# block 1

==> config.mk <==
export PLATFORM = sky130hd
export DESIGN_NAME = raster_scan_counter
export DESIGN_NICKNAME = d
export VERILOG_FILES = /design/src/rtl/raster_scan_counter.sv
export SDC_FILE = /design/constraint.sdc
export NUM_CORES = 1
export LEC_CHECK = 0
export CORE_MARGIN = 5
export CORE_UTILIZATION = 33
export DETAILED_ROUTE_END_ITERATION = 16
export GPL_TIMING_DRIVEN = 1
export HOLD_SLACK_MARGIN = 0.03
export PLACE_DENSITY = 0.58
export SETUP_SLACK_MARGIN = 0.4
export SLEW_MARGIN = 20
export SYNTH_ARGS = -nofsm -noshare
export SYNTH_HDL_FRONTEND = slang
export SYNTH_SLANG_ARGS = --single-unit
==> constraint.sdc <==
create_clock -name clk -period 2.1 [get_ports clk]
set_input_delay 0.21 -clock clk [delete_from_list [all_inputs] [get_ports clk]]
set_output_delay 0.21 -clock clk [all_outputs]
set_load 0.02 [all_outputs]
==> src/rtl/raster_scan_counter.sv <==
`default_nettype none
// ============================================================================
//  Module      : raster_scan_counter
//  Description : 2-D raster address generator. Walks a COLS x ROWS region one
//                pixel per step, emitting column/row coordinates and the
//                linear address y*COLS + x, built up incrementally with no
//                multiplier. Supports single-pass or continuous (looping)
//                scans, plus hold and abort controls.
//                Optional build macro SCAN_PRESCALE_EN adds a DIV-cycle step
//                prescaler for slow animation timing.
//  Revision    : 1.0  initial release
// ============================================================================
module raster_scan_counter #(
    parameter int COLS   = 40,
    parameter int ROWS   = 40,
    parameter int X_W    = 6,
    parameter int Y_W    = 6,
    parameter int ADDR_W = 11,
    parameter int DIV    = 12500000,
    parameter int DIV_W  = 26
) (
    input  logic              clk,
    input  logic              resetn,
    input  logic              start,
    input  logic              abort,
    input  logic              loop,
    input  logic              hold,
    output logic [X_W-1:0]    x,
    output logic [Y_W-1:0]    y,
    output logic [ADDR_W-1:0] addr,
    output logic              valid,
    output logic              lastPixel,
    output logic              done,
    output logic              busy
);

    // ------------------------------------------------------------------------
    // Elaboration-time parameter sanity checks
    // ------------------------------------------------------------------------
    if (COLS < 2 || ROWS < 2) begin : g_bad_dims
        $error("raster_scan_counter: COLS and ROWS must both be at least 2");
    end

    if (COLS > (2 ** X_W)) begin : g_bad_x_w
        $error("raster_scan_counter: X_W too narrow for COLS");
    end

    if (ROWS > (2 ** Y_W)) begin : g_bad_y_w
        $error("raster_scan_counter: Y_W too narrow for ROWS");
    end

    if ((COLS * ROWS) > (2 ** ADDR_W)) begin : g_bad_addr_w
        $error("raster_scan_counter: ADDR_W too narrow for COLS*ROWS");
    end

    if (DIV < 1 || (DIV - 1) >= (2 ** DIV_W)) begin : g_bad_div
        $error("raster_scan_counter: DIV must be >= 1 and fit in DIV_W bits");
    end

    // ------------------------------------------------------------------------
    // Constants
    // ------------------------------------------------------------------------
    localparam logic [X_W-1:0]    c_x_last   = X_W'(COLS - 1);
    localparam logic [Y_W-1:0]    c_y_last   = Y_W'(ROWS - 1);
    localparam logic [X_W-1:0]    c_x_one    = X_W'(1);
    localparam logic [Y_W-1:0]    c_y_one    = Y_W'(1);
    localparam logic [ADDR_W-1:0] c_addr_one = ADDR_W'(1);

    // ------------------------------------------------------------------------
    // State encoding
    // ------------------------------------------------------------------------
    typedef enum logic [0:0] {
        S_IDLE = 1'b0,
        S_SCAN = 1'b1
    } state_t;

    state_t              r_state;
    logic [X_W-1:0]      r_x;
    logic [Y_W-1:0]      r_y;
    logic [ADDR_W-1:0]   r_addr;
    logic                r_done;
    logic                r_loop;

    logic                w_tick;
    logic                w_valid;
    logic                w_x_end;
    logic                w_last;

    // ------------------------------------------------------------------------
    // Step timing: either every SCAN cycle or once per DIV unheld cycles
    // ------------------------------------------------------------------------
`ifdef SCAN_PRESCALE_EN
    localparam logic [DIV_W-1:0] c_pre_last = DIV_W'(DIV - 1);
    localparam logic [DIV_W-1:0] c_pre_one  = DIV_W'(1);

    logic [DIV_W-1:0] r_pre;

    assign w_tick = (r_pre == c_pre_last);

    // Prescaler: runs only while scanning and unheld, cleared outside SCAN
    always_ff @(posedge clk or negedge resetn) begin
        if (!resetn) begin
            r_pre <= '0;
        end else if (r_state != S_SCAN || abort) begin
            r_pre <= '0;
        end else if (!hold) begin
            r_pre <= w_tick ? '0 : (r_pre + c_pre_one);
        end
    end
`else
    assign w_tick = 1'b1;
`endif

    // ------------------------------------------------------------------------
    // Combinational step qualifiers
    // ------------------------------------------------------------------------
    assign w_valid = (r_state == S_SCAN) && w_tick && !hold;
    assign w_x_end = (r_x == c_x_last);
    assign w_last  = w_valid && w_x_end && (r_y == c_y_last);

    // ------------------------------------------------------------------------
    // Scan FSM with coordinate / address counters and done pulse
    // ------------------------------------------------------------------------
    always_ff @(posedge clk or negedge resetn) begin
        if (!resetn) begin
            r_state <= S_IDLE;
            r_x     <= '0;
            r_y     <= '0;
            r_addr  <= '0;
            r_done  <= 1'b0;
            r_loop  <= 1'b0;
        end else begin
            r_done <= 1'b0;
            case (r_state)
                S_IDLE: begin
                    // Simultaneous abort vetoes the start request
                    if (start && !abort) begin
                        r_state <= S_SCAN;
                        r_x     <= '0;
                        r_y     <= '0;
                        r_addr  <= '0;
                        r_loop  <= loop;
                    end
                end
                S_SCAN: begin
                    if (abort) begin
                        // Abort wins over a coincident last-pixel step: no done
                        r_state <= S_IDLE;
                        r_x     <= '0;
                        r_y     <= '0;
                        r_addr  <= '0;
                    end else if (w_valid) begin
                        if (w_last) begin
                            r_x    <= '0;
                            r_y    <= '0;
                            r_addr <= '0;
                            r_done <= 1'b1;
                            if (!r_loop) begin
                                r_state <= S_IDLE;
                            end
                        end else begin
                            r_addr <= r_addr + c_addr_one;
                            if (w_x_end) begin
                                r_x <= '0;
                                r_y <= r_y + c_y_one;
                            end else begin
                                r_x <= r_x + c_x_one;
                            end
                        end
                    end
                end
                default: begin
                    r_state <= S_IDLE;
                end
            endcase
        end
    end

    // ------------------------------------------------------------------------
    // Outputs
    // ------------------------------------------------------------------------
    assign x         = r_x;
    assign y         = r_y;
    assign addr      = r_addr;
    assign done      = r_done;
    assign busy      = (r_state == S_SCAN);
    assign valid     = w_valid;
    assign lastPixel = w_last;

endmodule
`default_nettype wire

# block 2

--- config.mk ---
export PLATFORM = sky130hd
export DESIGN_NAME = note_scroller
export DESIGN_NICKNAME = d
export VERILOG_FILES = /design/src/rtl/note_pkg.sv /design/src/rtl/chart_prefetch.sv /design/src/rtl/note_scroller.sv
export SDC_FILE = /design/constraint.sdc
export NUM_CORES = 1
export LEC_CHECK = 0
export CORE_AREA = 5 5 79 81
export CTS_BUF_LIST = sky130_fd_sc_hd__clkbuf_16
export CTS_CLUSTER_DIAMETER = 120
export CTS_CLUSTER_SIZE = 10
export DETAILED_ROUTE_END_ITERATION = 16
export DIE_AREA = 0 0 84 86
export PLACE_DENSITY = 0.67
export SYNTH_ARGS = -nofsm -noshare
export SYNTH_HDL_FRONTEND = slang
export SYNTH_HIERARCHICAL = 1
export SYNTH_SLANG_ARGS = --single-unit
--- constraint.sdc ---
create_clock -name clk -period 2.9 [get_ports clk]
set_input_delay 0.29 -clock clk [delete_from_list [all_inputs] [get_ports clk]]
set_output_delay 0.29 -clock clk [all_outputs]
set_load 0.005 [all_outputs]
--- src/rtl/note_pkg.sv ---
// +--------------------------------------------------------------------------+
// | note_pkg                                                                 |
// | Shared types and constants for the note_scroller block.                  |
// | Rev 1.0 - initial release                                                |
// +--------------------------------------------------------------------------+
`default_nettype none

package note_pkg;

    typedef enum logic [2:0] {
        S_IDLE  = 3'd0,
        S_FETCH = 3'd1,
        S_LOAD  = 3'd2,
        S_PLAY  = 3'd3,
        S_DRAIN = 3'd4,
        S_DONE  = 3'd5
    } state_t;

    // Chart ROM word encoding: bit 0 = red, bit 1 = blue, both set = end.
    localparam logic [1:0] c_note_empty = 2'b00;
    localparam logic [1:0] c_note_red   = 2'b01;
    localparam logic [1:0] c_note_blue  = 2'b10;
    localparam logic [1:0] c_note_end   = 2'b11;

    localparam int NUM_SLOTS      = 10;
    localparam int CELL_W_DEFAULT = 7;

endpackage

`default_nettype wire

--- src/rtl/chart_prefetch.sv ---
// +--------------------------------------------------------------------------+
// | chart_prefetch                                                           |
// | Chart ROM address generator and one-entry prefetch of the next cell.     |
// | Optional: NOTE_SCROLLER_LOOP_EN rewinds to address 0 at end of chart.    |
// | Rev 1.0 - initial release                                                |
// +--------------------------------------------------------------------------+
`default_nettype none

module chart_prefetch
    import note_pkg::*;
#(
    parameter int CHART_AW = 8
) (
    input  logic                clk,
    input  logic                rst,
    input  logic                i_clear,
    input  logic                i_load,
    input  logic                i_consume,
    input  logic                i_refill_en,
    input  logic [1:0]          i_chart_data,
    output logic [CHART_AW-1:0] o_chart_addr,
    output logic [1:0]          o_nxt,
    output logic                o_nxt_valid,
    output logic                o_end_hit
);

    localparam logic [CHART_AW-1:0] c_addr_one = {{(CHART_AW-1){1'b0}}, 1'b1};

    logic [CHART_AW-1:0] r_addr;
    logic [1:0]          r_nxt;
    logic                r_nxt_valid;
    logic                r_chart_end;
    logic                r_want;
    logic                w_read;
    logic                w_is_end;

    // A refill is only requested the cycle after a shift, so the address has
    // been stable for at least one cycle and the ROM word is valid.
    assign w_read    = i_load | (r_want & i_refill_en);
    assign w_is_end  = (i_chart_data == c_note_end) | (&r_addr);
    assign o_end_hit = w_read & w_is_end;

    always_ff @(posedge clk) begin
        if (rst || i_clear) begin
            r_addr      <= '0;
            r_nxt       <= c_note_empty;
            r_nxt_valid <= 1'b0;
            r_chart_end <= 1'b0;
            r_want      <= 1'b0;
        end else if (w_read) begin
            r_want      <= 1'b0;
            r_nxt_valid <= 1'b1;
            if (w_is_end) begin
                r_nxt <= c_note_empty;
`ifdef NOTE_SCROLLER_LOOP_EN
                r_addr <= '0;
`else
                r_chart_end <= 1'b1;
`endif
            end else begin
                r_nxt  <= i_chart_data;
                r_addr <= r_addr + c_addr_one;
            end
        end else if (i_consume && !r_chart_end) begin
            r_nxt_valid <= 1'b0;
            r_want      <= 1'b1;
        end
    end

    assign o_chart_addr = r_addr;
    assign o_nxt        = r_nxt;
    assign o_nxt_valid  = r_nxt_valid;

endmodule

`default_nettype wire

--- src/rtl/note_scroller.sv ---
// +--------------------------------------------------------------------------+
// | note_scroller                                                            |
// | Rhythm-game note highway: playback FSM and red/blue lane shift registers.|
// | Optional: NOTE_SCROLLER_LOOP_EN loops the chart instead of draining.     |
// | Rev 1.0 - initial release                                                |
// +--------------------------------------------------------------------------+
`default_nettype none

module note_scroller
    import note_pkg::*;
#(
    parameter int CHART_AW = 8,
    parameter int CELL_W   = CELL_W_DEFAULT
) (
    input  logic                 clk,
    input  logic                 rst,
    input  logic                 start,
    input  logic                 pause,
    input  logic                 step_tick,
    output logic [CHART_AW-1:0]  chart_addr,
    input  logic [1:0]           chart_data,
    output logic [NUM_SLOTS-1:0] red_notes,
    output logic [NUM_SLOTS-1:0] blue_notes,
    output logic [2:0]           offset,
    output logic                 playing,
    output logic                 done,
    output logic                 red_at_target,
    output logic                 blue_at_target
);

    localparam logic [2:0] c_offset_last = 3'(CELL_W - 1);

    state_t               r_state;
    logic [NUM_SLOTS-1:0] r_red;
    logic [NUM_SLOTS-1:0] r_blue;
    logic [2:0]           r_offset;
    logic                 r_playing;
    logic                 r_done;

    logic [1:0]           w_nxt;
    logic                 w_nxt_valid;
    logic                 w_end_hit;
    logic                 w_start_ok;
    logic                 w_active;
    logic                 w_tick;
    logic                 w_boundary;
    logic                 w_shift;
    logic                 w_lanes_empty;

    assign w_start_ok    = start & ((r_state == S_IDLE) | (r_state == S_DONE));
    assign w_active      = (r_state == S_PLAY) | (r_state == S_DRAIN);
    assign w_tick        = w_active & step_tick & ~pause;
    assign w_boundary    = (r_offset == c_offset_last);
    assign w_shift       = w_tick & w_boundary & w_nxt_valid;
    assign w_lanes_empty = ~(|r_red) & ~(|r_blue);

    chart_prefetch #(
        .CHART_AW(CHART_AW)
    ) u_prefetch (
        .clk         (clk),
        .rst         (rst),
        .i_clear     (w_start_ok),
        .i_load      (r_state == S_LOAD),
        .i_consume   (w_shift),
        .i_refill_en (r_state == S_PLAY),
        .i_chart_data(chart_data),
        .o_chart_addr(chart_addr),
        .o_nxt       (w_nxt),
        .o_nxt_valid (w_nxt_valid),
        .o_end_hit   (w_end_hit)
    );

    always_ff @(posedge clk) begin
        if (rst) begin
            r_state   <= S_IDLE;
            r_red     <= '0;
            r_blue    <= '0;
            r_offset  <= '0;
            r_playing <= 1'b0;
            r_done    <= 1'b0;
        end else begin
            case (r_state)
                S_IDLE, S_DONE: begin
                    if (w_start_ok) begin
                        r_state  <= S_FETCH;
                        r_red    <= '0;
                        r_blue   <= '0;
                        r_offset <= '0;
                        r_done   <= 1'b0;
                    end
                end
                S_FETCH: r_state <= S_LOAD;
                S_LOAD: begin
                    r_playing <= 1'b1;
`ifdef NOTE_SCROLLER_LOOP_EN
                    r_state <= S_PLAY;
`else
                    r_state <= w_end_hit ? S_DRAIN : S_PLAY;
`endif
                end
                S_PLAY, S_DRAIN: begin
                    if (w_tick && !w_boundary) begin
                        r_offset <= r_offset + 3'd1;
                    end else if (w_shift) begin
                        r_offset <= '0;
                        r_red    <= {r_red[NUM_SLOTS-2:0], w_nxt[0]};
                        r_blue   <= {r_blue[NUM_SLOTS-2:0], w_nxt[1]};
                        // Lanes already clear at a boundary: the last note has left.
                        if (r_state == S_DRAIN && w_lanes_empty) begin
                            r_state   <= S_DONE;
                            r_playing <= 1'b0;
                            r_done    <= 1'b1;
                        end
                    end
`ifndef NOTE_SCROLLER_LOOP_EN
                    if (r_state == S_PLAY && w_end_hit) begin
                        r_state <= S_DRAIN;
                    end
`endif
                end
                default: r_state <= S_IDLE;
            endcase
        end
    end

    assign red_notes      = r_red;
    assign blue_notes     = r_blue;
    assign offset         = r_offset;
    assign playing        = r_playing;
    assign done           = r_done;
    assign red_at_target  = r_red[NUM_SLOTS-1];
    assign blue_at_target = r_blue[NUM_SLOTS-1];

endmodule

`default_nettype wire

# block 3

===== src/rtl/gt_refclk_div_pkg.sv =====
// gt_clk_pkg: shared definitions for the GT reference-clock divider slice.
// Contents: divide-code width, CE synchronizer depth limits, divider state
// encoding and the high-phase length helper.
package gt_clk_pkg;

   localparam int unsigned DIV_W       = 3;
   localparam int unsigned CE_SYNC_MIN = 2;
   localparam int unsigned CE_SYNC_MAX = 4;

   typedef enum logic {
      ST_STOPPED = 1'b0,
      ST_RUN     = 1'b1
   } state_t;

   // High cycles per output period: H = (N+1)>>1 with N = div+1.
   function automatic logic [DIV_W:0] high_cycles(input logic [DIV_W-1:0] div);
      return ({1'b0, div} + (DIV_W+1)'(2)) >> 1;
   endfunction

endpackage


===== src/rtl/gt_refclk_div_if.sv =====
// gt_refclk_div_if: control/status bundle of the reference-clock divider.
//   CE         enable request, asynchronous to the reference clock
//   CEMASK     forces the effective enable high
//   DIV        requested divide code (N = DIV+1)
//   O          divided clock
//   RUNNING    divider is in its run state
//   DIV_ACTIVE divide code currently applied
// master: the controlling side; slave: the divider.
interface gt_refclk_div_if;
   import gt_clk_pkg::*;

   logic             CE;
   logic             CEMASK;
   logic [DIV_W-1:0] DIV;
   logic             O;
   logic             RUNNING;
   logic [DIV_W-1:0] DIV_ACTIVE;

   modport master (output CE, CEMASK, DIV, input O, RUNNING, DIV_ACTIVE);
   modport slave  (input CE, CEMASK, DIV, output O, RUNNING, DIV_ACTIVE);

endinterface


===== src/rtl/gt_refclk_div_sync.sv =====
// gt_sync_bit: STAGES-deep single-bit synchronizer with asynchronous
// active-low clear.
//   clk   destination clock
//   clr_n asynchronous active-low clear (all stages to 0)
//   d     asynchronous input
//   q     synchronized output (last stage)
module gt_sync_bit #(
   parameter int unsigned STAGES = 2
) (
   input  logic clk,
   input  logic clr_n,
   input  logic d,
   output logic q
);

   logic [STAGES-1:0] sync;

   always_ff @(posedge clk or negedge clr_n) begin
      if (!clr_n) sync <= '0;
      else        sync <= {sync[STAGES-2:0], d};
   end

   assign q = sync[STAGES-1];

endmodule


===== src/rtl/gt_refclk_div.sv =====
// gt_refclk_div: glitch-free programmable divider (N = 1..8) for the GT
// reference clock.
//   I     reference clock; all state on rising edge, divide-by-1 gate on
//         falling edge
//   CLRB  asynchronous active-low reset
//   bus   control/status (CE, CEMASK, DIV in; O, RUNNING, DIV_ACTIVE out)
// Start/stop and ratio changes happen only on period boundaries so O never
// produces a runt pulse (reset excepted).
module gt_refclk_div
   import gt_clk_pkg::*;
#(
   parameter int unsigned CE_SYNC_STAGES = 2
) (
   input  logic             I,
   input  logic             CLRB,
   gt_refclk_div_if.slave   bus
);

   if (CE_SYNC_STAGES < CE_SYNC_MIN || CE_SYNC_STAGES > CE_SYNC_MAX) begin : g_bad_stages
      $error("gt_refclk_div: CE_SYNC_STAGES must be within 2..4");
   end

   logic             ce_sync;
   logic             ce_eff;
   state_t           state, state_nx;
   logic [DIV_W-1:0] cnt, cnt_nx;
   logic [DIV_W-1:0] div_q, div_nx;
   logic             o_q, o_nx;
   logic             gate_n;
   logic             wrap;
   logic [DIV_W:0]   high;

   gt_sync_bit #(.STAGES(CE_SYNC_STAGES)) u_ce_sync (
      .clk   (I),
      .clr_n (CLRB),
      .d     (bus.CE),
      .q     (ce_sync)
   );

   assign ce_eff = bus.CEMASK | ce_sync;
   assign high   = high_cycles(div_q);
   assign wrap   = (cnt == div_q);

   always_comb begin
      state_nx = state;
      cnt_nx   = cnt;
      div_nx   = div_q;
      o_nx     = o_q;
      case (state)
         ST_STOPPED: begin
            cnt_nx = '0;
            o_nx   = 1'b0;
            if (ce_eff) begin
               state_nx = ST_RUN;
               div_nx   = bus.DIV;
               o_nx     = 1'b1;
            end
         end
         ST_RUN: begin
            if (wrap) begin
               cnt_nx = '0;
               if (ce_eff) begin
                  div_nx = bus.DIV;
                  o_nx   = 1'b1;
               end else begin
                  state_nx = ST_STOPPED;
                  o_nx     = 1'b0;
               end
            end else begin
               cnt_nx = cnt + DIV_W'(1);
               o_nx   = (({1'b0, cnt} + (DIV_W+1)'(1)) < high);
            end
         end
         default: state_nx = ST_STOPPED;
      endcase
   end

   always_ff @(posedge I or negedge CLRB) begin
      if (!CLRB) begin
         state <= ST_STOPPED;
         cnt   <= '0;
         div_q <= '0;
         o_q   <= 1'b0;
      end else begin
         state <= state_nx;
         cnt   <= cnt_nx;
         div_q <= div_nx;
         o_q   <= o_nx;
      end
   end

   // Divide-by-1 gate: updated while I is low, so it only ever admits or
   // blocks complete high phases of I.
   always_ff @(negedge I or negedge CLRB) begin
      if (!CLRB) gate_n <= 1'b0;
      else       gate_n <= (state == ST_RUN);
   end

   assign bus.O          = (div_q != '0) ? o_q : (I & gate_n);
   assign bus.RUNNING    = (state == ST_RUN);
   assign bus.DIV_ACTIVE = div_q;

endmodule

===== src/flat_wrapper.sv =====
// flat-port wrapper written by rule: the top's interface ports become plain ports
module gt_refclk_div_flat import gt_clk_pkg::*;
#(
   parameter int unsigned CE_SYNC_STAGES = 2
)
  (I, CLRB, bus_CE, bus_CEMASK, bus_DIV, bus_O, bus_RUNNING, bus_DIV_ACTIVE);
  gt_refclk_div_if bus_i ();
  input  logic I;
  input  logic CLRB;
  input wire logic [$bits(bus_i.CE)-1:0] bus_CE;
  input wire logic [$bits(bus_i.CEMASK)-1:0] bus_CEMASK;
  input wire logic [$bits(bus_i.DIV)-1:0] bus_DIV;
  output wire logic [$bits(bus_i.O)-1:0] bus_O;
  output wire logic [$bits(bus_i.RUNNING)-1:0] bus_RUNNING;
  output wire logic [$bits(bus_i.DIV_ACTIVE)-1:0] bus_DIV_ACTIVE;
  assign bus_i.CE = bus_CE;
  assign bus_i.CEMASK = bus_CEMASK;
  assign bus_i.DIV = bus_DIV;
  assign bus_O = bus_i.O;
  assign bus_RUNNING = bus_i.RUNNING;
  assign bus_DIV_ACTIVE = bus_i.DIV_ACTIVE;
  gt_refclk_div #(.CE_SYNC_STAGES(CE_SYNC_STAGES)) u_core (.I(I), .CLRB(CLRB), .bus(bus_i));
endmodule

===== config.mk =====
export PLATFORM = sky130hd
export DESIGN_NAME = gt_refclk_div_flat
export DESIGN_NICKNAME = d
export VERILOG_FILES = /design/src/rtl/gt_refclk_div_pkg.sv /design/src/rtl/gt_refclk_div_if.sv /design/src/rtl/gt_refclk_div_sync.sv /design/src/rtl/gt_refclk_div.sv /design/src/flat_wrapper.sv
export SDC_FILE = /design/constraint.sdc
export NUM_CORES = 1
export LEC_CHECK = 0
export CAP_MARGIN = 20
export CORE_MARGIN = 1
export CORE_UTILIZATION = 42
export DETAILED_ROUTE_END_ITERATION = 12
export GPL_ROUTABILITY_DRIVEN = 0
export GPL_TIMING_DRIVEN = 0
export PLACE_DENSITY = 0.76
export SETUP_SLACK_MARGIN = 0.3
export SYNTH_ARGS = -nofsm -noshare
export SYNTH_HDL_FRONTEND = slang
export SYNTH_SLANG_ARGS = --single-unit

===== constraint.sdc =====
create_clock -name I -period 1.48 [get_ports I]
set_clock_uncertainty 0.05 [all_clocks]
set_input_delay 0.222 -clock I [delete_from_list [all_inputs] [get_ports I]]
set_output_delay 0.222 -clock I [all_outputs]
set_load 0.005 [all_outputs]

### Cell area per tile, block 3

Drawn at 10 px/µm. The die is cut into 8 by 8 equal tiles; dark blue is low, red is high, 0 to 100% covered.
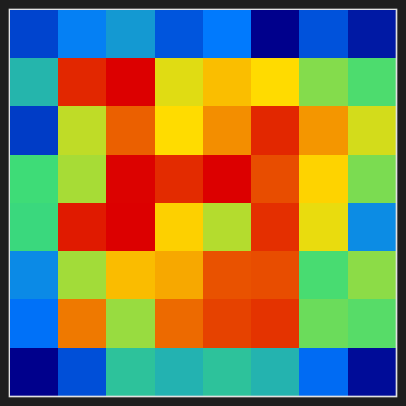
densest ninth of the die: middle
nearly empty tiles: 3.1%
fullest tile: 100%
mean over tiles: 60%
tiles over 75% full: 41%
Starting Density: 48.0%
final core utilization: 77.2%

==> flow_summary.toml, block 3 <==
# generated from flow reports
[clock_network]
postCtsSetupRepairBufs = 7

[setup_path]
crit_buf_inv = 1
cp-endpoint = "bus_O"
cp_top_family = "flip-flops"

[final_layout]
n_all_inverters = 5
comb_cells = 32
non_clock_buffer_area_share_pct = 22.1

[drt]
first_pass_iters = 3
drt_iter0_markers = 6
routedWlPerCell_um = 15.5

[final_timing]
setup_violations = 8
timing.final.ws_setup_ns = -0.603

[outcome]
violations = "setup timing"
status = "complete, but fails checks"

[yosys]
synth.largest_area_cell = "dfrtp_1"
synth_cell_types = 20

[pwr]
p_seq_share_pct = 26.8
vdd_drop_max_uv = 1620

[place]
post-place-ws_ns = -0.517
place_area_um2 = 689
-- block 3: state kept, by name (all words and copies together) (netlist names) --
signal / cells
u_core.bus.DIV_ACTIVE: 3
u_core.gate_n: 1
u_core.o_q: 1
u_core.bus.RUNNING: 1
u_core.cnt: 3
u_core.u_ce_sync.sync: 2
-- block 3: power groups by stage --
stage               Clock [W]  Sequential, W  Combinational [W]
floorplan           0.0000130       0.000543           0.000613
global placement    0.0000450       0.000570           0.000817
detailed placement  0.0000450       0.000573           0.000862
CTS                  0.000357       0.000590            0.00116
global route         0.000403       0.000637            0.00148
finish               0.000370       0.000616            0.00131
-- block 3: synth_stat cells --
library cell	n
inv_1	5
o311ai_0	1
a2bb2oi_1	1
or4_1	1
a31oi_1	1
nor2b_1	1
nand2_1	1
o21ai_0	4
mux2_4	2
dfrtn_1	1
nand3_1	2
dfrtp_1	10
o41ai_4	1
o31ai_1	1
xor2_1	4
nor2_1	3
nor3b_1	1
ha_1	4
nor3_1	1
o21bai_1	3
-- block 3: cell families after synthesis --
kind of cell	count (synthesis)	synth area share (%)
flops	11	49.0
simple gates	10	9.13
compound gates	12	18.0
fa+ha+maj	4	8.91
buf+inv	5	3.34
mux	2	5.35
xor+xnor	4	6.24
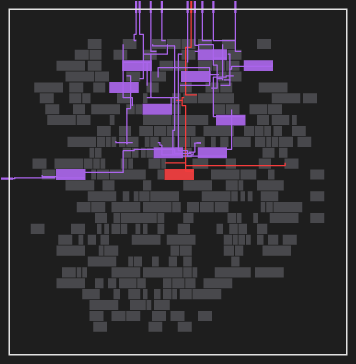
*Wires at chosen ports, followed through buffers, block 2*
Drawn at 4 px/µm.
| port | color | direction | edge | end cells | buffers | wire |
|---|---|---|---|---|---|---|
| blue_notes | purple | output | 9 top, 1 left | 10 | 10 | 456 µm |
| red_at_target | red | output | top | 1 | 1 | 78.7 µm |
Ports: 42
port bufs: 41

==> flow_summary.toml, block 2 <==
# generated from flow reports
[outcome]
status = "finished, final reports clean"

[final_layout]
seqCellArea_um2 = 821
design.seq.count = 41
synthToLayoutAreaGrowth_pct = 26.8

[setup_path]
cp.required_ns = 3.11
r2r-start = "r_state[2]"
r2r-end = "u_prefetch/o_nxt_valid"

[yosys]
top_area_share_pct = 38.8
synthAoiAreaFrac_pct = 25.0
synth_cell_types = 55
fa_ha_area_share_pct = 1.77
synth_area_um2 = 2120
synth.largest_area_cell = "dfxtp_1"
synth_flops = 41
ys_area_um2 = 2120
syn-num-nets = 230

[global_routing]
grt_overflow = 0
busiest_layer = "met2"
grt_use_total_pct = 14.9

[drt]
wl_met1_um = 2540
wl_met3_um = 207
routedWlPerCell_um = 15.9

[floorplanning]
dieArea_um2 = 7220

[final_timing]
relSlewSlack_pct = 64.8
slew_viol_final = 0
period_minus_slack_ns = 1.92

[pwr]
total_power_w = 0.00130

[run]
cap_violations = 0

[hold_path]
hold_start = "u_prefetch/o_nxt[0]"

[place]
place_area_um2 = 2540
-- block 2: registers in the layout (all words and copies together), names as in the netlist --
signal	count
u_prefetch/o_chart_addr	8
r_state	3
u_prefetch/r_chart_end	1
u_prefetch/r_want	1
blue_notes	10
red_notes	10
u_prefetch/o_nxt_valid	1
offset	3
done	1
playing	1
u_prefetch/o_nxt	2
-- block 2: cells in the final DEF (no fill, tap or decap), types with 5 or more instances in the layout --
master and n:
a21oi_1 5, a31oi_1 5, a41o_1 14, and4_1 12, clkbuf_16 5, clkdlybuf4s50_1 41
dfxtp_1 41, inv_1 7, nand2_1 18, nand3_1 5, nand4_1 5, nor2_1 9
nor2b_1 7, nor3_1 5, nor4_1 6, o2111ai_1 5, o21ai_0 6
-- block 2: report_power, final --
part / internal [W] / switching (W) / leakage (nW) / total, W
Combinational: 0.0000626 / 0.000111 / 0.679 / 0.000174
Clock: 0.000312 / 0.000218 / 0.0748 / 0.000530
Sequential: 0.000576 / 0.0000206 / 0.331 / 0.000596
-- block 2: worst max-delay path: stages (launching register included) --
cell and delay [ns]:
dfxtp_1 0.48, and3b_4 0.29, o211ai_4 0.47, inv_2 0.16, nor2b_1 0.18, nand2b_1 0.14, a21oi_1 0.13
### Wires at chosen ports, followed through buffers, block 1

Drawn at 4 px/µm.
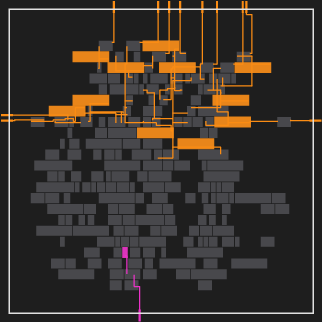
| port | color | direction | edge | end cells | buffers | wire |
|---|---|---|---|---|---|---|
| addr | orange | output | 8 top, 2 left, 1 right | 11 | 11 | 446 µm |
| lastPixel | magenta | output | bottom | 1 | 1 | 15.3 µm |
Ports: 33
port bufs: 32

==> flow_summary.toml, block 1 <==
# generated from flow reports
[outcome]
status = "finished, final reports clean"

[drt]
routed_wl_um = 3620
drt_iter0_markers = 84
vias = 1260
top_layer = "met4"
wl_met3_um = 122

[floorplanning]
dieArea_um2 = 5720
core_um2 = 4090

[final_timing]
finalCritPeriodShare_pct = 81.9
slew_viol_final = 0
hold_ws_ns = 0.306

[yosys]
syn-num-nets = 152
ys_area_um2 = 1420
ys_seq_share_pct = 45.8

[setup_path]
worstPathMaxFanout = 7
r2r-start = "y[0]"

[run]
cap_violations = 0

[clock_network]
clockRootBuffer = "clkbuf_8"

[global_routing]
use_met3_pct = 2.24
grt_max_degree = 27

[place]
gp_congestion = 0.815
[block 1: synth_stat cells (4+ instances only)]
cell       n  area, µm²
xor2_1     8       70.1
nor2_1    13       48.8
nand2b_1   7       43.8
nand3_1    4       20.0
o21ai_0    4       20.0
inv_1      4       15.0
nand4_1    6       37.5
nand2_1   15       56.3
dfrtp_1   26        651
a31oi_1    6       37.5
o21ai_1    4       20.0
and3_1     5       31.3
[block 1: registers in the layout, indices dropped and copies added (netlist names)]
signal and count:
addr 11, done 1, y 6, busy 1
r_loop 1, x 6
[block 1: power by group]
| part | total [W] | switching (W) | leakage [nW] | internal, W |
|---|---|---|---|---|
| sequential | 0.000541 | 0.0000211 | 0.354 | 0.000520 |
| clock | 0.000324 | 0.000157 | 0.0288 | 0.000167 |
| combinational | 0.000237 | 0.000124 | 0.509 | 0.000113 |
[block 1: worst reg2reg max path, cell delays in order (launching register included)]
cell	delay [ns]
dfrtp_1	0.43
ha_2	0.22
nand4b_1	0.12
nor2_2	0.20
buf_6	0.14
a21oi_4	0.06
buf_6	0.14
a21o_1	0.16
a22o_1	0.17

# block 4

## src/rtl/lut_arbiter.sv

```systemverilog
// Round-robin arbiter sharing one activation LUT between NUM_REQ requesters.
// One request in flight at a time: grant, hold x for the ROM latency, return tagged y.
module lut_arbiter #(
    parameter int NUM_REQ     = 4,
    parameter int LUT_LATENCY = 1,
    parameter int ID_W        = $clog2(NUM_REQ)
) (
    input  logic                   clk,
    input  logic                   rst,
    input  logic [NUM_REQ*16-1:0]  req_x,
    input  logic [NUM_REQ-1:0]     req_valid,
    output logic [NUM_REQ-1:0]     req_ready,
    output logic [15:0]            lut_x,
    output logic                   lut_x_valid,
    input  logic [15:0]            lut_y,
    output logic [15:0]            rsp_y,
    output logic [ID_W-1:0]        rsp_id,
    output logic                   rsp_valid,
    input  logic                   rsp_ready
);

    localparam int CNT_W = (LUT_LATENCY < 2) ? 1 : $clog2(LUT_LATENCY + 1);

    typedef enum logic [1:0] {StIdle, StIssue, StResp} state_e;

    state_e           state_q, state_d;
    logic [ID_W-1:0]  rr_ptr_q, rr_ptr_d;
    logic [ID_W-1:0]  id_q, id_d;
    logic [ID_W-1:0]  rsp_id_q, rsp_id_d;
    logic [CNT_W-1:0] cnt_q, cnt_d;
    logic [15:0]      x_q, x_d;
    logic [15:0]      rsp_y_q, rsp_y_d;
    logic             lut_x_valid_q, lut_x_valid_d;
    logic             rsp_valid_q, rsp_valid_d;

    logic             found;
    logic [ID_W-1:0]  sel;

    // First valid requester at or after rr_ptr, wrapping.
    always_comb begin
        found = 1'b0;
        sel   = '0;
        for (int i = 0; i < NUM_REQ; i++) begin
            if (!found && req_valid[(int'(rr_ptr_q) + i) % NUM_REQ]) begin
                found = 1'b1;
                sel   = ID_W'((int'(rr_ptr_q) + i) % NUM_REQ);
            end
        end
    end

    always_comb begin
        req_ready = '0;
        if (state_q == StIdle && found && !rst) begin
            req_ready[sel] = 1'b1;
        end
    end

    always_comb begin
        state_d       = state_q;
        rr_ptr_d      = rr_ptr_q;
        id_d          = id_q;
        rsp_id_d      = rsp_id_q;
        cnt_d         = cnt_q;
        x_d           = x_q;
        rsp_y_d       = rsp_y_q;
        lut_x_valid_d = lut_x_valid_q;
        rsp_valid_d   = rsp_valid_q;
        unique case (state_q)
            StIdle: begin
                if (found) begin
                    x_d           = req_x[32'(sel) * 16 +: 16];
                    id_d          = sel;
                    cnt_d         = CNT_W'(LUT_LATENCY);
                    lut_x_valid_d = 1'b1;
                    state_d       = StIssue;
                end
            end
            StIssue: begin
                if (cnt_q == '0) begin
                    rsp_y_d       = lut_y;
                    rsp_id_d      = id_q;
                    rsp_valid_d   = 1'b1;
                    lut_x_valid_d = 1'b0;
                    state_d       = StResp;
                end else begin
                    cnt_d = cnt_q - CNT_W'(1);
                end
            end
            StResp: begin
                if (rsp_ready) begin
                    rsp_valid_d = 1'b0;
                    rr_ptr_d    = (id_q == ID_W'(NUM_REQ - 1)) ? '0 : id_q + ID_W'(1);
                    state_d     = StIdle;
                end
            end
            default: state_d = StIdle;
        endcase
    end

    always_ff @(posedge clk or posedge rst) begin
        if (rst) begin
            state_q       <= StIdle;
            rr_ptr_q      <= '0;
            id_q          <= '0;
            rsp_id_q      <= '0;
            cnt_q         <= '0;
            x_q           <= '0;
            rsp_y_q       <= '0;
            lut_x_valid_q <= 1'b0;
            rsp_valid_q   <= 1'b0;
        end else begin
            state_q       <= state_d;
            rr_ptr_q      <= rr_ptr_d;
            id_q          <= id_d;
            rsp_id_q      <= rsp_id_d;
            cnt_q         <= cnt_d;
            x_q           <= x_d;
            rsp_y_q       <= rsp_y_d;
            lut_x_valid_q <= lut_x_valid_d;
            rsp_valid_q   <= rsp_valid_d;
        end
    end

    assign lut_x       = x_q;
    assign lut_x_valid = lut_x_valid_q;
    assign rsp_y       = rsp_y_q;
    assign rsp_id      = rsp_id_q;
    assign rsp_valid   = rsp_valid_q;

endmodule
```

## config.mk

```make
export PLATFORM = sky130hd
export DESIGN_NAME = lut_arbiter
export DESIGN_NICKNAME = d
export VERILOG_FILES = /design/src/rtl/lut_arbiter.sv
export SDC_FILE = /design/constraint.sdc
export NUM_CORES = 1
export LEC_CHECK = 0
export ABC_AREA = 1
export CAP_MARGIN = 0
export CORE_MARGIN = 1
export CORE_UTILIZATION = 35
export DETAILED_ROUTE_END_ITERATION = 10
export PLACE_DENSITY = 0.79
export SKIP_LAST_GASP = 1
export SLEW_MARGIN = 20
export SYNTH_ARGS = -nofsm -noshare
export SYNTH_HDL_FRONTEND = slang
export SYNTH_SLANG_ARGS = --single-unit
```

## constraint.sdc

```tcl
create_clock -name clk -period 3.45 [get_ports clk]
set_clock_uncertainty 0.1 [all_clocks]
set_input_delay 0.8625 -clock clk [delete_from_list [all_inputs] [get_ports clk]]
set_output_delay 0.8625 -clock clk [all_outputs]
set_load 0.02 [all_outputs]
```

# block 5

===== src/rtl/lsq_pkg.sv =====
// Shared entry-state encoding, entry layout and default sizes for the load/store forwarding queue.
package lsq_pkg;

  localparam int LSQ_DEPTH = 16;
  localparam int LSQ_AW    = 32;
  localparam int LSQ_DW    = 32;
  localparam int LSQ_CW    = 4;
  localparam int LSQ_TW    = 4;

  typedef enum logic [1:0] {
    ST_FREE   = 2'd0,
    ST_PEND   = 2'd1,
    ST_ISSUED = 2'd2,
    ST_DONE   = 2'd3
  } lsq_state_e;

  // Entry layout at the default widths; the queue builds the same shape at its instance widths.
  typedef struct packed {
    logic              is_store;
    logic              fwd;
    logic [LSQ_AW-1:0] addr;
    logic [LSQ_DW-1:0] data;
    logic [LSQ_CW-1:0] cntrl;
    logic [LSQ_TW-1:0] tag;
  } lsq_entry_t;

endpackage


===== src/rtl/lsq_fwd_match.sv =====
// Youngest-match priority search over the occupied ring window [head, tail).
// Purely combinational, zero latency; no flow control of its own.
module lsq_fwd_match #(
  parameter int DEPTH = 16,
  parameter int IDW   = $clog2(DEPTH)
) (
  input  logic [DEPTH-1:0] match,
  input  logic [IDW:0]     head,
  input  logic [IDW:0]     tail,
  output logic             hit,
  output logic [IDW-1:0]   idx
);

  logic [IDW:0]   occ;
  logic [IDW-1:0] pos;

  assign occ = tail - head;

  // Walk oldest to youngest so the last hit found is the youngest matching store.
  always_comb begin
    hit = 1'b0;
    idx = '0;
    pos = '0;
    for (int k = 0; k < DEPTH; k++) begin
      pos = head[IDW-1:0] + IDW'(k);
      if (((IDW+1)'(k) < occ) && match[pos]) begin
        hit = 1'b1;
        idx = pos;
      end
    end
  end

endmodule


===== src/rtl/lsq_fwd_queue.sv =====
// Load/store queue: in-order issue, out-of-order completion, in-order retire, store-to-load forwarding.
// Issue one cycle after enqueue; mem_stall freezes the request register; enq_ready drops only when full.
module lsq_fwd_queue
  import lsq_pkg::*;
#(
  parameter int DEPTH = LSQ_DEPTH,
  parameter int AW    = LSQ_AW,
  parameter int DW    = LSQ_DW,
  parameter int CW    = LSQ_CW,
  parameter int TW    = LSQ_TW,
  parameter int IDW   = $clog2(DEPTH)
) (
  input  logic           clk,
  input  logic           rst,
  input  logic           enq_valid,
  output logic           enq_ready,
  input  logic           enq_is_store,
  input  logic [AW-1:0]  enq_addr,
  input  logic [DW-1:0]  enq_data,
  input  logic [CW-1:0]  enq_cntrl,
  input  logic [TW-1:0]  enq_tag,
  output logic           mem_valid,
  input  logic           mem_stall,
  output logic           mem_rw,
  output logic [AW-1:0]  mem_addr,
  output logic [DW-1:0]  mem_data,
  output logic [IDW-1:0] mem_id,
  input  logic           rsp_valid,
  input  logic [IDW-1:0] rsp_id,
  input  logic [DW-1:0]  rsp_data,
  output logic           ret_valid,
  input  logic           ret_ready,
  output logic           ret_is_store,
  output logic           ret_fwd,
  output logic [AW-1:0]  ret_addr,
  output logic [DW-1:0]  ret_data,
  output logic [CW-1:0]  ret_cntrl,
  output logic [TW-1:0]  ret_tag,
  output logic           empty,
  output logic [IDW:0]   count,
  output logic           proto_err
);

  // Same layout as lsq_entry_t, sized by this instance's parameters.
  typedef struct packed {
    logic          is_store;
    logic          fwd;
    logic [AW-1:0] addr;
    logic [DW-1:0] data;
    logic [CW-1:0] cntrl;
    logic [TW-1:0] tag;
  } entry_t;

  lsq_state_e       st  [DEPTH];
  entry_t           ent [DEPTH];
  logic [IDW:0]     head, iss, tail;
  logic [IDW-1:0]   head_i, iss_i, tail_i;
  logic             full, enq_fire, ret_fire, out_free;
  logic             fwd_hit, fwd_load;
  logic [IDW-1:0]   fwd_idx;
  logic [DEPTH-1:0] match_vec;
  entry_t           new_ent;

  assign head_i = head[IDW-1:0];
  assign iss_i  = iss[IDW-1:0];
  assign tail_i = tail[IDW-1:0];

  assign count     = tail - head;
  assign full      = (count == (IDW+1)'(DEPTH));
  assign enq_ready = !full;
  assign empty     = (count == '0);
  assign enq_fire  = enq_valid && enq_ready;
  assign ret_valid = !empty && (st[head_i] == ST_DONE);
  assign ret_fire  = ret_valid && ret_ready;
  assign out_free  = !mem_valid || !mem_stall;

  assign ret_is_store = ent[head_i].is_store;
  assign ret_fwd      = ent[head_i].fwd;
  assign ret_addr     = ent[head_i].addr;
  assign ret_data     = ent[head_i].data;
  assign ret_cntrl    = ent[head_i].cntrl;
  assign ret_tag      = ent[head_i].tag;

  // A retiring head store is still non-FREE this cycle, so it remains a forwarding source.
  always_comb begin
    match_vec = '0;
    for (int i = 0; i < DEPTH; i++) begin
      match_vec[i] = (st[i] != ST_FREE) && ent[i].is_store &&
                     (ent[i].addr[AW-1:2] == enq_addr[AW-1:2]);
    end
  end

  lsq_fwd_match #(
    .DEPTH (DEPTH),
    .IDW   (IDW)
  ) u_match (
    .match (match_vec),
    .head  (head),
    .tail  (tail),
    .hit   (fwd_hit),
    .idx   (fwd_idx)
  );

  assign fwd_load = !enq_is_store && fwd_hit;

  always_comb begin
    new_ent          = '0;
    new_ent.is_store = enq_is_store;
    new_ent.fwd      = fwd_load;
    new_ent.addr     = enq_addr;
    new_ent.cntrl    = enq_cntrl;
    new_ent.tag      = enq_tag;
    if (enq_is_store) begin
      new_ent.data = enq_data;
    end else if (fwd_load) begin
      new_ent.data = ent[fwd_idx].data;
    end
  end

  always_ff @(posedge clk or posedge rst) begin
    if (rst) begin
      head      <= '0;
      iss       <= '0;
      tail      <= '0;
      proto_err <= 1'b0;
      mem_valid <= 1'b0;
      mem_rw    <= 1'b0;
      mem_addr  <= '0;
      mem_data  <= '0;
      mem_id    <= '0;
      for (int i = 0; i < DEPTH; i++) begin
        st[i]  <= ST_FREE;
        ent[i] <= '0;
      end
    end else begin
      if (mem_valid && !mem_stall) begin
        mem_valid <= 1'b0;
      end

      // Forwarded loads are skipped; PEND entries wait for a free request register.
      if (iss != tail) begin
        if (st[iss_i] == ST_DONE) begin
          iss <= iss + 1'b1;
        end else if (st[iss_i] == ST_PEND && out_free) begin
          mem_valid  <= 1'b1;
          mem_rw     <= ent[iss_i].is_store;
          mem_addr   <= ent[iss_i].addr;
          mem_data   <= ent[iss_i].data;
          mem_id     <= iss_i;
          st[iss_i]  <= ST_ISSUED;
          iss        <= iss + 1'b1;
        end
      end

      if (rsp_valid) begin
        if (st[rsp_id] == ST_ISSUED) begin
          st[rsp_id] <= ST_DONE;
          if (!ent[rsp_id].is_store) begin
            ent[rsp_id].data <= rsp_data;
          end
        end else begin
          proto_err <= 1'b1;
        end
      end

      if (ret_fire) begin
        st[head_i] <= ST_FREE;
        head       <= head + 1'b1;
      end

      if (enq_fire) begin
        st[tail_i]  <= fwd_load ? ST_DONE : ST_PEND;
        ent[tail_i] <= new_ent;
        tail        <= tail + 1'b1;
      end
    end
  end

endmodule

===== config.mk =====
export PLATFORM = sky130hd
export DESIGN_NAME = lsq_fwd_queue
export DESIGN_NICKNAME = d
export VERILOG_FILES = /design/src/rtl/lsq_pkg.sv /design/src/rtl/lsq_fwd_match.sv /design/src/rtl/lsq_fwd_queue.sv
export SDC_FILE = /design/constraint.sdc
export NUM_CORES = 2
export LEC_CHECK = 0
export ABC_AREA = 1
export CORE_ASPECT_RATIO = 0.7
export CORE_UTILIZATION = 35
export CTS_BUF_LIST = sky130_fd_sc_hd__clkbuf_8
export CTS_CLUSTER_DIAMETER = 60
export DETAILED_ROUTE_END_ITERATION = 8
export PLACE_DENSITY_LB_ADDON = 0.12
export SYNTH_ARGS = -nofsm -noshare
export SYNTH_HDL_FRONTEND = slang
export SYNTH_SLANG_ARGS = --single-unit

===== constraint.sdc =====
create_clock -name clk -period 49.8 [get_ports clk]
set_input_delay 7.47 -clock clk [delete_from_list [all_inputs] [get_ports clk]]
set_output_delay 7.47 -clock clk [all_outputs]
set_load 0.03 [all_outputs]

# block 6

$ cat config.mk
export PLATFORM = sky130hd
export DESIGN_NAME = ptp_servo
export DESIGN_NICKNAME = d
export VERILOG_FILES = /design/src/rtl/ptp_pkg.sv /design/src/rtl/ptp_offset_calc.sv /design/src/rtl/ptp_servo.sv
export SDC_FILE = /design/constraint.sdc
export NUM_CORES = 1
export LEC_CHECK = 0
export CORE_ASPECT_RATIO = 0.7
export CORE_MARGIN = 2
export CORE_UTILIZATION = 53
export DETAILED_ROUTE_END_ITERATION = 7
export PLACE_DENSITY = 0.82
export SYNTH_ARGS = -nofsm -noshare
export SYNTH_HDL_FRONTEND = slang
export SYNTH_SLANG_ARGS = --single-unit
export TNS_END_PERCENT = 5
$ cat constraint.sdc
create_clock -name clk -period 15.5 [get_ports clk]
set_input_delay 3.1 -clock clk [delete_from_list [all_inputs] [get_ports clk]]
set_output_delay 3.1 -clock clk [all_outputs]
set_load 0.01 [all_outputs]
$ cat src/rtl/ptp_pkg.sv
// Shared definitions for the PTP servo: default widths, servo state encoding
// and the signed offset type used across the servo slice.
package ptp_pkg;

    localparam int DEF_TS_WIDTH = 31;
    localparam int DEF_NS_WIDTH = 27;

    typedef enum logic [2:0] {
        ST_IDLE    = 3'd0,
        ST_COMPUTE = 3'd1,
        ST_STEP    = 3'd2,
        ST_SLEW    = 3'd3,
        ST_HOLD    = 3'd4
    } servo_state_t;

    typedef logic signed [DEF_TS_WIDTH-1:0] offset_t;

endpackage

$ cat src/rtl/ptp_offset_calc.sv
// Combinational offset arithmetic: wrapped master-minus-local difference,
// its magnitude, and the slew command clamped to +/-SLEW_LIMIT.
module ptp_offset_calc
    import ptp_pkg::*;
#(
    parameter int TS_WIDTH   = DEF_TS_WIDTH,
    parameter int NS_WIDTH   = DEF_NS_WIDTH,
    parameter int SLEW_LIMIT = 16
) (
    input  logic [TS_WIDTH-1:0]        master_ts,
    input  logic [TS_WIDTH-1:0]        local_ts,
    output logic signed [TS_WIDTH-1:0] offset,
    output logic [TS_WIDTH-1:0]        abs_offset,
    output logic [NS_WIDTH-1:0]        slew_ns
);

    localparam logic [TS_WIDTH-1:0] LIMIT_TS     = TS_WIDTH'(SLEW_LIMIT);
    localparam logic [NS_WIDTH-1:0] POS_LIMIT_NS = NS_WIDTH'(SLEW_LIMIT);
    localparam logic [NS_WIDTH-1:0] NEG_LIMIT_NS = NS_WIDTH'(-SLEW_LIMIT);

    logic [TS_WIDTH-1:0] diff_s;

    // Modulo-2^TS_WIDTH difference; the most negative value's magnitude still fits unsigned.
    always_comb begin
        diff_s = master_ts - local_ts;
        offset = $signed(diff_s);
        if (diff_s[TS_WIDTH-1]) begin
            abs_offset = (~diff_s) + TS_WIDTH'(1);
        end else begin
            abs_offset = diff_s;
        end
        if (abs_offset > LIMIT_TS) begin
            slew_ns = diff_s[TS_WIDTH-1] ? NEG_LIMIT_NS : POS_LIMIT_NS;
        end else begin
            slew_ns = diff_s[NS_WIDTH-1:0];
        end
    end

endmodule

$ cat src/rtl/ptp_servo.sv
// PTP clock servo: samples master/local time, then either steps the local
// clock or slews it while integrating drift, and reports lock status.
module ptp_servo
    import ptp_pkg::*;
#(
    parameter int TS_WIDTH       = DEF_TS_WIDTH,
    parameter int NS_WIDTH       = DEF_NS_WIDTH,
    parameter int NOM_PERIOD     = 4,
    parameter int STEP_THRESH    = 1000,
    parameter int SLEW_LIMIT     = 16,
    parameter int HOLDOFF        = 8,
    parameter int DRIFT_SHIFT    = 2,
    parameter int DRIFT_INTERVAL = 64,
    parameter int LOCK_COUNT     = 4
) (
    input  logic                clk,
    input  logic                rst_n,
    input  logic [TS_WIDTH-1:0] input_ts,
    input  logic                input_ts_valid,
    output logic                input_ts_ready,
    input  logic [TS_WIDTH-1:0] local_ts,
    output logic [NS_WIDTH-1:0] output_period_ns,
    output logic                output_period_valid,
    output logic [NS_WIDTH-1:0] output_adj_ns,
    output logic [NS_WIDTH-1:0] output_adj_count,
    output logic                output_adj_valid,
    output logic [NS_WIDTH-1:0] output_drift_ns,
    output logic [NS_WIDTH-1:0] output_drift_count,
    output logic                output_drift_valid,
    output logic [TS_WIDTH-1:0] offset_out,
    output logic                locked
);

    localparam int SUM_W = ((TS_WIDTH > NS_WIDTH) ? TS_WIDTH : NS_WIDTH) + 2;
    localparam int LC_W  = $clog2(LOCK_COUNT + 1);
    localparam int HC_W  = $clog2(HOLDOFF + 1);

    localparam logic [TS_WIDTH-1:0]     STEP_THRESH_TS = TS_WIDTH'(STEP_THRESH);
    localparam logic [TS_WIDTH-1:0]     SLEW_LIMIT_TS  = TS_WIDTH'(SLEW_LIMIT);
    localparam logic [NS_WIDTH-1:0]     DRIFT_CNT_NS   = NS_WIDTH'(DRIFT_INTERVAL);
    localparam logic [LC_W-1:0]         LOCK_LC        = LC_W'(LOCK_COUNT);
    localparam logic [HC_W-1:0]         HOLD_LAST      = HC_W'(HOLDOFF - 1);
    localparam logic signed [SUM_W-1:0] DRIFT_MAX      = SUM_W'((longint'(1) << (NS_WIDTH - 1)) - longint'(1));
    localparam logic signed [SUM_W-1:0] DRIFT_MIN      = -DRIFT_MAX;

    // Symmetric saturation of the widened drift sum back into the command width.
    function automatic logic signed [NS_WIDTH-1:0] sat_drift(input logic signed [SUM_W-1:0] v);
        if (v > DRIFT_MAX) begin
            sat_drift = NS_WIDTH'(DRIFT_MAX);
        end else if (v < DRIFT_MIN) begin
            sat_drift = NS_WIDTH'(DRIFT_MIN);
        end else begin
            sat_drift = v[NS_WIDTH-1:0];
        end
    endfunction

    servo_state_t               state_r, state_nxt_s;
    logic [TS_WIDTH-1:0]        master_ts_r, master_ts_nxt_s;
    logic [TS_WIDTH-1:0]        local_ts_r, local_ts_nxt_s;
    logic [HC_W-1:0]            hold_cnt_r, hold_cnt_nxt_s;
    logic [LC_W-1:0]            lock_cnt_r, lock_cnt_nxt_s, lock_inc_s;
    logic signed [NS_WIDTH-1:0] drift_acc_r, drift_acc_nxt_s, drift_sat_s;
    logic signed [SUM_W-1:0]    drift_sum_s;
    logic                       ready_r, started_r, period_valid_r;
    logic [NS_WIDTH-1:0]        adj_ns_r, adj_ns_nxt_s, adj_count_r, adj_count_nxt_s;
    logic                       adj_valid_r, adj_valid_nxt_s;
    logic [NS_WIDTH-1:0]        drift_ns_r, drift_ns_nxt_s, drift_count_r, drift_count_nxt_s;
    logic                       drift_valid_r, drift_valid_nxt_s;
    logic [TS_WIDTH-1:0]        offset_r, offset_nxt_s;
    logic                       locked_r, locked_nxt_s;
    logic                       accept_s, is_step_s;
    logic signed [TS_WIDTH-1:0] offset_s;
    logic [TS_WIDTH-1:0]        abs_offset_s;
    logic [NS_WIDTH-1:0]        slew_ns_s;

    ptp_offset_calc #(
        .TS_WIDTH   (TS_WIDTH),
        .NS_WIDTH   (NS_WIDTH),
        .SLEW_LIMIT (SLEW_LIMIT)
    ) u_offset_calc (
        .master_ts  (master_ts_r),
        .local_ts   (local_ts_r),
        .offset     (offset_s),
        .abs_offset (abs_offset_s),
        .slew_ns    (slew_ns_s)
    );

    assign accept_s    = (state_r == ST_IDLE) && ready_r && input_ts_valid;
    assign is_step_s   = abs_offset_s > STEP_THRESH_TS;
    assign lock_inc_s  = (lock_cnt_r == LOCK_LC) ? lock_cnt_r : lock_cnt_r + LC_W'(1);
    assign drift_sum_s = SUM_W'(drift_acc_r) + SUM_W'(offset_s >>> DRIFT_SHIFT);
    assign drift_sat_s = sat_drift(drift_sum_s);

    // State register.
    always_ff @(posedge clk or negedge rst_n) begin
        if (!rst_n) begin
            state_r <= ST_IDLE;
        end else begin
            state_r <= state_nxt_s;
        end
    end

    // Next-state logic; samples offered while busy simply wait for ready.
    always_comb begin
        state_nxt_s = state_r;
        case (state_r)
            ST_IDLE:    state_nxt_s = accept_s ? ST_COMPUTE : ST_IDLE;
            ST_COMPUTE: state_nxt_s = is_step_s ? ST_STEP : ST_SLEW;
            ST_STEP:    state_nxt_s = ST_HOLD;
            ST_SLEW:    state_nxt_s = ST_HOLD;
            ST_HOLD:    state_nxt_s = (hold_cnt_r == HOLD_LAST) ? ST_IDLE : ST_HOLD;
            default:    state_nxt_s = ST_IDLE;
        endcase
    end

    // Next values of the registered outputs and datapath; commands are formed in COMPUTE
    // so they become visible during the STEP/SLEW cycle.
    always_comb begin
        master_ts_nxt_s   = master_ts_r;
        local_ts_nxt_s    = local_ts_r;
        hold_cnt_nxt_s    = HC_W'(0);
        lock_cnt_nxt_s    = lock_cnt_r;
        locked_nxt_s      = locked_r;
        drift_acc_nxt_s   = drift_acc_r;
        offset_nxt_s      = offset_r;
        adj_ns_nxt_s      = adj_ns_r;
        adj_count_nxt_s   = adj_count_r;
        adj_valid_nxt_s   = 1'b0;
        drift_ns_nxt_s    = drift_ns_r;
        drift_count_nxt_s = drift_count_r;
        drift_valid_nxt_s = 1'b0;
        case (state_r)
            ST_IDLE: begin
                if (accept_s) begin
                    master_ts_nxt_s = input_ts;
                    local_ts_nxt_s  = local_ts;
                end else begin
                    master_ts_nxt_s = master_ts_r;
                end
            end
            ST_COMPUTE: begin
                offset_nxt_s    = $unsigned(offset_s);
                adj_count_nxt_s = NS_WIDTH'(0);
                adj_valid_nxt_s = 1'b1;
                if (is_step_s) begin
                    adj_ns_nxt_s   = offset_s[NS_WIDTH-1:0];
                    lock_cnt_nxt_s = LC_W'(0);
                    locked_nxt_s   = 1'b0;
                end else begin
                    adj_ns_nxt_s      = slew_ns_s;
                    drift_acc_nxt_s   = drift_sat_s;
                    drift_ns_nxt_s    = drift_sat_s;
                    drift_count_nxt_s = DRIFT_CNT_NS;
                    drift_valid_nxt_s = 1'b1;
                    if (abs_offset_s <= SLEW_LIMIT_TS) begin
                        lock_cnt_nxt_s = lock_inc_s;
                        locked_nxt_s   = (lock_inc_s == LOCK_LC);
                    end else begin
                        lock_cnt_nxt_s = LC_W'(0);
                        locked_nxt_s   = 1'b0;
                    end
                end
            end
            ST_HOLD: begin
                if (hold_cnt_r != HOLD_LAST) begin
                    hold_cnt_nxt_s = hold_cnt_r + HC_W'(1);
                end else begin
                    hold_cnt_nxt_s = HC_W'(0);
                end
            end
            default: hold_cnt_nxt_s = HC_W'(0);
        endcase
    end

    // Datapath and output registers; reset abandons any sample in flight.
    always_ff @(posedge clk or negedge rst_n) begin
        if (!rst_n) begin
            master_ts_r    <= '0;
            local_ts_r     <= '0;
            hold_cnt_r     <= '0;
            lock_cnt_r     <= '0;
            locked_r       <= 1'b0;
            drift_acc_r    <= '0;
            offset_r       <= '0;
            adj_ns_r       <= '0;
            adj_count_r    <= '0;
            adj_valid_r    <= 1'b0;
            drift_ns_r     <= '0;
            drift_count_r  <= '0;
            drift_valid_r  <= 1'b0;
            ready_r        <= 1'b0;
            started_r      <= 1'b0;
            period_valid_r <= 1'b0;
        end else begin
            master_ts_r    <= master_ts_nxt_s;
            local_ts_r     <= local_ts_nxt_s;
            hold_cnt_r     <= hold_cnt_nxt_s;
            lock_cnt_r     <= lock_cnt_nxt_s;
            locked_r       <= locked_nxt_s;
            drift_acc_r    <= drift_acc_nxt_s;
            offset_r       <= offset_nxt_s;
            adj_ns_r       <= adj_ns_nxt_s;
            adj_count_r    <= adj_count_nxt_s;
            adj_valid_r    <= adj_valid_nxt_s;
            drift_ns_r     <= drift_ns_nxt_s;
            drift_count_r  <= drift_count_nxt_s;
            drift_valid_r  <= drift_valid_nxt_s;
            ready_r        <= (state_nxt_s == ST_IDLE);
            started_r      <= 1'b1;
            period_valid_r <= ~started_r;
        end
    end

    assign input_ts_ready      = ready_r;
    assign output_period_ns    = NS_WIDTH'(NOM_PERIOD);
    assign output_period_valid = period_valid_r;
    assign output_adj_ns       = adj_ns_r;
    assign output_adj_count    = adj_count_r;
    assign output_adj_valid    = adj_valid_r;
    assign output_drift_ns     = drift_ns_r;
    assign output_drift_count  = drift_count_r;
    assign output_drift_valid  = drift_valid_r;
    assign offset_out          = offset_r;
    assign locked              = locked_r;

endmodule

### Cell placement, block 6

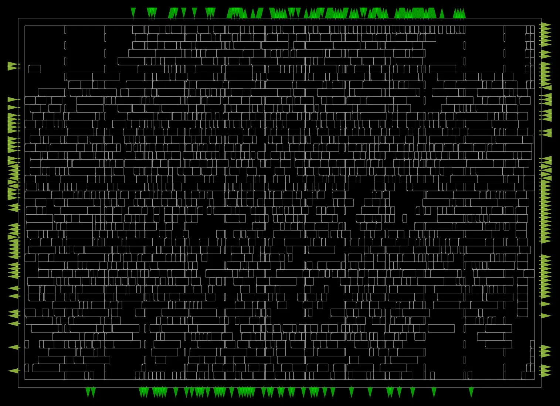
flip-flops: 164
core area: 21600 µm²

==> flow_summary.toml, block 6 <==
# generated from flow reports
[floorplanning]
die_x_um = 181

[setup_path]
r2r_slack_ns = 8.01
cp.required_ns = 15.79
crit_slowest_cell = "nand3_1"
crit_buf_inv = 1

[clock_network]
clockRootBuffer = "clkbuf_16"

[final_timing]
tightest_slew_ns = 1.09

[yosys]
fa_ha_area_share_pct = 7.14
synth_cell_types = 92
top_logic_kind = "AND-OR/OR-AND gates"
xor_area_share_pct = 2.94

[final_layout]
seqCellArea_um2 = 4100
fillCellCount = 1864
layout.cells.most_common_list = "179 x nand2_1, 164 x dfrtp_1, 154 x clkdlybuf4s50_1"
dominant_cells = "combinational gates"

[outcome]
status = "finished, final reports clean"

[place]
portBuffers = 155

[run]
cap_violations = 0

[drt]
detail-route-antenna-nets = 0
routedWlPerCell_um = 17.7
==> block 6: sequential cells by signal, summed over array words and instances, names as in the netlist, 3 cells and up <==
| register | cells |
|---|---|
| hold_cnt_r | 4 |
| local_ts_r | 31 |
| lock_cnt_r | 3 |
| master_ts_r | 31 |
| offset_out | 31 |
| output_adj_ns | 27 |
| output_drift_ns | 27 |
| state_r | 3 |
==> block 6: synth_stat cells (all sizes together) (10+ instances only) <==
cell type | number | area, µm²
nor2 | 106 | 398
xnor2 | 24 | 210
clkbuf | 37 | 139
nor3 | 33 | 186
dfrtp | 164 | 4100
a21o | 25 | 189
a21oi | 76 | 380
ha | 63 | 788
nand2 | 180 | 678
o21a | 13 | 97.6
buf | 96 | 706
mux2 | 33 | 372
o21ai | 112 | 561
xor2 | 15 | 131
a211oi | 15 | 118
o2bb2ai | 25 | 219
a211o | 12 | 105
or3 | 20 | 133
nand4 | 16 | 100
a31oi | 12 | 75.1
nand3 | 32 | 165
and3 | 18 | 115
nor4 | 10 | 68.8
inv | 73 | 274
==> block 6: per-layer routing <==
layer	share of wire (%)	wire, µm
met1	47	15000
met2	43	13500
met3	8.2	2580
met4	1.8	562
met5	0	0
### M1 wires, block 4

Drawn at 6 px/µm. Supply wires on this layer in gray. Cells faint in the background.
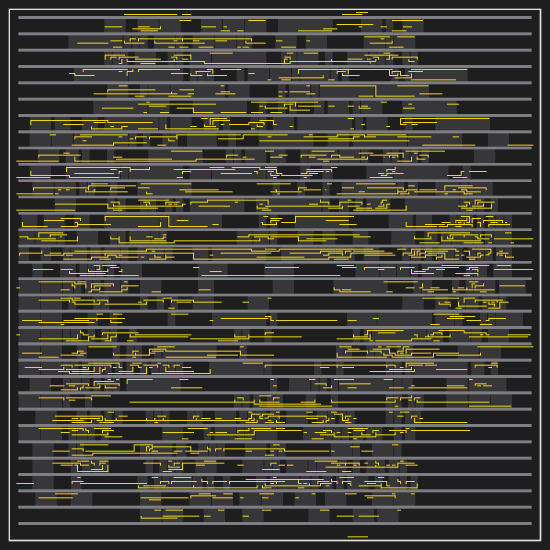
share of all routed wire: 42%
wire length on this layer: 3230 µm
main direction: horizontal
longest straight run: 24.8 µm
nets with wire on the layer: 524
total number of vias: 2907
M1 GR Usage: 25.2%
Routed WL: 7770 µm

### Sizing map, block 4

Drawn at 4 px/µm.
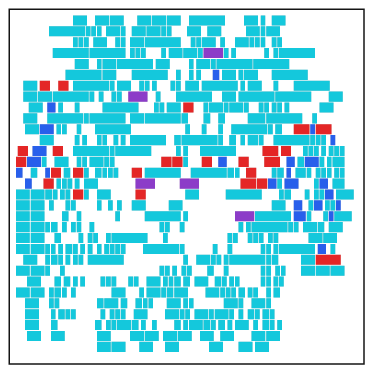
| size | color | cells | share |
|---|---|---|---|
| drive 6 and up | purple | 5 | 0.94% |
| drive 1 or less | cyan | 476 | 90% |
| drive 2 | blue | 24 | 4.5% |
| drive 3 to 4 | red | 25 | 4.7% |
setup ws final: 0.115 ns
design area: 4100 µm²

==> flow_summary.toml, block 4 <==
# generated from flow reports
[outcome]
status = "finished, final reports clean"

[setup_path]
cp.arrival_ns = 2.37
crit_path_start = "req_valid[1]"
crit_path_frequent_cell = "nand2_4"

[global_routing]
grt_use_met2_pct = 35.6
grt_antenna_before_repair = 0
grt_overflow = 0

[clock_network]
cts_made_buffers = 5
insertion_delay_ns = 0.30
clockRootBuffer = "clkbuf_8"

[final_layout]
lay_top_count = "nand2_1"
drive_gt1_share_pct = 10.2
logic_area_um2 = 1400
layout.cells.most_common_list = "251 x nand2_1, 118 x clkdlybuf4s50_1, 43 x dfrtp_1"

[place]
place_hpwl_um = 5750
dp_cells = 618

[final_timing]
hold_ws_ns = 0.376

[floorplanning]
core_um2 = 7210
io_pins = 127
die_x_um = 88.3

[yosys]
xor_area_share_pct = 0
[block 4: layout make-up]
cell class	count	area share [%]
multi-input cells	324	34.1
repair buffers	140	33.0
flip-flops and latches	43	26.2
well taps	99	3.02
clock buffers	5	1.68
inverters	15	1.46
clock inverters	3	0.488
[block 4: cells in the mapped netlist (all sizes together)]
cell / instances / area [µm²]
a21oi: 2 / 10.0
buf: 15 / 118
clkbuf: 4 / 15.0
clkinv: 1 / 3.75
dfrtp: 43 / 1080
ha: 1 / 12.5
inv: 14 / 52.6
nand2: 261 / 1000
nand3: 39 / 200
nand3b: 1 / 7.51
nor2: 9 / 48.8
nor3: 4 / 25.0
o21ai: 6 / 30.0
o31ai: 1 / 7.51
[block 4: sequential cells by signal, summed over array words and instances, names as in the netlist]
register,cells
rsp_y,16
cnt_q,1
state_q,2
rsp_id,2
lut_x_valid,1
rsp_valid,1
rr_ptr_q,2
id_q,2
lut_x,16
### Cell placement, block 5

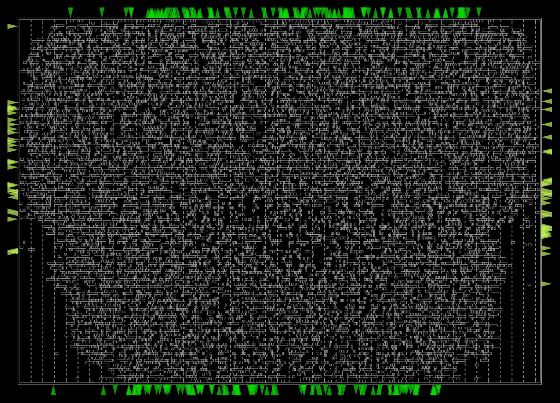
final core utilization: 38.9%
FILL cells: 28300
Seq area share: 32.0%
flip-flops: 1302
core area: 262000 µm²

==> flow_summary.toml, block 5 <==
# generated from flow reports
[final_layout]
n_clock_buffer = 316
logic_area_um2 = 50600
regMostFlops = "ent"
lay_top_count = "nand2_1"

[clock_network]
cts_resized = 0
insertion_delay_ns = 1.09

[yosys]
avgSynthCellArea_um2 = 6.43
async_flop_share_pct = 100
yosysCellCount = 14400
synth_area_um2 = 92300

[hold_path]
min_path_type = "flip-flop to flip-flop"

[final_timing]
slew_viol_final = 3

[run]
warnings = 79
cap_violations = 1

[setup_path]
cp.arrival_ns = 17.28
worstSetupPathType = "input pin to flip-flop"

[floorplanning]
die_x_um = 616
die_h_um = 432
fp_util_pct = 35.3

[outcome]
status = "complete, but fails checks"
violations = "capacitance limit, slew limit"
block 5: worst reg2reg max path: cells and delay by family (launching register included):
family / cells / cell delay [ns]
simple gates: 28 / 4.26
buf+inv: 5 / 3.93
compound gates: 2 / 0.30
flops: 1 / 1.11
block 5: final timing paths:
kind	start	end	depth (start not counted)
max	enq_addr[28]	ent[86]	39
min	proto_err	proto_err	1
max reg2reg	head[0]	ent[86]	35
min reg2reg	proto_err	proto_err	1
max in group asynchronous	rst	ent[330]	6
min in group asynchronous	rst	ent[212]	2
block 5: routing by layer:
metal	GRT usage (%)	vias to the layer above	routed length, µm
met5	0.938	-	631
met4	13.6	30	20900
met3	19.7	1056	95800
met2	49.8	8187	201000
met1	60.5	51000	246000
li1	-	46700	-
block 5: cell families after synthesis:
| family | count (synthesis) | share of synthesized area, % |
|---|---|---|
| simple gates | 6455 | 28.5 |
| fa+ha+maj | 26 | 0.360 |
| xor+xnor | 184 | 1.75 |
| compound gates | 4056 | 23.8 |
| flops | 1302 | 35.3 |
| buf+inv | 2337 | 10.3 |

# block 7

**src/rtl/mux_reg_8x8_if.sv**
```systemverilog
// mux_reg_8x8_if: write/read/scan signal bundle for the page register bank.
interface mux_reg_8x8_if #(
  parameter int WIDTH = 8,
  parameter int DEPTH = 8
);
  logic [WIDTH-1:0] in;
  logic [DEPTH-1:0] en_in;
  logic [DEPTH-1:0] en_out;
  logic [WIDTH-1:0] out;
  logic             tc;
  logic             td;
  logic             tq;
  modport master (output in, en_in, en_out, tc, td, input out, tq);
  modport slave  (input in, en_in, en_out, tc, td, output out, tq);
endinterface

```
**src/rtl/mux_reg_8x8.sv**
```systemverilog
// mux_reg_8x8: register bank with per-entry write enables, one-hot AND-OR read mux and full scan chain.
module mux_reg_8x8 #(
  parameter int WIDTH = 8,
  parameter int DEPTH = 8
) (
  input  logic           clk,
  input  logic           reset,
  mux_reg_8x8_if.slave   bus
);
  localparam int N = WIDTH * DEPTH;
  logic [N-1:0]     q;
  logic [N-1:0]     q_wr;
  logic [WIDTH-1:0] o;
  for (genvar i = 0; i < DEPTH; i++) begin : g_wr
    assign q_wr[WIDTH*i +: WIDTH] = bus.en_in[i] ? bus.in : q[WIDTH*i +: WIDTH];
  end
  // scan chain runs from bit 0 (td) up to bit N-1 (tq)
  always_ff @(posedge clk or posedge reset)
    if (reset) q <= '0;
    else q <= bus.tc ? {q[N-2:0], bus.td} : q_wr;
  always_comb begin
    o = '0;
    for (int r = 0; r < DEPTH; r++) o = o | (q[WIDTH*r +: WIDTH] & {WIDTH{bus.en_out[r]}});
  end
  assign bus.out = o;
  assign bus.tq  = q[N-1];
endmodule

```
**src/flat_wrapper.sv**
```systemverilog
// flat-port wrapper written by rule: the top's interface ports become plain ports
module mux_reg_8x8_flat 
#(
  parameter int WIDTH = 8,
  parameter int DEPTH = 8
)
  (clk, reset, bus_in, bus_en_in, bus_en_out, bus_tc, bus_td, bus_out, bus_tq);
  mux_reg_8x8_if #(.WIDTH(WIDTH), .DEPTH(DEPTH)) bus_i ();
  input  logic clk;
  input  logic reset;
  input wire logic [$bits(bus_i.in)-1:0] bus_in;
  input wire logic [$bits(bus_i.en_in)-1:0] bus_en_in;
  input wire logic [$bits(bus_i.en_out)-1:0] bus_en_out;
  input wire logic [$bits(bus_i.tc)-1:0] bus_tc;
  input wire logic [$bits(bus_i.td)-1:0] bus_td;
  output wire logic [$bits(bus_i.out)-1:0] bus_out;
  output wire logic [$bits(bus_i.tq)-1:0] bus_tq;
  assign bus_i.in = bus_in;
  assign bus_i.en_in = bus_en_in;
  assign bus_i.en_out = bus_en_out;
  assign bus_i.tc = bus_tc;
  assign bus_i.td = bus_td;
  assign bus_out = bus_i.out;
  assign bus_tq = bus_i.tq;
  mux_reg_8x8 #(.WIDTH(WIDTH), .DEPTH(DEPTH)) u_core (.clk(clk), .reset(reset), .bus(bus_i));
endmodule
```
**config.mk**
```make
export PLATFORM = sky130hd
export DESIGN_NAME = mux_reg_8x8_flat
export DESIGN_NICKNAME = d
export VERILOG_FILES = /design/src/rtl/mux_reg_8x8_if.sv /design/src/rtl/mux_reg_8x8.sv /design/src/flat_wrapper.sv
export SDC_FILE = /design/constraint.sdc
export NUM_CORES = 1
export LEC_CHECK = 0
export CORE_ASPECT_RATIO = 2
export CORE_MARGIN = 3
export CORE_UTILIZATION = 60
export DETAILED_ROUTE_END_ITERATION = 7
export GPL_TIMING_DRIVEN = 1
export PLACE_DENSITY = 0.84
export SLEW_MARGIN = 20
export SYNTH_ARGS = -nofsm -noshare
export SYNTH_HDL_FRONTEND = slang
export SYNTH_SLANG_ARGS = --single-unit
```
**constraint.sdc**
```tcl
create_clock -name clk -period 4.8 [get_ports clk]
set_input_delay 0.96 -clock clk [delete_from_list [all_inputs] [get_ports clk]]
set_output_delay 0.96 -clock clk [all_outputs]
set_load 0.02 [all_outputs]
```
# block 8

`config.mk`:
```
export PLATFORM = sky130hd
export DESIGN_NAME = jet_motion
export DESIGN_NICKNAME = d
export VERILOG_FILES = /design/src/rtl/jet_pkg.sv /design/src/rtl/jet_axis.sv /design/src/rtl/jet_motion.sv
export SDC_FILE = /design/constraint.sdc
export NUM_CORES = 1
export LEC_CHECK = 0
export CORE_ASPECT_RATIO = 0.5
export CORE_UTILIZATION = 43
export CTS_CLUSTER_SIZE = 28
export DETAILED_ROUTE_END_ITERATION = 10
export GPL_TIMING_DRIVEN = 0
export MAX_ROUTING_LAYER = met4
export PLACE_DENSITY = 0.75
export SLEW_MARGIN = 15
export SYNTH_ARGS = -nofsm -noshare
export SYNTH_HDL_FRONTEND = slang
export SYNTH_SLANG_ARGS = --single-unit
```
`constraint.sdc`:
```
create_clock -name frame_clk -period 5.5 [get_ports frame_clk]
set_input_delay 0.55 -clock frame_clk [delete_from_list [all_inputs] [get_ports frame_clk]]
set_output_delay 0.55 -clock frame_clk [all_outputs]
set_load 0.005 [all_outputs]
```
`src/rtl/jet_pkg.sv`:
```
// jet_pkg
// Shared definitions for the Jet Fighter motion controller.
//   - Default keyboard usage codes for the movement and fire keys.
//   - heading_t: 8-way heading code, clockwise from north.
//   - sat_add():    add a step to a velocity and clip it to +/-lim.
//   - heading_of(): map a (dir_x, dir_y) pair to a heading code.
package jet_pkg;

    localparam logic [7:0] KEYCODE_UP    = 8'h1A;
    localparam logic [7:0] KEYCODE_DOWN  = 8'h16;
    localparam logic [7:0] KEYCODE_LEFT  = 8'h04;
    localparam logic [7:0] KEYCODE_RIGHT = 8'h07;
    localparam logic [7:0] KEYCODE_FIRE  = 8'h2C;

    typedef enum logic [2:0] {
        HEAD_N  = 3'd0,
        HEAD_NE = 3'd1,
        HEAD_E  = 3'd2,
        HEAD_SE = 3'd3,
        HEAD_S  = 3'd4,
        HEAD_SW = 3'd5,
        HEAD_W  = 3'd6,
        HEAD_NW = 3'd7
    } heading_t;

    function automatic int sat_add(input int v, input int d, input int lim);
        int s;
        s = v + d;
        if (s > lim) begin
            return lim;
        end
        if (s < -lim) begin
            return -lim;
        end
        return s;
    endfunction

    // Directions are 2-bit two's complement: 2'b11 = -1, 2'b01 = +1.
    // Screen y grows downward, so dir_y = -1 points north.
    function automatic heading_t heading_of(input logic signed [1:0] dir_x,
                                            input logic signed [1:0] dir_y);
        heading_t h;
        h = HEAD_N;
        case ({dir_x, dir_y})
            4'b0011: h = HEAD_N;
            4'b0111: h = HEAD_NE;
            4'b0100: h = HEAD_E;
            4'b0101: h = HEAD_SE;
            4'b0001: h = HEAD_S;
            4'b1101: h = HEAD_SW;
            4'b1100: h = HEAD_W;
            4'b1111: h = HEAD_NW;
            default: h = HEAD_N;
        endcase
        return h;
    endfunction

endpackage

```
`src/rtl/jet_axis.sv`:
```
// jet_axis
// One motion axis of the jet: velocity with acceleration, friction and a
// speed limit, plus the position register with clamp or wrap at the arena
// edges.
// Ports:
//   frame_clk  frame-rate clock
//   Reset_n    asynchronous active-low reset
//   freeze     holds both registers when high
//   dir        signed direction request (-1, 0, +1)
//   pos        sprite centre on this axis
//   vel        signed velocity on this axis
module jet_axis
    import jet_pkg::*;
#(
    parameter int COORD_W   = 10,
    parameter int VEL_W     = 4,
    parameter int MIN       = 0,
    parameter int MAX       = 639,
    parameter int SIZE      = 16,
    parameter int START     = 320,
    parameter int ACCEL     = 1,
    parameter int FRICTION  = 1,
    parameter int MAX_SPEED = 3,
    parameter int WRAP_MODE = 0
) (
    input  logic                    frame_clk,
    input  logic                    Reset_n,
    input  logic                    freeze,
    input  logic signed [1:0]       dir,
    output logic [COORD_W-1:0]      pos,
    output logic signed [VEL_W-1:0] vel
);

    // Two extra bits let the candidate go negative or past the top
    // without wrapping, so edge tests are plain signed compares.
    localparam int CW = COORD_W + 2;
    localparam logic signed [CW-1:0] LO  = CW'(MIN + SIZE);
    localparam logic signed [CW-1:0] HI  = CW'(MAX - SIZE);
    localparam logic signed [CW-1:0] ONE = CW'(1);

    int                      vi;
    logic signed [VEL_W-1:0] nv;
    logic signed [CW-1:0]    cand;
    logic signed [CW-1:0]    wrapped_hi;
    logic signed [CW-1:0]    wrapped_lo;
    logic [COORD_W-1:0]      next_pos;
    logic signed [VEL_W-1:0] next_vel;

    // New velocity: accelerate toward the held direction, else bleed
    // toward zero without overshooting.
    always_comb begin
        vi = int'(vel);
        nv = vel;
        if (dir != 2'sb00) begin
            nv = VEL_W'(sat_add(vi, int'(dir) * ACCEL, MAX_SPEED));
        end else if (vi > FRICTION) begin
            nv = VEL_W'(vi - FRICTION);
        end else if (vi < -FRICTION) begin
            nv = VEL_W'(vi + FRICTION);
        end else begin
            nv = '0;
        end
    end

    // Position moves by the new velocity in the same frame. Overshoot past
    // an edge either pins the jet and kills its speed, or re-enters from the
    // opposite edge carrying the excess.
    always_comb begin
        cand       = $signed({2'b00, pos}) + CW'(nv);
        wrapped_hi = LO + (cand - HI) - ONE;
        wrapped_lo = HI - (LO - cand) + ONE;
        next_pos   = cand[COORD_W-1:0];
        next_vel   = nv;
        if (cand > HI) begin
            if (WRAP_MODE != 0) begin
                next_pos = wrapped_hi[COORD_W-1:0];
            end else begin
                next_pos = COORD_W'(HI);
                next_vel = '0;
            end
        end else if (cand < LO) begin
            if (WRAP_MODE != 0) begin
                next_pos = wrapped_lo[COORD_W-1:0];
            end else begin
                next_pos = COORD_W'(LO);
                next_vel = '0;
            end
        end
    end

    always_ff @(posedge frame_clk or negedge Reset_n) begin
        if (!Reset_n) begin
            pos <= COORD_W'(START);
            vel <= '0;
        end else if (!freeze) begin
            pos <= next_pos;
            vel <= next_vel;
        end
    end

endmodule

```
`src/rtl/jet_motion.sv`:
```
// jet_motion
// Per-player jet controller: decodes the keyboard report, drives the two
// motion axes, tracks the 8-way heading and issues single-frame fire pulses
// separated by a cooldown.
// Ports:
//   frame_clk       frame-rate clock
//   Reset_n         asynchronous active-low reset
//   freeze          pause; all state holds, Fire stays low
//   keycodes        NUM_KEYS keyboard slots, slot k at [8k+7:8k], 0 = empty
//   JetX, JetY      sprite centre
//   JetS            sprite half-size (constant)
//   VelX, VelY      signed velocities
//   Heading         0=N .. 7=NW clockwise
//   Fire            one-frame shot pulse
module jet_motion
    import jet_pkg::*;
#(
    parameter int         COORD_W       = 10,
    parameter int         VEL_W         = 4,
    parameter int         NUM_KEYS      = 6,
    parameter int         X_MIN         = 0,
    parameter int         X_MAX         = 639,
    parameter int         Y_MIN         = 0,
    parameter int         Y_MAX         = 479,
    parameter int         X_START       = 320,
    parameter int         Y_START       = 240,
    parameter int         SIZE          = 16,
    parameter int         ACCEL         = 1,
    parameter int         FRICTION      = 1,
    parameter int         MAX_SPEED     = 3,
    parameter int         WRAP_MODE     = 0,
    parameter int         FIRE_COOLDOWN = 8,
    parameter logic [7:0] KEY_UP        = KEYCODE_UP,
    parameter logic [7:0] KEY_DOWN      = KEYCODE_DOWN,
    parameter logic [7:0] KEY_LEFT      = KEYCODE_LEFT,
    parameter logic [7:0] KEY_RIGHT     = KEYCODE_RIGHT,
    parameter logic [7:0] KEY_FIRE      = KEYCODE_FIRE
) (
    input  logic                    frame_clk,
    input  logic                    Reset_n,
    input  logic                    freeze,
    input  logic [NUM_KEYS*8-1:0]   keycodes,
    output logic [COORD_W-1:0]      JetX,
    output logic [COORD_W-1:0]      JetY,
    output logic [COORD_W-1:0]      JetS,
    output logic signed [VEL_W-1:0] VelX,
    output logic signed [VEL_W-1:0] VelY,
    output logic [2:0]              Heading,
    output logic                    Fire
);

    localparam int CD_W = (FIRE_COOLDOWN > 0) ? $clog2(FIRE_COOLDOWN + 1) : 1;

    logic            up_key, down_key, left_key, right_key, fire_now;
    logic signed [1:0] dir_x, dir_y;
    heading_t        heading_q;
    logic            fire_q, fire_prev;
    logic [CD_W-1:0] cooldown;

    // A key counts as held if it sits in any slot of the report.
    always_comb begin
        up_key    = 1'b0;
        down_key  = 1'b0;
        left_key  = 1'b0;
        right_key = 1'b0;
        fire_now  = 1'b0;
        for (int k = 0; k < NUM_KEYS; k++) begin
            if (keycodes[8*k +: 8] == KEY_UP)    up_key    = 1'b1;
            if (keycodes[8*k +: 8] == KEY_DOWN)  down_key  = 1'b1;
            if (keycodes[8*k +: 8] == KEY_LEFT)  left_key  = 1'b1;
            if (keycodes[8*k +: 8] == KEY_RIGHT) right_key = 1'b1;
            if (keycodes[8*k +: 8] == KEY_FIRE)  fire_now  = 1'b1;
        end
    end

    // Opposing keys cancel; up is negative y because the screen origin is
    // top-left.
    always_comb begin
        dir_x = 2'sb00;
        dir_y = 2'sb00;
        if (right_key && !left_key) dir_x = 2'sb01;
        else if (left_key && !right_key) dir_x = 2'sb11;
        if (down_key && !up_key) dir_y = 2'sb01;
        else if (up_key && !down_key) dir_y = 2'sb11;
    end

    jet_axis #(
        .COORD_W(COORD_W), .VEL_W(VEL_W), .MIN(X_MIN), .MAX(X_MAX),
        .SIZE(SIZE), .START(X_START), .ACCEL(ACCEL), .FRICTION(FRICTION),
        .MAX_SPEED(MAX_SPEED), .WRAP_MODE(WRAP_MODE)
    ) u_axis_x (
        .frame_clk(frame_clk), .Reset_n(Reset_n), .freeze(freeze),
        .dir(dir_x), .pos(JetX), .vel(VelX)
    );

    jet_axis #(
        .COORD_W(COORD_W), .VEL_W(VEL_W), .MIN(Y_MIN), .MAX(Y_MAX),
        .SIZE(SIZE), .START(Y_START), .ACCEL(ACCEL), .FRICTION(FRICTION),
        .MAX_SPEED(MAX_SPEED), .WRAP_MODE(WRAP_MODE)
    ) u_axis_y (
        .frame_clk(frame_clk), .Reset_n(Reset_n), .freeze(freeze),
        .dir(dir_y), .pos(JetY), .vel(VelY)
    );

    // Heading remembers the last non-idle direction. Fire needs a fresh
    // press (edge on fire_now) and an expired cooldown, so holding the key
    // never repeats a shot. A frozen frame drops any pending pulse.
    always_ff @(posedge frame_clk or negedge Reset_n) begin
        if (!Reset_n) begin
            heading_q <= HEAD_N;
            fire_q    <= 1'b0;
            fire_prev <= 1'b0;
            cooldown  <= '0;
        end else if (freeze) begin
            fire_q <= 1'b0;
        end else begin
            if ((dir_x != 2'sb00) || (dir_y != 2'sb00)) begin
                heading_q <= heading_of(dir_x, dir_y);
            end
            fire_prev <= fire_now;
            if (fire_now && !fire_prev && (cooldown == '0)) begin
                fire_q   <= 1'b1;
                cooldown <= CD_W'(FIRE_COOLDOWN);
            end else begin
                fire_q <= 1'b0;
                if (cooldown != '0) begin
                    cooldown <= cooldown - 1'b1;
                end
            end
        end
    end

    assign JetS    = COORD_W'(SIZE);
    assign Heading = heading_q;
    assign Fire    = fire_q;

endmodule

```
# block 9

**src/rtl/ecc_job_scheduler.sv**
```systemverilog
// ecc_job_scheduler: round-robin arbiter that accepts one ECC job at a time,
// programs the ECC core over a four-write APB sequence (CODEWORD_WIDTH,
// NOISE, DATA_IN, CTRL), waits for operation_done or a timeout and returns
// a single-cycle response tagged with the requester index.
module ecc_job_scheduler #(
    parameter int NUM_REQ         = 4,
    parameter int AMBA_ADDR_WIDTH = 20,
    parameter int AMBA_WORD       = 32,
    parameter int DATA_WIDTH      = 32,
    parameter int TIMEOUT         = 64,
    localparam int IDW            = (NUM_REQ > 1) ? $clog2(NUM_REQ) : 1
) (
    input  logic                           clk,
    input  logic                           rst,
    input  logic [NUM_REQ-1:0]             req_valid,
    output logic [NUM_REQ-1:0]             req_ready,
    input  logic [2*NUM_REQ-1:0]           req_op,
    input  logic [2*NUM_REQ-1:0]           req_width,
    input  logic [AMBA_WORD*NUM_REQ-1:0]   req_data,
    input  logic [AMBA_WORD*NUM_REQ-1:0]   req_noise,
    output logic [AMBA_ADDR_WIDTH-1:0]     PADDR,
    output logic [AMBA_WORD-1:0]           PWDATA,
    output logic                           PSEL,
    output logic                           PENABLE,
    output logic                           PWRITE,
    input  logic                           operation_done,
    input  logic [DATA_WIDTH-1:0]          data_out,
    input  logic [1:0]                     num_of_errors,
    output logic                           rsp_valid,
    output logic [IDW-1:0]                 rsp_id,
    output logic [DATA_WIDTH-1:0]          rsp_data,
    output logic [1:0]                     rsp_errors,
    output logic [1:0]                     rsp_status
);

    localparam int WCW = (TIMEOUT > 1) ? $clog2(TIMEOUT) : 1;

    localparam logic [2:0] S_IDLE       = 3'd0;
    localparam logic [2:0] S_GRANT      = 3'd1;
    localparam logic [2:0] S_APB_SETUP  = 3'd2;
    localparam logic [2:0] S_APB_ACCESS = 3'd3;
    localparam logic [2:0] S_WAIT       = 3'd4;
    localparam logic [2:0] S_RESP       = 3'd5;

    localparam logic [3:0] ADDR_CTRL     = 4'h0;
    localparam logic [3:0] ADDR_DATA_IN  = 4'h4;
    localparam logic [3:0] ADDR_CW_WIDTH = 4'h8;
    localparam logic [3:0] ADDR_NOISE    = 4'hC;

    localparam logic [1:0] ST_OK      = 2'b00;
    localparam logic [1:0] ST_TIMEOUT = 2'b01;
    localparam logic [1:0] ST_ILLEGAL = 2'b10;

    logic [2:0]            state_q,    state_d;
    logic [1:0]            reg_idx_q,  reg_idx_d;
    logic [WCW-1:0]        wait_cnt_q, wait_cnt_d;
    logic [IDW-1:0]        rr_ptr_q,   rr_ptr_d;
    logic [IDW-1:0]        id_q,       id_d;
    logic [1:0]            op_q,       op_d;
    logic [1:0]            width_q,    width_d;
    logic [AMBA_WORD-1:0]  data_q,     data_d;
    logic [AMBA_WORD-1:0]  noise_q,    noise_d;
    logic [DATA_WIDTH-1:0] rdata_q,    rdata_d;
    logic [1:0]            rerr_q,     rerr_d;
    logic [1:0]            rstat_q,    rstat_d;

    logic                  grant_found;
    logic [IDW-1:0]        grant_idx;
    logic [1:0]            sel_op;
    logic [1:0]            sel_width;
    logic [AMBA_WORD-1:0]  sel_data;
    logic [AMBA_WORD-1:0]  sel_noise;

    // Candidate index k positions after the round-robin pointer, wrapping.
    function automatic logic [IDW-1:0] rr_cand(input logic [IDW-1:0] ptr, input int k);
        return IDW'((int'(ptr) + k) % NUM_REQ);
    endfunction

    // Round-robin pick: the first valid requester strictly after rr_ptr.
    always_comb begin
        grant_found = 1'b0;
        grant_idx   = '0;
        for (int k = 1; k <= NUM_REQ; k++) begin
            if (!grant_found && req_valid[rr_cand(rr_ptr_q, k)]) begin
                grant_found = 1'b1;
                grant_idx   = rr_cand(rr_ptr_q, k);
            end
        end
    end

    // Route the granted requester's job fields to the latch inputs.
    always_comb begin
        sel_op    = '0;
        sel_width = '0;
        sel_data  = '0;
        sel_noise = '0;
        for (int i = 0; i < NUM_REQ; i++) begin
            if (grant_idx == IDW'(i)) begin
                sel_op    = req_op[2*i +: 2];
                sel_width = req_width[2*i +: 2];
                sel_data  = req_data[AMBA_WORD*i +: AMBA_WORD];
                sel_noise = req_noise[AMBA_WORD*i +: AMBA_WORD];
            end
        end
    end

    // Next-state logic for the job FSM and its datapath registers.
    always_comb begin
        // NOTE: every signal written here gets a default first, so no path leaves one unassigned and no latch is inferred.
        state_d    = state_q;
        reg_idx_d  = reg_idx_q;
        wait_cnt_d = wait_cnt_q;
        rr_ptr_d   = rr_ptr_q;
        id_d       = id_q;
        op_d       = op_q;
        width_d    = width_q;
        data_d     = data_q;
        noise_d    = noise_q;
        rdata_d    = rdata_q;
        rerr_d     = rerr_q;
        rstat_d    = rstat_q;

        case (state_q)
            S_IDLE: begin
                if (|req_valid) state_d = S_GRANT;
            end

            S_GRANT: begin
                if (grant_found) begin
                    rr_ptr_d  = grant_idx;
                    id_d      = grant_idx;
                    op_d      = sel_op;
                    width_d   = sel_width;
                    data_d    = sel_data;
                    noise_d   = sel_noise;
                    reg_idx_d = 2'd0;
                    if (sel_op == 2'b11 || sel_width == 2'b11) begin
                        // Illegal jobs are answered without touching the core.
                        rdata_d = '0;
                        rerr_d  = '0;
                        rstat_d = ST_ILLEGAL;
                        state_d = S_RESP;
                    end else begin
                        state_d = S_APB_SETUP;
                    end
                end else begin
                    // The request vanished between IDLE and GRANT.
                    state_d = S_IDLE;
                end
            end

            S_APB_SETUP: begin
                state_d = S_APB_ACCESS;
            end

            S_APB_ACCESS: begin
                if (reg_idx_q == 2'd3) begin
                    wait_cnt_d = '0;
                    state_d    = S_WAIT;
                end else begin
                    reg_idx_d = reg_idx_q + 2'd1;
                    state_d   = S_APB_SETUP;
                end
            end

            S_WAIT: begin
                // Completion is checked first so it wins a tie with the timeout.
                if (operation_done) begin
                    rdata_d = data_out;
                    rerr_d  = num_of_errors;
                    rstat_d = ST_OK;
                    state_d = S_RESP;
                end else if (wait_cnt_q == WCW'(TIMEOUT - 1)) begin
                    rdata_d = '0;
                    rerr_d  = '0;
                    rstat_d = ST_TIMEOUT;
                    state_d = S_RESP;
                end else begin
                    wait_cnt_d = wait_cnt_q + 1'b1;
                end
            end

            S_RESP: begin
                state_d = (|req_valid) ? S_GRANT : S_IDLE;
            end

            default: begin
                state_d = S_IDLE;
            end
        endcase
    end

    // State and datapath registers with asynchronous active-low reset.
    always_ff @(posedge clk or negedge rst) begin
        if (!rst) begin
            // NOTE: payload registers are reset as well; there are few of them and it keeps captured results deterministic after an aborted job.
            state_q    <= S_IDLE;
            reg_idx_q  <= '0;
            wait_cnt_q <= '0;
            rr_ptr_q   <= IDW'(NUM_REQ - 1);
            id_q       <= '0;
            op_q       <= '0;
            width_q    <= '0;
            data_q     <= '0;
            noise_q    <= '0;
            rdata_q    <= '0;
            rerr_q     <= '0;
            rstat_q    <= '0;
        end else begin
            // NOTE: non-blocking assignments so every flop samples the pre-edge values together.
            state_q    <= state_d;
            reg_idx_q  <= reg_idx_d;
            wait_cnt_q <= wait_cnt_d;
            rr_ptr_q   <= rr_ptr_d;
            id_q       <= id_d;
            op_q       <= op_d;
            width_q    <= width_d;
            data_q     <= data_d;
            noise_q    <= noise_d;
            rdata_q    <= rdata_d;
            rerr_q     <= rerr_d;
            rstat_q    <= rstat_d;
        end
    end

    // Outputs decode from registered state, so reset forces them to zero at once.
    always_comb begin
        req_ready  = '0;
        PSEL       = 1'b0;
        PENABLE    = 1'b0;
        PWRITE     = 1'b0;
        PADDR      = '0;
        PWDATA     = '0;
        rsp_valid  = 1'b0;
        rsp_id     = '0;
        rsp_data   = '0;
        rsp_errors = '0;
        rsp_status = '0;

        for (int i = 0; i < NUM_REQ; i++) begin
            if (state_q == S_GRANT && grant_found && grant_idx == IDW'(i)) req_ready[i] = 1'b1;
        end

        if (state_q == S_APB_SETUP || state_q == S_APB_ACCESS) begin
            PSEL    = 1'b1;
            PWRITE  = 1'b1;
            PENABLE = (state_q == S_APB_ACCESS);
            case (reg_idx_q)
                2'd0: begin
                    PADDR  = AMBA_ADDR_WIDTH'(ADDR_CW_WIDTH);
                    PWDATA = AMBA_WORD'(width_q);
                end
                2'd1: begin
                    PADDR  = AMBA_ADDR_WIDTH'(ADDR_NOISE);
                    PWDATA = noise_q;
                end
                2'd2: begin
                    PADDR  = AMBA_ADDR_WIDTH'(ADDR_DATA_IN);
                    PWDATA = data_q;
                end
                default: begin
                    PADDR  = AMBA_ADDR_WIDTH'(ADDR_CTRL);
                    PWDATA = AMBA_WORD'(op_q);
                end
            endcase
        end

        if (state_q == S_RESP) begin
            rsp_valid  = 1'b1;
            rsp_id     = id_q;
            rsp_data   = rdata_q;
            rsp_errors = rerr_q;
            rsp_status = rstat_q;
        end
    end

endmodule

```
**config.mk**
```make
export PLATFORM = sky130hd
export DESIGN_NAME = ecc_job_scheduler
export DESIGN_NICKNAME = d
export VERILOG_FILES = /design/src/rtl/ecc_job_scheduler.sv
export SDC_FILE = /design/constraint.sdc
export NUM_CORES = 1
export LEC_CHECK = 0
export CORE_AREA = 5 5 155 157
export CTS_BUF_LIST = sky130_fd_sc_hd__clkbuf_2 sky130_fd_sc_hd__clkbuf_4 sky130_fd_sc_hd__clkbuf_8
export DETAILED_ROUTE_END_ITERATION = 12
export DIE_AREA = 0 0 160 162
export PLACE_DENSITY_LB_ADDON = 0.1
export SYNTH_ARGS = -nofsm -noshare
export SYNTH_HDL_FRONTEND = slang
export SYNTH_SLANG_ARGS = --single-unit
```
**constraint.sdc**
```tcl
create_clock -name clk -period 5.76 [get_ports clk]
set_input_delay 1.152 -clock clk [delete_from_list [all_inputs] [get_ports clk]]
set_output_delay 1.152 -clock clk [all_outputs]
set_load 0.01 [all_outputs]
```

==> gallery <==
Wires at chosen ports, followed through buffers.
Plate I
Drawn at 2 px/µm.
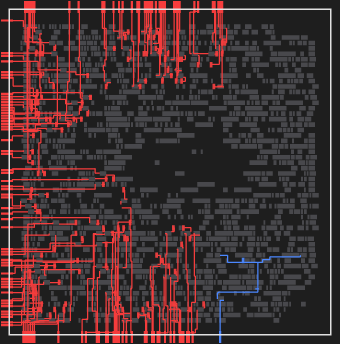
Plate II
Drawn at 3 px/µm.
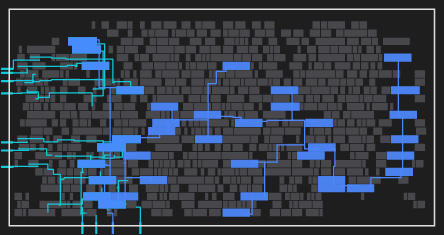
Plate III
Drawn at 4 px/µm.
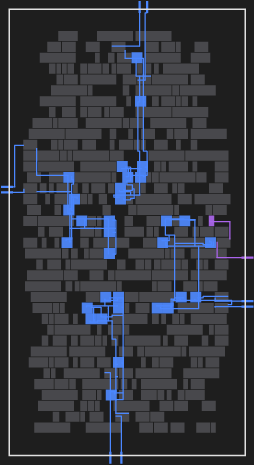
The one with the fewest cells is Plate III.
The one with the largest die is Plate I.
Block 7 is Plate III.
Block 9 is Plate I.
Block 8 is Plate II.

### Sizing map, block 7

Drawn at 4 px/µm.
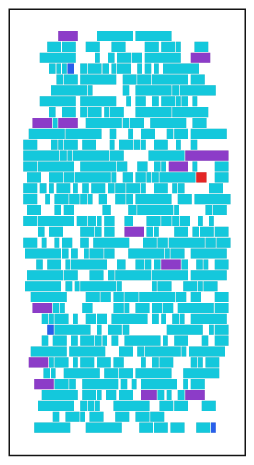
| size | color | cells | share |
|---|---|---|---|
| drive 1 or less | cyan | 333 | 95% |
| drive 3 to 4 | red | 1 | 0.29% |
| drive 6 and up | purple | 13 | 3.7% |
| drive 2 | blue | 3 | 0.86% |
area grow syn2layout: 12.5%
bufs w/o clock: 37
design area: 3740 µm²

==> flow_summary.toml, block 7 <==
# generated from flow reports
[final_layout]
n_antenna_cell = 0
nets = 373
logic_area_um2 = 1490

[floorplanning]
die_h_um = 111

[pwr]
p_sw_share_pct = 29.4
total_power_w = 0.00141

[place]
portBuffers = 36

[yosys]
ys_warn_count = 0
edf_count = 0

[setup_path]
crit_path_frequent_cell = "clkdlybuf4s50_1"
worstPathMaxFanout = 8
max_stage_delay_ns = 0.57
end_kind = "output port"

[drt]
first_pass_iters = 6
detail-route-antenna-nets = 0
vias = 2597
via_per_inst = 6.37

[outcome]
status = "finished, final reports clean"

[final_timing]
hold_violations = 0

[hold_path]
hold_start = "u_core.q[40]"
min_path_type = "flip-flop to flip-flop"

[clock_network]
cts_resized = 0
## block 7: routing by layer
metal	routed length (µm)	global-route usage, %	vias up	share of wire (%)
li1	-	-	1205	-
met1	3320	35.8	1273	40
met2	4250	43.5	91	51
met3	477	6.41	28	5.7
met4	304	15.0	0	3.6
met5	0	0	-	0
## block 7: layout make-up
class | instances | share of cell area [%]
inverters | 1 | 0.100
clock inverters | 3 | 1.07
well taps | 58 | 1.94
flip-flops and latches | 64 | 42.9
repair buffers | 37 | 9.88
clock buffers | 13 | 4.25
multi-input cells | 232 | 39.9
## block 7: power by group through the flow
| stage | Combinational [W] | Clock (W) | Sequential [W] |
|---|---|---|---|
| floorplan | 0.000190 | 0 | 0.000660 |
| global placement | 0.000259 | 0 | 0.000682 |
| detailed placement | 0.000268 | 0 | 0.000682 |
| CTS | 0.000268 | 0.000477 | 0.000674 |
| global route | 0.000295 | 0.000499 | 0.000683 |
| finish | 0.000268 | 0.000468 | 0.000676 |
## block 7: logic make-up (layout without fill, tap and decap cells)
family / after synthesis / count (layout) / share of synthesized area [%]
compound gates: 96 / 96 / 16.9
buf+inv: 39 / 54 / 6.86
flops: 64 / 64 / 48.2
mux: 64 / 64 / 19.3
simple gates: 72 / 72 / 8.74
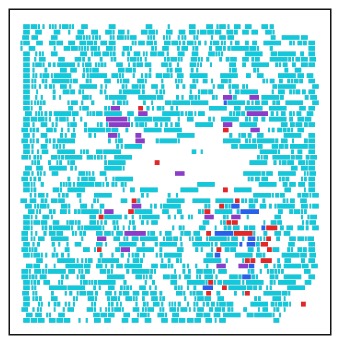
*Sizing map, block 9*
Drawn at 2 px/µm.
| size | color | cells | share |
|---|---|---|---|
| drive 2 | blue | 12 | 0.80% |
| drive 6 and up | purple | 22 | 1.5% |
| drive 1 or less | cyan | 1429 | 96% |
| drive 3 to 4 | red | 28 | 1.9% |
setup ws final: 1.25 ns
area grow syn2layout: 55.7%

==> flow_summary.toml, block 9 <==
# generated from flow reports
[final_timing]
fmax_ghz = 0.222
relSlewSlack_pct = 25.7

[drt]
vias = 8837
routedWlPerCell_um = 17.5
detail-route-antenna-nets = 0
wl_met1_um = 12400

[global_routing]
grt_use_total_pct = 22.9
use_met1_pct = 27.0

[setup_path]
r2r-end = "data_q[27]"
r2r-start = "rr_ptr_q[1]"

[floorplanning]
core_um2 = 22400

[yosys]
mux_share_pct = 0.254

[outcome]
status = "finished, final reports clean"

[final_layout]
nets = 1797

[clock_network]
cts_resized = 0

[pwr]
total_power_w = 0.00480
-- block 9: worst max-delay path, stage by stage --
cell             delay [ns]
clkdlybuf4s50_1        0.64
nor4_1                 0.15
nor4_2                 0.60
and3_1                 0.27
clkdlybuf4s50_1        0.54
-- block 9: area by class of cell --
class / instances / area (µm²)
Inverter: 5 / 18.8
Tap cell: 285 / 357
Multi-Input combinational cell: 928 / 4440
Clock buffer: 17 / 234
Sequential cell: 119 / 2980
Fill cell: 2192 / 10100
Antenna cell: 2 / 5.00
Timing Repair Buffer: 407 / 4030
Clock inverter: 15 / 204
-- block 9: cells by family (layout without fill, tap and decap cells) --
group,count (synthesis),count (layout)
compound gates,268,268
xor+xnor,4,4
fa+ha+maj,6,6
buf+inv,115,444
flops,119,119
mux,2,2
other cells,1,20
simple gates,630,630
-- block 9: power breakdown --
part / internal, W / total [W] / leakage, nW / switching [W]
combinational: 0.000966 / 0.00255 / 3.38 / 0.00159
sequential: 0.00117 / 0.00140 / 1.51 / 0.000223
clock: 0.000473 / 0.000850 / 0.208 / 0.000377
-- block 9: state kept, by name (all words and copies together) (netlist names), 3 cells and up --
register	flops
data_q	32
noise_q	32
rdata_q	32
state_q	3
wait_cnt_q	6
### M1 wires, block 8

Drawn at 6 px/µm. Supply wires on this layer in gray. Cells faint in the background.
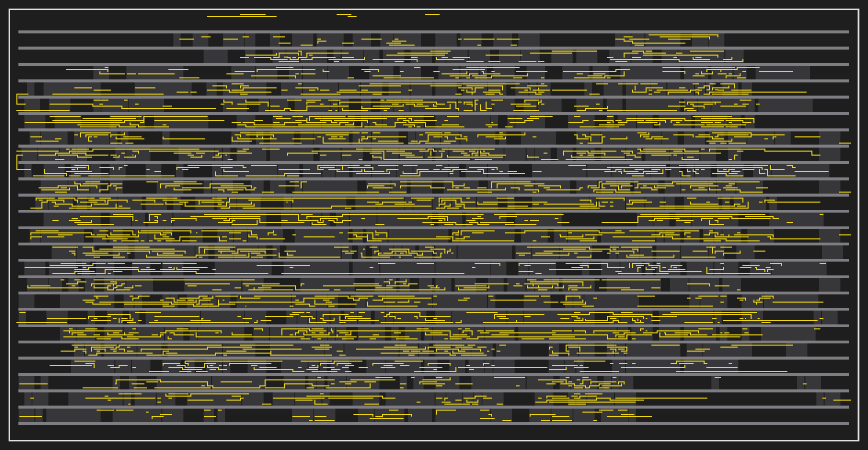
longest straight run: 30.4 µm
share of all routed wire: 42%
nets with wire on the layer: 674
main direction: horizontal
wire length on this layer: 5800 µm
M1 GR Usage: 30.7%
Routed WL: 13700 µm
total number of vias: 4590

==> flow_summary.toml, block 8 <==
# generated from flow reports
[yosys]
ys_seq_share_pct = 22.4
mux_share_pct = 0.750
xor_area_share_pct = 3.78
ys_warn_count = 0

[place]
portBuffers = 82
place_area_um2 = 5320

[final_timing]
timing.final.ws_setup_ns = -0.629
fin_skew_ns = 0.0115
hold_ws_ns = 0.105
period_minus_slack_ns = 6.13
hold_violations = 0
setup_violations = 22

[setup_path]
max_stage_delay_ns = 0.49
crit_path_start = "keycodes[22]"
cp_top_family = "simple AND/OR/NAND/NOR gates"
worst-path-stages = 31
r2r-start = "u_axis_x.vel[0]"

[final_layout]
non_clock_buffer_area_share_pct = 20.8
lay_top_count = "clkdlybuf4s50_1"
drive_gt1_share_pct = 31.3
nNonClkBuffers = 149
n_all_inverters = 36

[outcome]
violations = "setup timing"
status = "complete, but fails checks"

[pwr]
vdd_drop_max_uv = 562

[drt]
routedWlPerCell_um = 17.7

[floorplanning]
fp_util_pct = 46.2

[global_routing]
grt_antenna_before_repair = 0
busiest_layer = "met2"
## block 8: registers in the layout (all words and copies together), names as in the netlist
register and flops:
u_axis_x.pos 10, cooldown 4, u_axis_y.vel 4, Heading 3, u_axis_x.vel 4, u_axis_y.pos 10
Fire 1, fire_prev 1
## block 8: worst register-to-register path, stage by stage, from the launching register on
cell       delay, ns
dfrtp_1         0.50
ha_4            0.23
fa_2            0.41
a31oi_4         0.18
mux2_4          0.35
a2bb2oi_2       0.15
o31a_1          0.19
ha_2            0.21
inv_2           0.04
fa_2            0.33
nand2b_4        0.16
a21oi_4         0.19
buf_4           0.15
nor3_2          0.04
o21ai_2         0.24
xor2_1          0.16
buf_4           0.16
buf_4           0.13
buf_4           0.12
buf_4           0.13
a311oi_2        0.19
o21ai_1         0.11
## block 8: report_power, final
| part | internal [W] | total (W) | leakage [nW] | switching (W) |
|---|---|---|---|---|
| logic | 0.00168 | 0.00347 | 2.26 | 0.00179 |
| clock network | 0.000215 | 0.000345 | 0.0800 | 0.000130 |
| registers | 0.000401 | 0.000539 | 0.460 | 0.000138 |
## block 8: what timing repair did
item	4_1_cts	5_1_grt
pin swaps	42	59
resized	102	67
buffers inserted	22	22
gates cloned	1	1
setup endpoints to repair	27	27

# block 10

### Cell placement, block 10

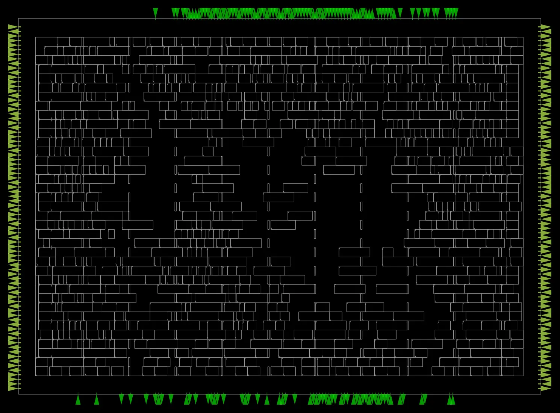

## src/rtl/mem_port_arbiter_if.sv

```systemverilog
// Requester and memory-side signals of the two-port memory arbiter.
// The slave modport is the arbiter's view; master is the surrounding logic.
interface mem_port_arbiter_if #(
   parameter int unsigned ADDR_WIDTH = 32,
   parameter int unsigned DATA_WIDTH = 32
);
   logic                  p0_req;
   logic                  p0_we;
   logic [ADDR_WIDTH-1:0] p0_addr;
   logic [DATA_WIDTH-1:0] p0_wdata;
   logic                  p0_ack;
   logic [DATA_WIDTH-1:0] p0_rdata;

   logic                  p1_req;
   logic                  p1_we;
   logic [ADDR_WIDTH-1:0] p1_addr;
   logic [DATA_WIDTH-1:0] p1_wdata;
   logic                  p1_ack;
   logic [DATA_WIDTH-1:0] p1_rdata;

   logic [ADDR_WIDTH-1:0] mem_address;
   logic                  mem_write_enable;
   logic [DATA_WIDTH-1:0] mem_write_data;
   logic                  mem_read_enable;
   logic [DATA_WIDTH-1:0] mem_read_data;

   logic                  busy;

   modport slave (
      input  p0_req, p0_we, p0_addr, p0_wdata,
      input  p1_req, p1_we, p1_addr, p1_wdata,
      input  mem_read_data,
      output p0_ack, p0_rdata, p1_ack, p1_rdata,
      output mem_address, mem_write_enable, mem_write_data, mem_read_enable,
      output busy
   );

   modport master (
      output p0_req, p0_we, p0_addr, p0_wdata,
      output p1_req, p1_we, p1_addr, p1_wdata,
      output mem_read_data,
      input  p0_ack, p0_rdata, p1_ack, p1_rdata,
      input  mem_address, mem_write_enable, mem_write_data, mem_read_enable,
      input  busy
   );
endinterface

```

## src/rtl/mem_port_arbiter.sv

```systemverilog
// Shares one single-ported memory between fetch (port 0) and execute (port 1).
// Execute has priority; a starvation counter bounds how long fetch is locked out.
module mem_port_arbiter #(
   parameter int unsigned ADDR_WIDTH   = 32,
   parameter int unsigned DATA_WIDTH   = 32,
   parameter int unsigned MEM_LATENCY  = 1,
   parameter int unsigned STARVE_LIMIT = 4
) (
   input  logic              clock,
   input  logic              reset_n,
   mem_port_arbiter_if.slave bus
);

   localparam int unsigned CNT_WIDTH = 4;

   typedef enum logic [1:0] {IDLE, ACCESS, WAIT, DONE} state_e;

   state_e                 state;
   logic                   port_q;
   logic                   we_q;
   logic [ADDR_WIDTH-1:0]  addr_q;
   logic [DATA_WIDTH-1:0]  wdata_q;
   logic [DATA_WIDTH-1:0]  data_q;
   logic [CNT_WIDTH-1:0]   lat_cnt;
   logic [CNT_WIDTH-1:0]   starve_cnt;
   logic                   mem_we_q;
   logic                   mem_re_q;
   logic                   ack0_q;
   logic                   ack1_q;
   logic                   busy_q;

   // Arbitration decision and selected request fields, only consumed in IDLE.
   logic                   grant0_c;
   logic                   sel_we_c;
   logic [ADDR_WIDTH-1:0]  sel_addr_c;
   logic [DATA_WIDTH-1:0]  sel_wdata_c;

   assign grant0_c    = !bus.p1_req ||
                        (bus.p0_req && (starve_cnt == CNT_WIDTH'(STARVE_LIMIT)));
   assign sel_we_c    = grant0_c ? bus.p0_we    : bus.p1_we;
   assign sel_addr_c  = grant0_c ? bus.p0_addr  : bus.p1_addr;
   assign sel_wdata_c = grant0_c ? bus.p0_wdata : bus.p1_wdata;

   always_ff @(posedge clock or negedge reset_n) begin
      if (!reset_n) begin
         state      <= IDLE;
         port_q     <= 1'b0;
         we_q       <= 1'b0;
         addr_q     <= '0;
         wdata_q    <= '0;
         data_q     <= '0;
         lat_cnt    <= '0;
         starve_cnt <= '0;
         mem_we_q   <= 1'b0;
         mem_re_q   <= 1'b0;
         ack0_q     <= 1'b0;
         ack1_q     <= 1'b0;
         busy_q     <= 1'b0;
      end else begin
         mem_we_q <= 1'b0;
         mem_re_q <= 1'b0;
         ack0_q   <= 1'b0;
         ack1_q   <= 1'b0;
         case (state)
            IDLE: begin
               if (bus.p0_req || bus.p1_req) begin
                  port_q   <= !grant0_c;
                  we_q     <= sel_we_c;
                  addr_q   <= sel_addr_c;
                  wdata_q  <= sel_wdata_c;
                  mem_we_q <= sel_we_c;
                  mem_re_q <= !sel_we_c;
                  busy_q   <= 1'b1;
                  state    <= ACCESS;
                  // Count only port-1 wins that actually kept fetch waiting.
                  if (grant0_c || !bus.p0_req) begin
                     starve_cnt <= '0;
                  end else if (starve_cnt < CNT_WIDTH'(STARVE_LIMIT)) begin
                     starve_cnt <= starve_cnt + CNT_WIDTH'(1);
                  end
               end
            end
            ACCESS: begin
               if (we_q) begin
                  ack0_q <= !port_q;
                  ack1_q <= port_q;
                  state  <= DONE;
               end else begin
                  lat_cnt <= CNT_WIDTH'(MEM_LATENCY);
                  state   <= WAIT;
               end
            end
            WAIT: begin
               lat_cnt <= lat_cnt - CNT_WIDTH'(1);
               if (lat_cnt == CNT_WIDTH'(1)) begin
                  data_q <= bus.mem_read_data;
                  ack0_q <= !port_q;
                  ack1_q <= port_q;
                  state  <= DONE;
               end
            end
            DONE: begin
               busy_q <= 1'b0;
               state  <= IDLE;
            end
            default: state <= IDLE;
         endcase
      end
   end

   assign bus.p0_ack           = ack0_q;
   assign bus.p1_ack           = ack1_q;
   assign bus.p0_rdata         = data_q;
   assign bus.p1_rdata         = data_q;
   assign bus.mem_address      = addr_q;
   assign bus.mem_write_data   = wdata_q;
   assign bus.mem_write_enable = mem_we_q;
   assign bus.mem_read_enable  = mem_re_q;
   assign bus.busy             = busy_q;

endmodule

```

## src/flat_wrapper.sv

```systemverilog
// flat-port wrapper written by rule: the top's interface ports become plain ports
module mem_port_arbiter_flat 
#(
   parameter int unsigned ADDR_WIDTH   = 32,
   parameter int unsigned DATA_WIDTH   = 32,
   parameter int unsigned MEM_LATENCY  = 1,
   parameter int unsigned STARVE_LIMIT = 4
)
  (clock, reset_n, bus_p0_req, bus_p0_we, bus_p0_addr, bus_p0_wdata, bus_p1_req, bus_p1_we, bus_p1_addr, bus_p1_wdata, bus_mem_read_data, bus_p0_ack, bus_p0_rdata, bus_p1_ack, bus_p1_rdata, bus_mem_address, bus_mem_write_enable, bus_mem_write_data, bus_mem_read_enable, bus_busy);
  mem_port_arbiter_if #(.ADDR_WIDTH(ADDR_WIDTH), .DATA_WIDTH(DATA_WIDTH)) bus_i ();
  input  logic clock;
  input  logic reset_n;
  input wire logic [$bits(bus_i.p0_req)-1:0] bus_p0_req;
  input wire logic [$bits(bus_i.p0_we)-1:0] bus_p0_we;
  input wire logic [$bits(bus_i.p0_addr)-1:0] bus_p0_addr;
  input wire logic [$bits(bus_i.p0_wdata)-1:0] bus_p0_wdata;
  input wire logic [$bits(bus_i.p1_req)-1:0] bus_p1_req;
  input wire logic [$bits(bus_i.p1_we)-1:0] bus_p1_we;
  input wire logic [$bits(bus_i.p1_addr)-1:0] bus_p1_addr;
  input wire logic [$bits(bus_i.p1_wdata)-1:0] bus_p1_wdata;
  input wire logic [$bits(bus_i.mem_read_data)-1:0] bus_mem_read_data;
  output wire logic [$bits(bus_i.p0_ack)-1:0] bus_p0_ack;
  output wire logic [$bits(bus_i.p0_rdata)-1:0] bus_p0_rdata;
  output wire logic [$bits(bus_i.p1_ack)-1:0] bus_p1_ack;
  output wire logic [$bits(bus_i.p1_rdata)-1:0] bus_p1_rdata;
  output wire logic [$bits(bus_i.mem_address)-1:0] bus_mem_address;
  output wire logic [$bits(bus_i.mem_write_enable)-1:0] bus_mem_write_enable;
  output wire logic [$bits(bus_i.mem_write_data)-1:0] bus_mem_write_data;
  output wire logic [$bits(bus_i.mem_read_enable)-1:0] bus_mem_read_enable;
  output wire logic [$bits(bus_i.busy)-1:0] bus_busy;
  assign bus_i.p0_req = bus_p0_req;
  assign bus_i.p0_we = bus_p0_we;
  assign bus_i.p0_addr = bus_p0_addr;
  assign bus_i.p0_wdata = bus_p0_wdata;
  assign bus_i.p1_req = bus_p1_req;
  assign bus_i.p1_we = bus_p1_we;
  assign bus_i.p1_addr = bus_p1_addr;
  assign bus_i.p1_wdata = bus_p1_wdata;
  assign bus_i.mem_read_data = bus_mem_read_data;
  assign bus_p0_ack = bus_i.p0_ack;
  assign bus_p0_rdata = bus_i.p0_rdata;
  assign bus_p1_ack = bus_i.p1_ack;
  assign bus_p1_rdata = bus_i.p1_rdata;
  assign bus_mem_address = bus_i.mem_address;
  assign bus_mem_write_enable = bus_i.mem_write_enable;
  assign bus_mem_write_data = bus_i.mem_write_data;
  assign bus_mem_read_enable = bus_i.mem_read_enable;
  assign bus_busy = bus_i.busy;
  mem_port_arbiter #(.ADDR_WIDTH(ADDR_WIDTH), .DATA_WIDTH(DATA_WIDTH), .MEM_LATENCY(MEM_LATENCY), .STARVE_LIMIT(STARVE_LIMIT)) u_core (.clock(clock), .reset_n(reset_n), .bus(bus_i));
endmodule
```

## config.mk

```make
export PLATFORM = sky130hd
export DESIGN_NAME = mem_port_arbiter_flat
export DESIGN_NICKNAME = d
export VERILOG_FILES = /design/src/rtl/mem_port_arbiter_if.sv /design/src/rtl/mem_port_arbiter.sv /design/src/flat_wrapper.sv
export SDC_FILE = /design/constraint.sdc
export NUM_CORES = 1
export LEC_CHECK = 0
export CAP_MARGIN = 30
export CORE_ASPECT_RATIO = 0.7
export CORE_MARGIN = 5
export CORE_UTILIZATION = 35
export DETAILED_ROUTE_END_ITERATION = 6
export PLACE_DENSITY = 0.81
export SKIP_CTS_REPAIR_TIMING = 1
export SLEW_MARGIN = 20
export SYNTH_ARGS = -nofsm -noshare
export SYNTH_HDL_FRONTEND = slang
export SYNTH_SLANG_ARGS = --single-unit
export TNS_END_PERCENT = 30
```

## constraint.sdc

```tcl
create_clock -name clock -period 1.8 [get_ports clock]
set_input_delay 0.36 -clock clock [delete_from_list [all_inputs] [get_ports clock]]
set_output_delay 0.36 -clock clock [all_outputs]
set_load 0.01 [all_outputs]
```

# block 11

===== src/rtl/tri_sum_pkg.sv =====
`default_nettype none
// ============================================================================
// Module      : tri_sum_pkg
// Description : Shared lane state encoding, defaults and saturating adder.
// Revision    : 1.0 - initial release
// ============================================================================
package tri_sum_pkg;

    typedef enum logic [1:0] {
        IDLE = 2'd0,
        RUN  = 2'd1,
        DONE = 2'd2
    } lane_state_e;

    localparam int c_DEF_LIMIT  = 200;
    localparam int c_DEF_X_INIT = 1;

    // Bit 32 of the result flags saturation; bits [31:0] hold the w-bit sum.
    // Operands are assumed to already fit in w bits.
    function automatic logic [32:0] sat_add(input logic [31:0] a,
                                            input logic [31:0] b,
                                            input int          w);
        logic [32:0] s;
        logic [31:0] ones;
        s    = {1'b0, a} + {1'b0, b};
        ones = (w >= 32) ? 32'hFFFF_FFFF : ((32'd1 << w) - 32'd1);
        if (s > {1'b0, ones}) begin
            return {1'b1, ones};
        end
        return {1'b0, s[31:0]};
    endfunction

endpackage
`default_nettype wire


===== src/rtl/tri_sum_lane.sv =====
`default_nettype none
// ============================================================================
// Module      : tri_sum_lane
// Description : One triangular-sum lane: FSM, x/y registers, sticky sat and
//               registered invariant check.
// Revision    : 1.0 - initial release
// ============================================================================
module tri_sum_lane
    import tri_sum_pkg::*;
#(
    parameter int XW     = 15,
    parameter int YW     = 8,
    parameter int LIMIT  = c_DEF_LIMIT,
    parameter int X_INIT = c_DEF_X_INIT
) (
    input  logic          clk,
    input  logic          rst,
    input  logic          i_start,
    input  logic          i_clear,
    input  logic          i_step_en,
    input  logic [YW-1:0] i_limit,
    output logic [XW-1:0] o_x,
    output logic [YW-1:0] o_y,
    output logic          o_done,
    output logic          o_sat,
    output logic          o_inv_err,
    output logic          o_run
);

    localparam logic [XW-1:0] c_X_INIT = XW'(X_INIT);
    localparam logic [YW-1:0] c_LIMIT  = YW'(LIMIT);

    lane_state_e   r_state;
    logic [XW-1:0] r_x;
    logic [YW-1:0] r_y;
    logic [YW-1:0] r_lim;
    logic          r_sat;
    logic          r_inv_err;

    logic [32:0]   w_add;
    logic [YW-1:0] w_y_nxt;
    logic          w_step;

    assign w_add   = sat_add(32'(r_x), 32'(r_y), XW);
    assign w_y_nxt = r_y + YW'(1);
    assign w_step  = (r_state == RUN) && i_step_en && (r_y < r_lim);

    always_ff @(posedge clk) begin
        if (rst) begin
            r_state   <= RUN;
            r_x       <= c_X_INIT;
            r_y       <= '0;
            r_lim     <= c_LIMIT;
            r_sat     <= 1'b0;
            r_inv_err <= 1'b0;
        end else begin
            r_inv_err <= (r_state == DONE) && (32'(r_x) < 32'(r_y));
            if (i_clear) begin
                r_state <= IDLE;
                r_x     <= c_X_INIT;
                r_y     <= '0;
                r_sat   <= 1'b0;
            end else if (i_start) begin
                r_state <= (i_limit == '0) ? DONE : RUN;
                r_x     <= c_X_INIT;
                r_y     <= '0;
                r_sat   <= 1'b0;
                r_lim   <= i_limit;
            end else if (w_step) begin
                r_x <= XW'(w_add[31:0]);
                r_y <= w_y_nxt;
                if (w_add[32]) begin
                    r_sat <= 1'b1;
                end
                // done becomes visible together with y == lim
                if (w_y_nxt == r_lim) begin
                    r_state <= DONE;
                end
            end
        end
    end

    assign o_x       = r_x;
    assign o_y       = r_y;
    assign o_done    = (r_state == DONE);
    assign o_run     = (r_state == RUN);
    assign o_sat     = r_sat;
    assign o_inv_err = r_inv_err;

endmodule
`default_nettype wire


===== src/rtl/tri_sum_engine.sv =====
`default_nettype none
// ============================================================================
// Module      : tri_sum_engine
// Description : Multi-lane triangular-sum accumulator; packs lane outputs and
//               reduces busy.
// Revision    : 1.0 - initial release
// ============================================================================
module tri_sum_engine
    import tri_sum_pkg::*;
#(
    parameter int NCH    = 2,
    parameter int XW     = 15,
    parameter int YW     = 8,
    parameter int LIMIT  = c_DEF_LIMIT,
    parameter int X_INIT = c_DEF_X_INIT
) (
    input  logic              clk,
    input  logic              rst,
    input  logic              start,
    input  logic [YW-1:0]     limit_in,
    input  logic              clear,
    input  logic [NCH-1:0]    step_en,
    output logic [NCH*XW-1:0] x_out,
    output logic [NCH*YW-1:0] y_out,
    output logic [NCH-1:0]    done,
    output logic [NCH-1:0]    sat,
    output logic [NCH-1:0]    inv_err,
    output logic              busy
);

    logic [NCH-1:0] w_run;

    for (genvar c = 0; c < NCH; c++) begin : g_lane
        tri_sum_lane #(
            .XW     (XW),
            .YW     (YW),
            .LIMIT  (LIMIT),
            .X_INIT (X_INIT)
        ) u_lane (
            .clk       (clk),
            .rst       (rst),
            .i_start   (start),
            .i_clear   (clear),
            .i_step_en (step_en[c]),
            .i_limit   (limit_in),
            .o_x       (x_out[c*XW +: XW]),
            .o_y       (y_out[c*YW +: YW]),
            .o_done    (done[c]),
            .o_sat     (sat[c]),
            .o_inv_err (inv_err[c]),
            .o_run     (w_run[c])
        );
    end

    assign busy = |w_run;

endmodule
`default_nettype wire


===== config.mk =====
export PLATFORM = sky130hd
export DESIGN_NAME = tri_sum_engine
export DESIGN_NICKNAME = d
export VERILOG_FILES = /design/src/rtl/tri_sum_pkg.sv /design/src/rtl/tri_sum_lane.sv /design/src/rtl/tri_sum_engine.sv
export SDC_FILE = /design/constraint.sdc
export NUM_CORES = 1
export LEC_CHECK = 0
export CAP_MARGIN = 20
export CORE_UTILIZATION = 55
export DETAILED_ROUTE_END_ITERATION = 7
export HOLD_SLACK_MARGIN = 0.1
export PLACE_DENSITY = 0.81
export SLEW_MARGIN = 20
export SYNTH_ARGS = -nofsm -noshare
export SYNTH_HDL_FRONTEND = slang
export SYNTH_SLANG_ARGS = --single-unit

===== constraint.sdc =====
create_clock -name clk -period 2.67 [get_ports clk]
set_input_delay 0.267 -clock clk [delete_from_list [all_inputs] [get_ports clk]]
set_output_delay 0.267 -clock clk [all_outputs]
set_load 0.02 [all_outputs]

### Wires at chosen ports, followed through buffers, block 10

Drawn at 2 px/µm.
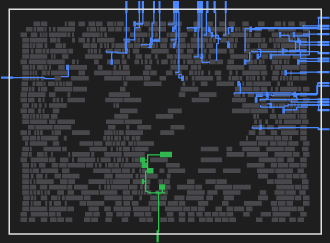
| port | color | direction | edge | end cells | buffers | wire |
|---|---|---|---|---|---|---|
| bus_p0_wdata | blue | input | 17 right, 14 top, 1 left | 32 | 32 | 944 µm |
| bus_p0_req | green | input | bottom | 6 | 2 | 66.6 µm |
port bufs: 298
Ports: 299

About 'Cell placement' of block 10:
flip-flops: 113
final core utilization: 63.0%

==> flow_summary.toml, block 10 <==
# generated from flow reports
[final_layout]
synthToLayoutAreaGrowth_pct = 77.7
fillCellCount = 1164
layout.cells.most_common_list = "296 x clkdlybuf4s50_1, 134 x a21oi_1, 113 x dfrtp_1"

[final_timing]
setup_tns_ns = -0.831
fin_skew_ns = 0.0181
setup_violations = 32
timing.final.ws_setup_ns = -0.0446

[drt]
drt_iter0_markers = 276
top_layer = "met4"
wl_met2_um = 8890

[setup_path]
r2r-end = "u_core.bus.p0_rdata[2]"

[pwr]
p_int_w = 0.0106
leakagePower_nw = 3.90

[outcome]
status = "complete, but fails checks"
violations = "setup timing"

[floorplanning]
fp_util_pct = 35.4

[yosys]
topCellsByArea = "dfrtp_1 55%, a21oi_1 13%, mux2_2 7.0%"
synth_flops = 113
common_cells = "134 x a21oi_1, 113 x dfrtp_1, 76 x nand2_1, 71 x nor2_1"

[global_routing]
grt_use_total_pct = 19.3
grt_pass1_vias = 5190
## block 10: flip-flops by register name, summed over array words and instances (netlist names)
| name | count |
|---|---|
| u_core.bus.p0_rdata | 32 |
| u_core.bus.mem_read_enable | 1 |
| u_core.bus.busy | 1 |
| u_core.we_q | 1 |
| u_core.port_q | 1 |
| u_core.starve_cnt | 4 |
| u_core.bus.mem_address | 32 |
| u_core.bus.p0_ack | 1 |
| u_core.lat_cnt | 4 |
| u_core.state | 2 |
| u_core.bus.mem_write_data | 32 |
| u_core.bus.mem_write_enable | 1 |
| u_core.bus.p1_ack | 1 |
## block 10: layout make-up
| cell class | count | area [µm²] | share of cell area [%] |
|---|---|---|---|
| multi-input cells | 352 | 2020 | 22.0 |
| repair buffers | 335 | 3450 | 37.5 |
| flip-flops and latches | 113 | 2830 | 30.8 |
| inverters | 9 | 33.8 | 0.368 |
| clock buffers | 21 | 450 | 4.91 |
| well taps | 195 | 244 | 2.66 |
| clock inverters | 10 | 160 | 1.74 |
## block 10: kinds of logic after synthesis
kind of cell,after synthesis
compound gates,151
xor+xnor,1
fa+ha+maj,8
buf+inv,73
flops,113
mux,35
simple gates,157
### Cell placement, block 11

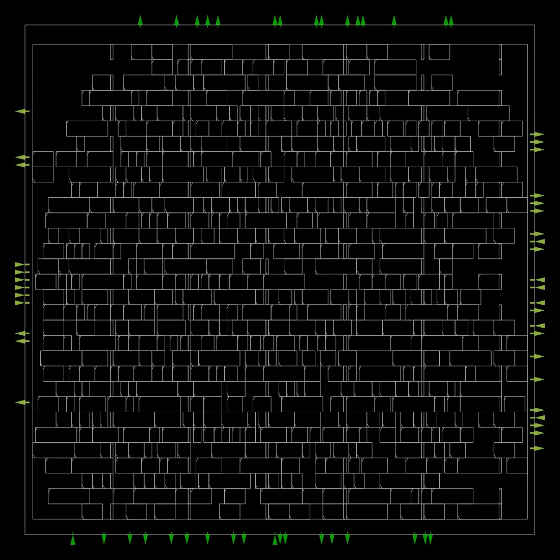
final core utilization: 72.3%
flip-flops: 62
core area: 7410 µm²
FILL cells: 578
# rows: 31

### Sizing map, block 11

Drawn at 4 px/µm.
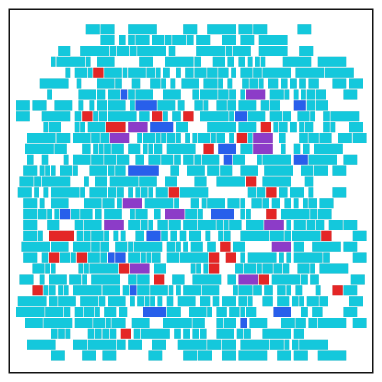
| size | color | cells | share |
|---|---|---|---|
| drive 3 to 4 | red | 26 | 4.3% |
| drive 6 and up | purple | 12 | 2.0% |
| drive 2 | blue | 18 | 3.0% |
| drive 1 or less | cyan | 547 | 91% |
setup ws final: 0.176 ns
design area: 5350 µm²
bufs w/o clock: 90

==> flow_summary.toml, block 11 <==
# generated from flow reports
[yosys]
ff_type = "dfxtp_1"
async_flop_share_pct = 0
most_common_cell = "dfxtp_1"

[final_layout]
n_antenna_cell = 0
drive_gt1_share_pct = 9.29
seqCellArea_um2 = 1240

[pwr]
p_seq_share_pct = 48.7
combPwrFrac_pct = 11.4

[final_timing]
setup_tns_ns = 0
relSlewSlack_pct = 62.7

[clock_network]
postCtsSetupRepairBufs = 0
cts_made_buffers = 9
cts_tree = "built"

[drt]
detail-route-antenna-nets = 0

[global_routing]
grt_max_degree = 33
grt_use_total_pct = 26.8

[setup_path]
r2r-start = "g_lane[1].u_lane.o_x[1]"
crit_slowest_cell = "dfxtp_1"

[outcome]
status = "finished, final reports clean"

[floorplanning]
die_h_um = 90.5
[block 11: final cells by class]
class                           instances  area share, %
Tap cell                               99           2.31
Timing Repair Buffer                   90           15.7
Inverter                               44           3.09
Sequential cell                        62           23.2
Multi-Input combinational cell        391           52.2
Clock buffer                           12           3.09
Clock inverter                          4          0.374
[block 11: cell usage in the layout, fill, tap and decap left out, types with 3 or more instances in the layout]
cell,Yosys,final
clkdlybuf4s50_1,0,66
dfxtp_1,62,61
nor2_1,52,52
ha_1,50,50
inv_1,44,44
a21oi_1,38,38
nand2_1,30,30
xnor2_1,30,30
buf_4,9,24
o21ai_0,22,22
nor2b_1,12,12
clkbuf_8,0,12
nand3_1,11,11
nor3_1,10,10
nand4_1,10,10
xor2_1,10,10
a31oi_1,8,8
a211oi_1,8,8
nand2b_1,7,7
o21bai_1,6,6
and3_1,5,5
a211o_1,5,5
o22ai_1,5,5
or3_1,4,4
and2_1,4,4
o21a_1,4,4
nor4_1,4,4
o211ai_1,4,4
clkinv_2,0,4
o2111ai_1,3,3
a311oi_1,3,3

==> layout pictures side by side <==
M1 wires.
panel A
Drawn at 4 px/µm. Supply wires on this layer in gray. Cells faint in the background.
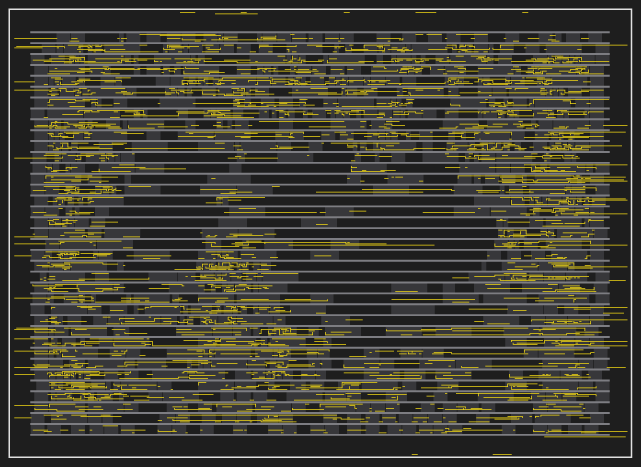
panel B
Drawn at 6 px/µm. Supply wires on this layer in gray. Cells faint in the background.
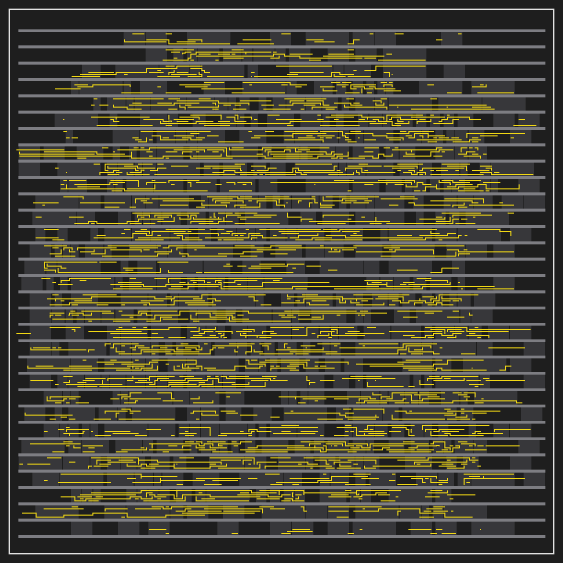
- panel B = block 11
- panel A = block 10



==> gallery <==
Wires at chosen ports, followed through buffers.
image #1
Drawn at 10 px/µm.
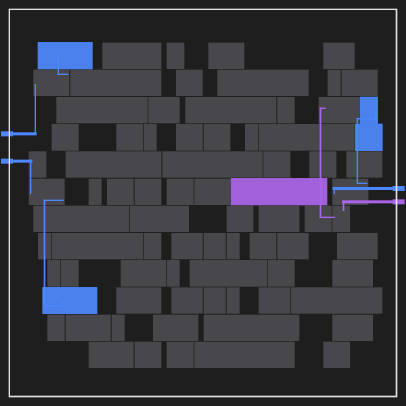
image #2
Drawn at 1 px/µm.
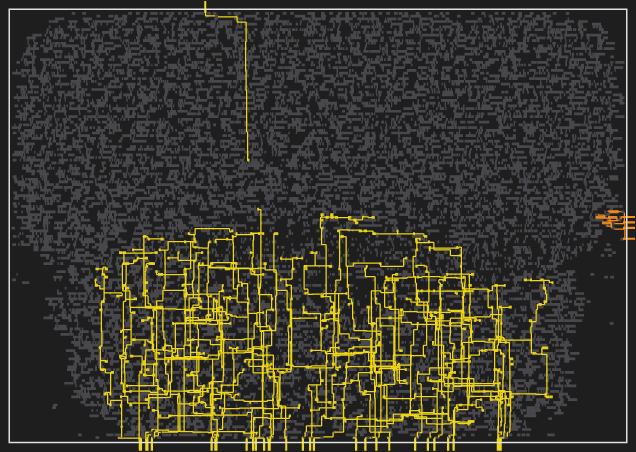
image #3
Drawn at 4 px/µm.
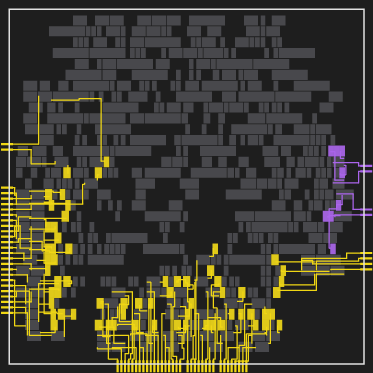
image #4
Drawn at 2 px/µm.
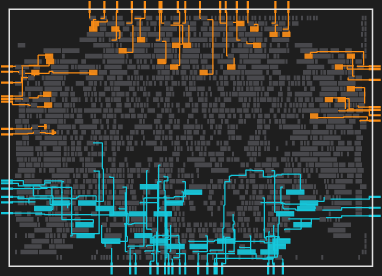
image #5
Drawn at 4 px/µm.
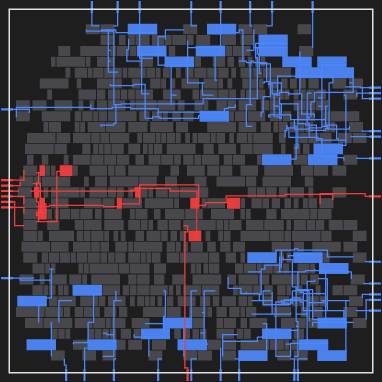
For block 3, see image #1.
For block 5, see image #2.
For block 4, see image #3.
For block 11, see image #5.
For block 6, see image #4.

Key to image #2:
| port | color | direction | edge | end cells | buffers | wire |
|---|---|---|---|---|---|---|
| mem_id | orange | output | right | 4 | 4 | 111 µm |
| enq_addr | yellow | input | 31 bottom, 1 top | 529 | 60 | 14500 µm |


==> screenshots <==
Cell area per tile.
picture 1
Drawn at 4 px/µm. The die is cut into 9 by 9 equal tiles; dark blue is low, red is high, 0 to 100% covered.
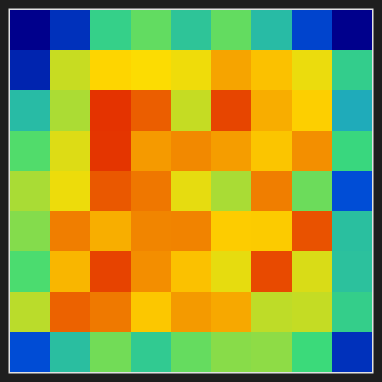
picture 2
Drawn at 4 px/µm. The die is cut into 8 by 8 equal tiles; dark blue is low, red is high, 0 to 100% covered.
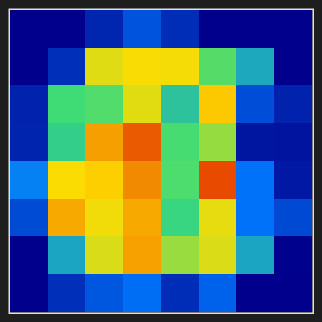
picture 3
Drawn at 2 px/µm. The die is cut into 16 by 16 equal tiles; dark blue is low, red is high, 0 to 100% covered.
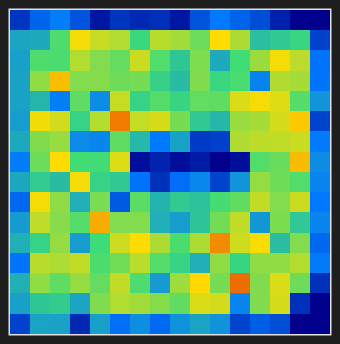
picture 4
Drawn at 4 px/µm. The die is cut into 8 by 9 equal tiles; dark blue is low, red is high, 0 to 100% covered.
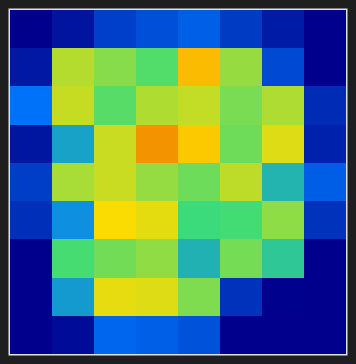
picture 5
Drawn at 4 px/µm. The die is cut into 6 by 11 equal tiles; dark blue is low, red is high, 0 to 100% covered.
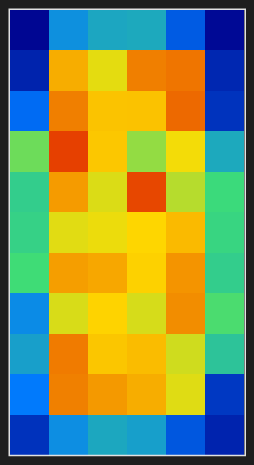
picture 6
Drawn at 2 px/µm. The die is cut into 16 by 11 equal tiles; dark blue is low, red is high, 0 to 100% covered.
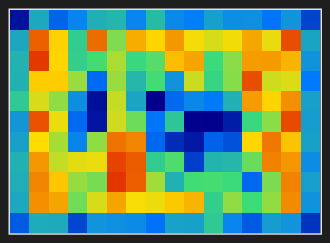
- block 9 = picture 3
- block 7 = picture 5
- block 10 = picture 6
- block 2 = picture 4
- block 1 = picture 2
- block 11 = picture 1
- largest die: picture 3

Power is estimated from default activity; no workload was simulated.
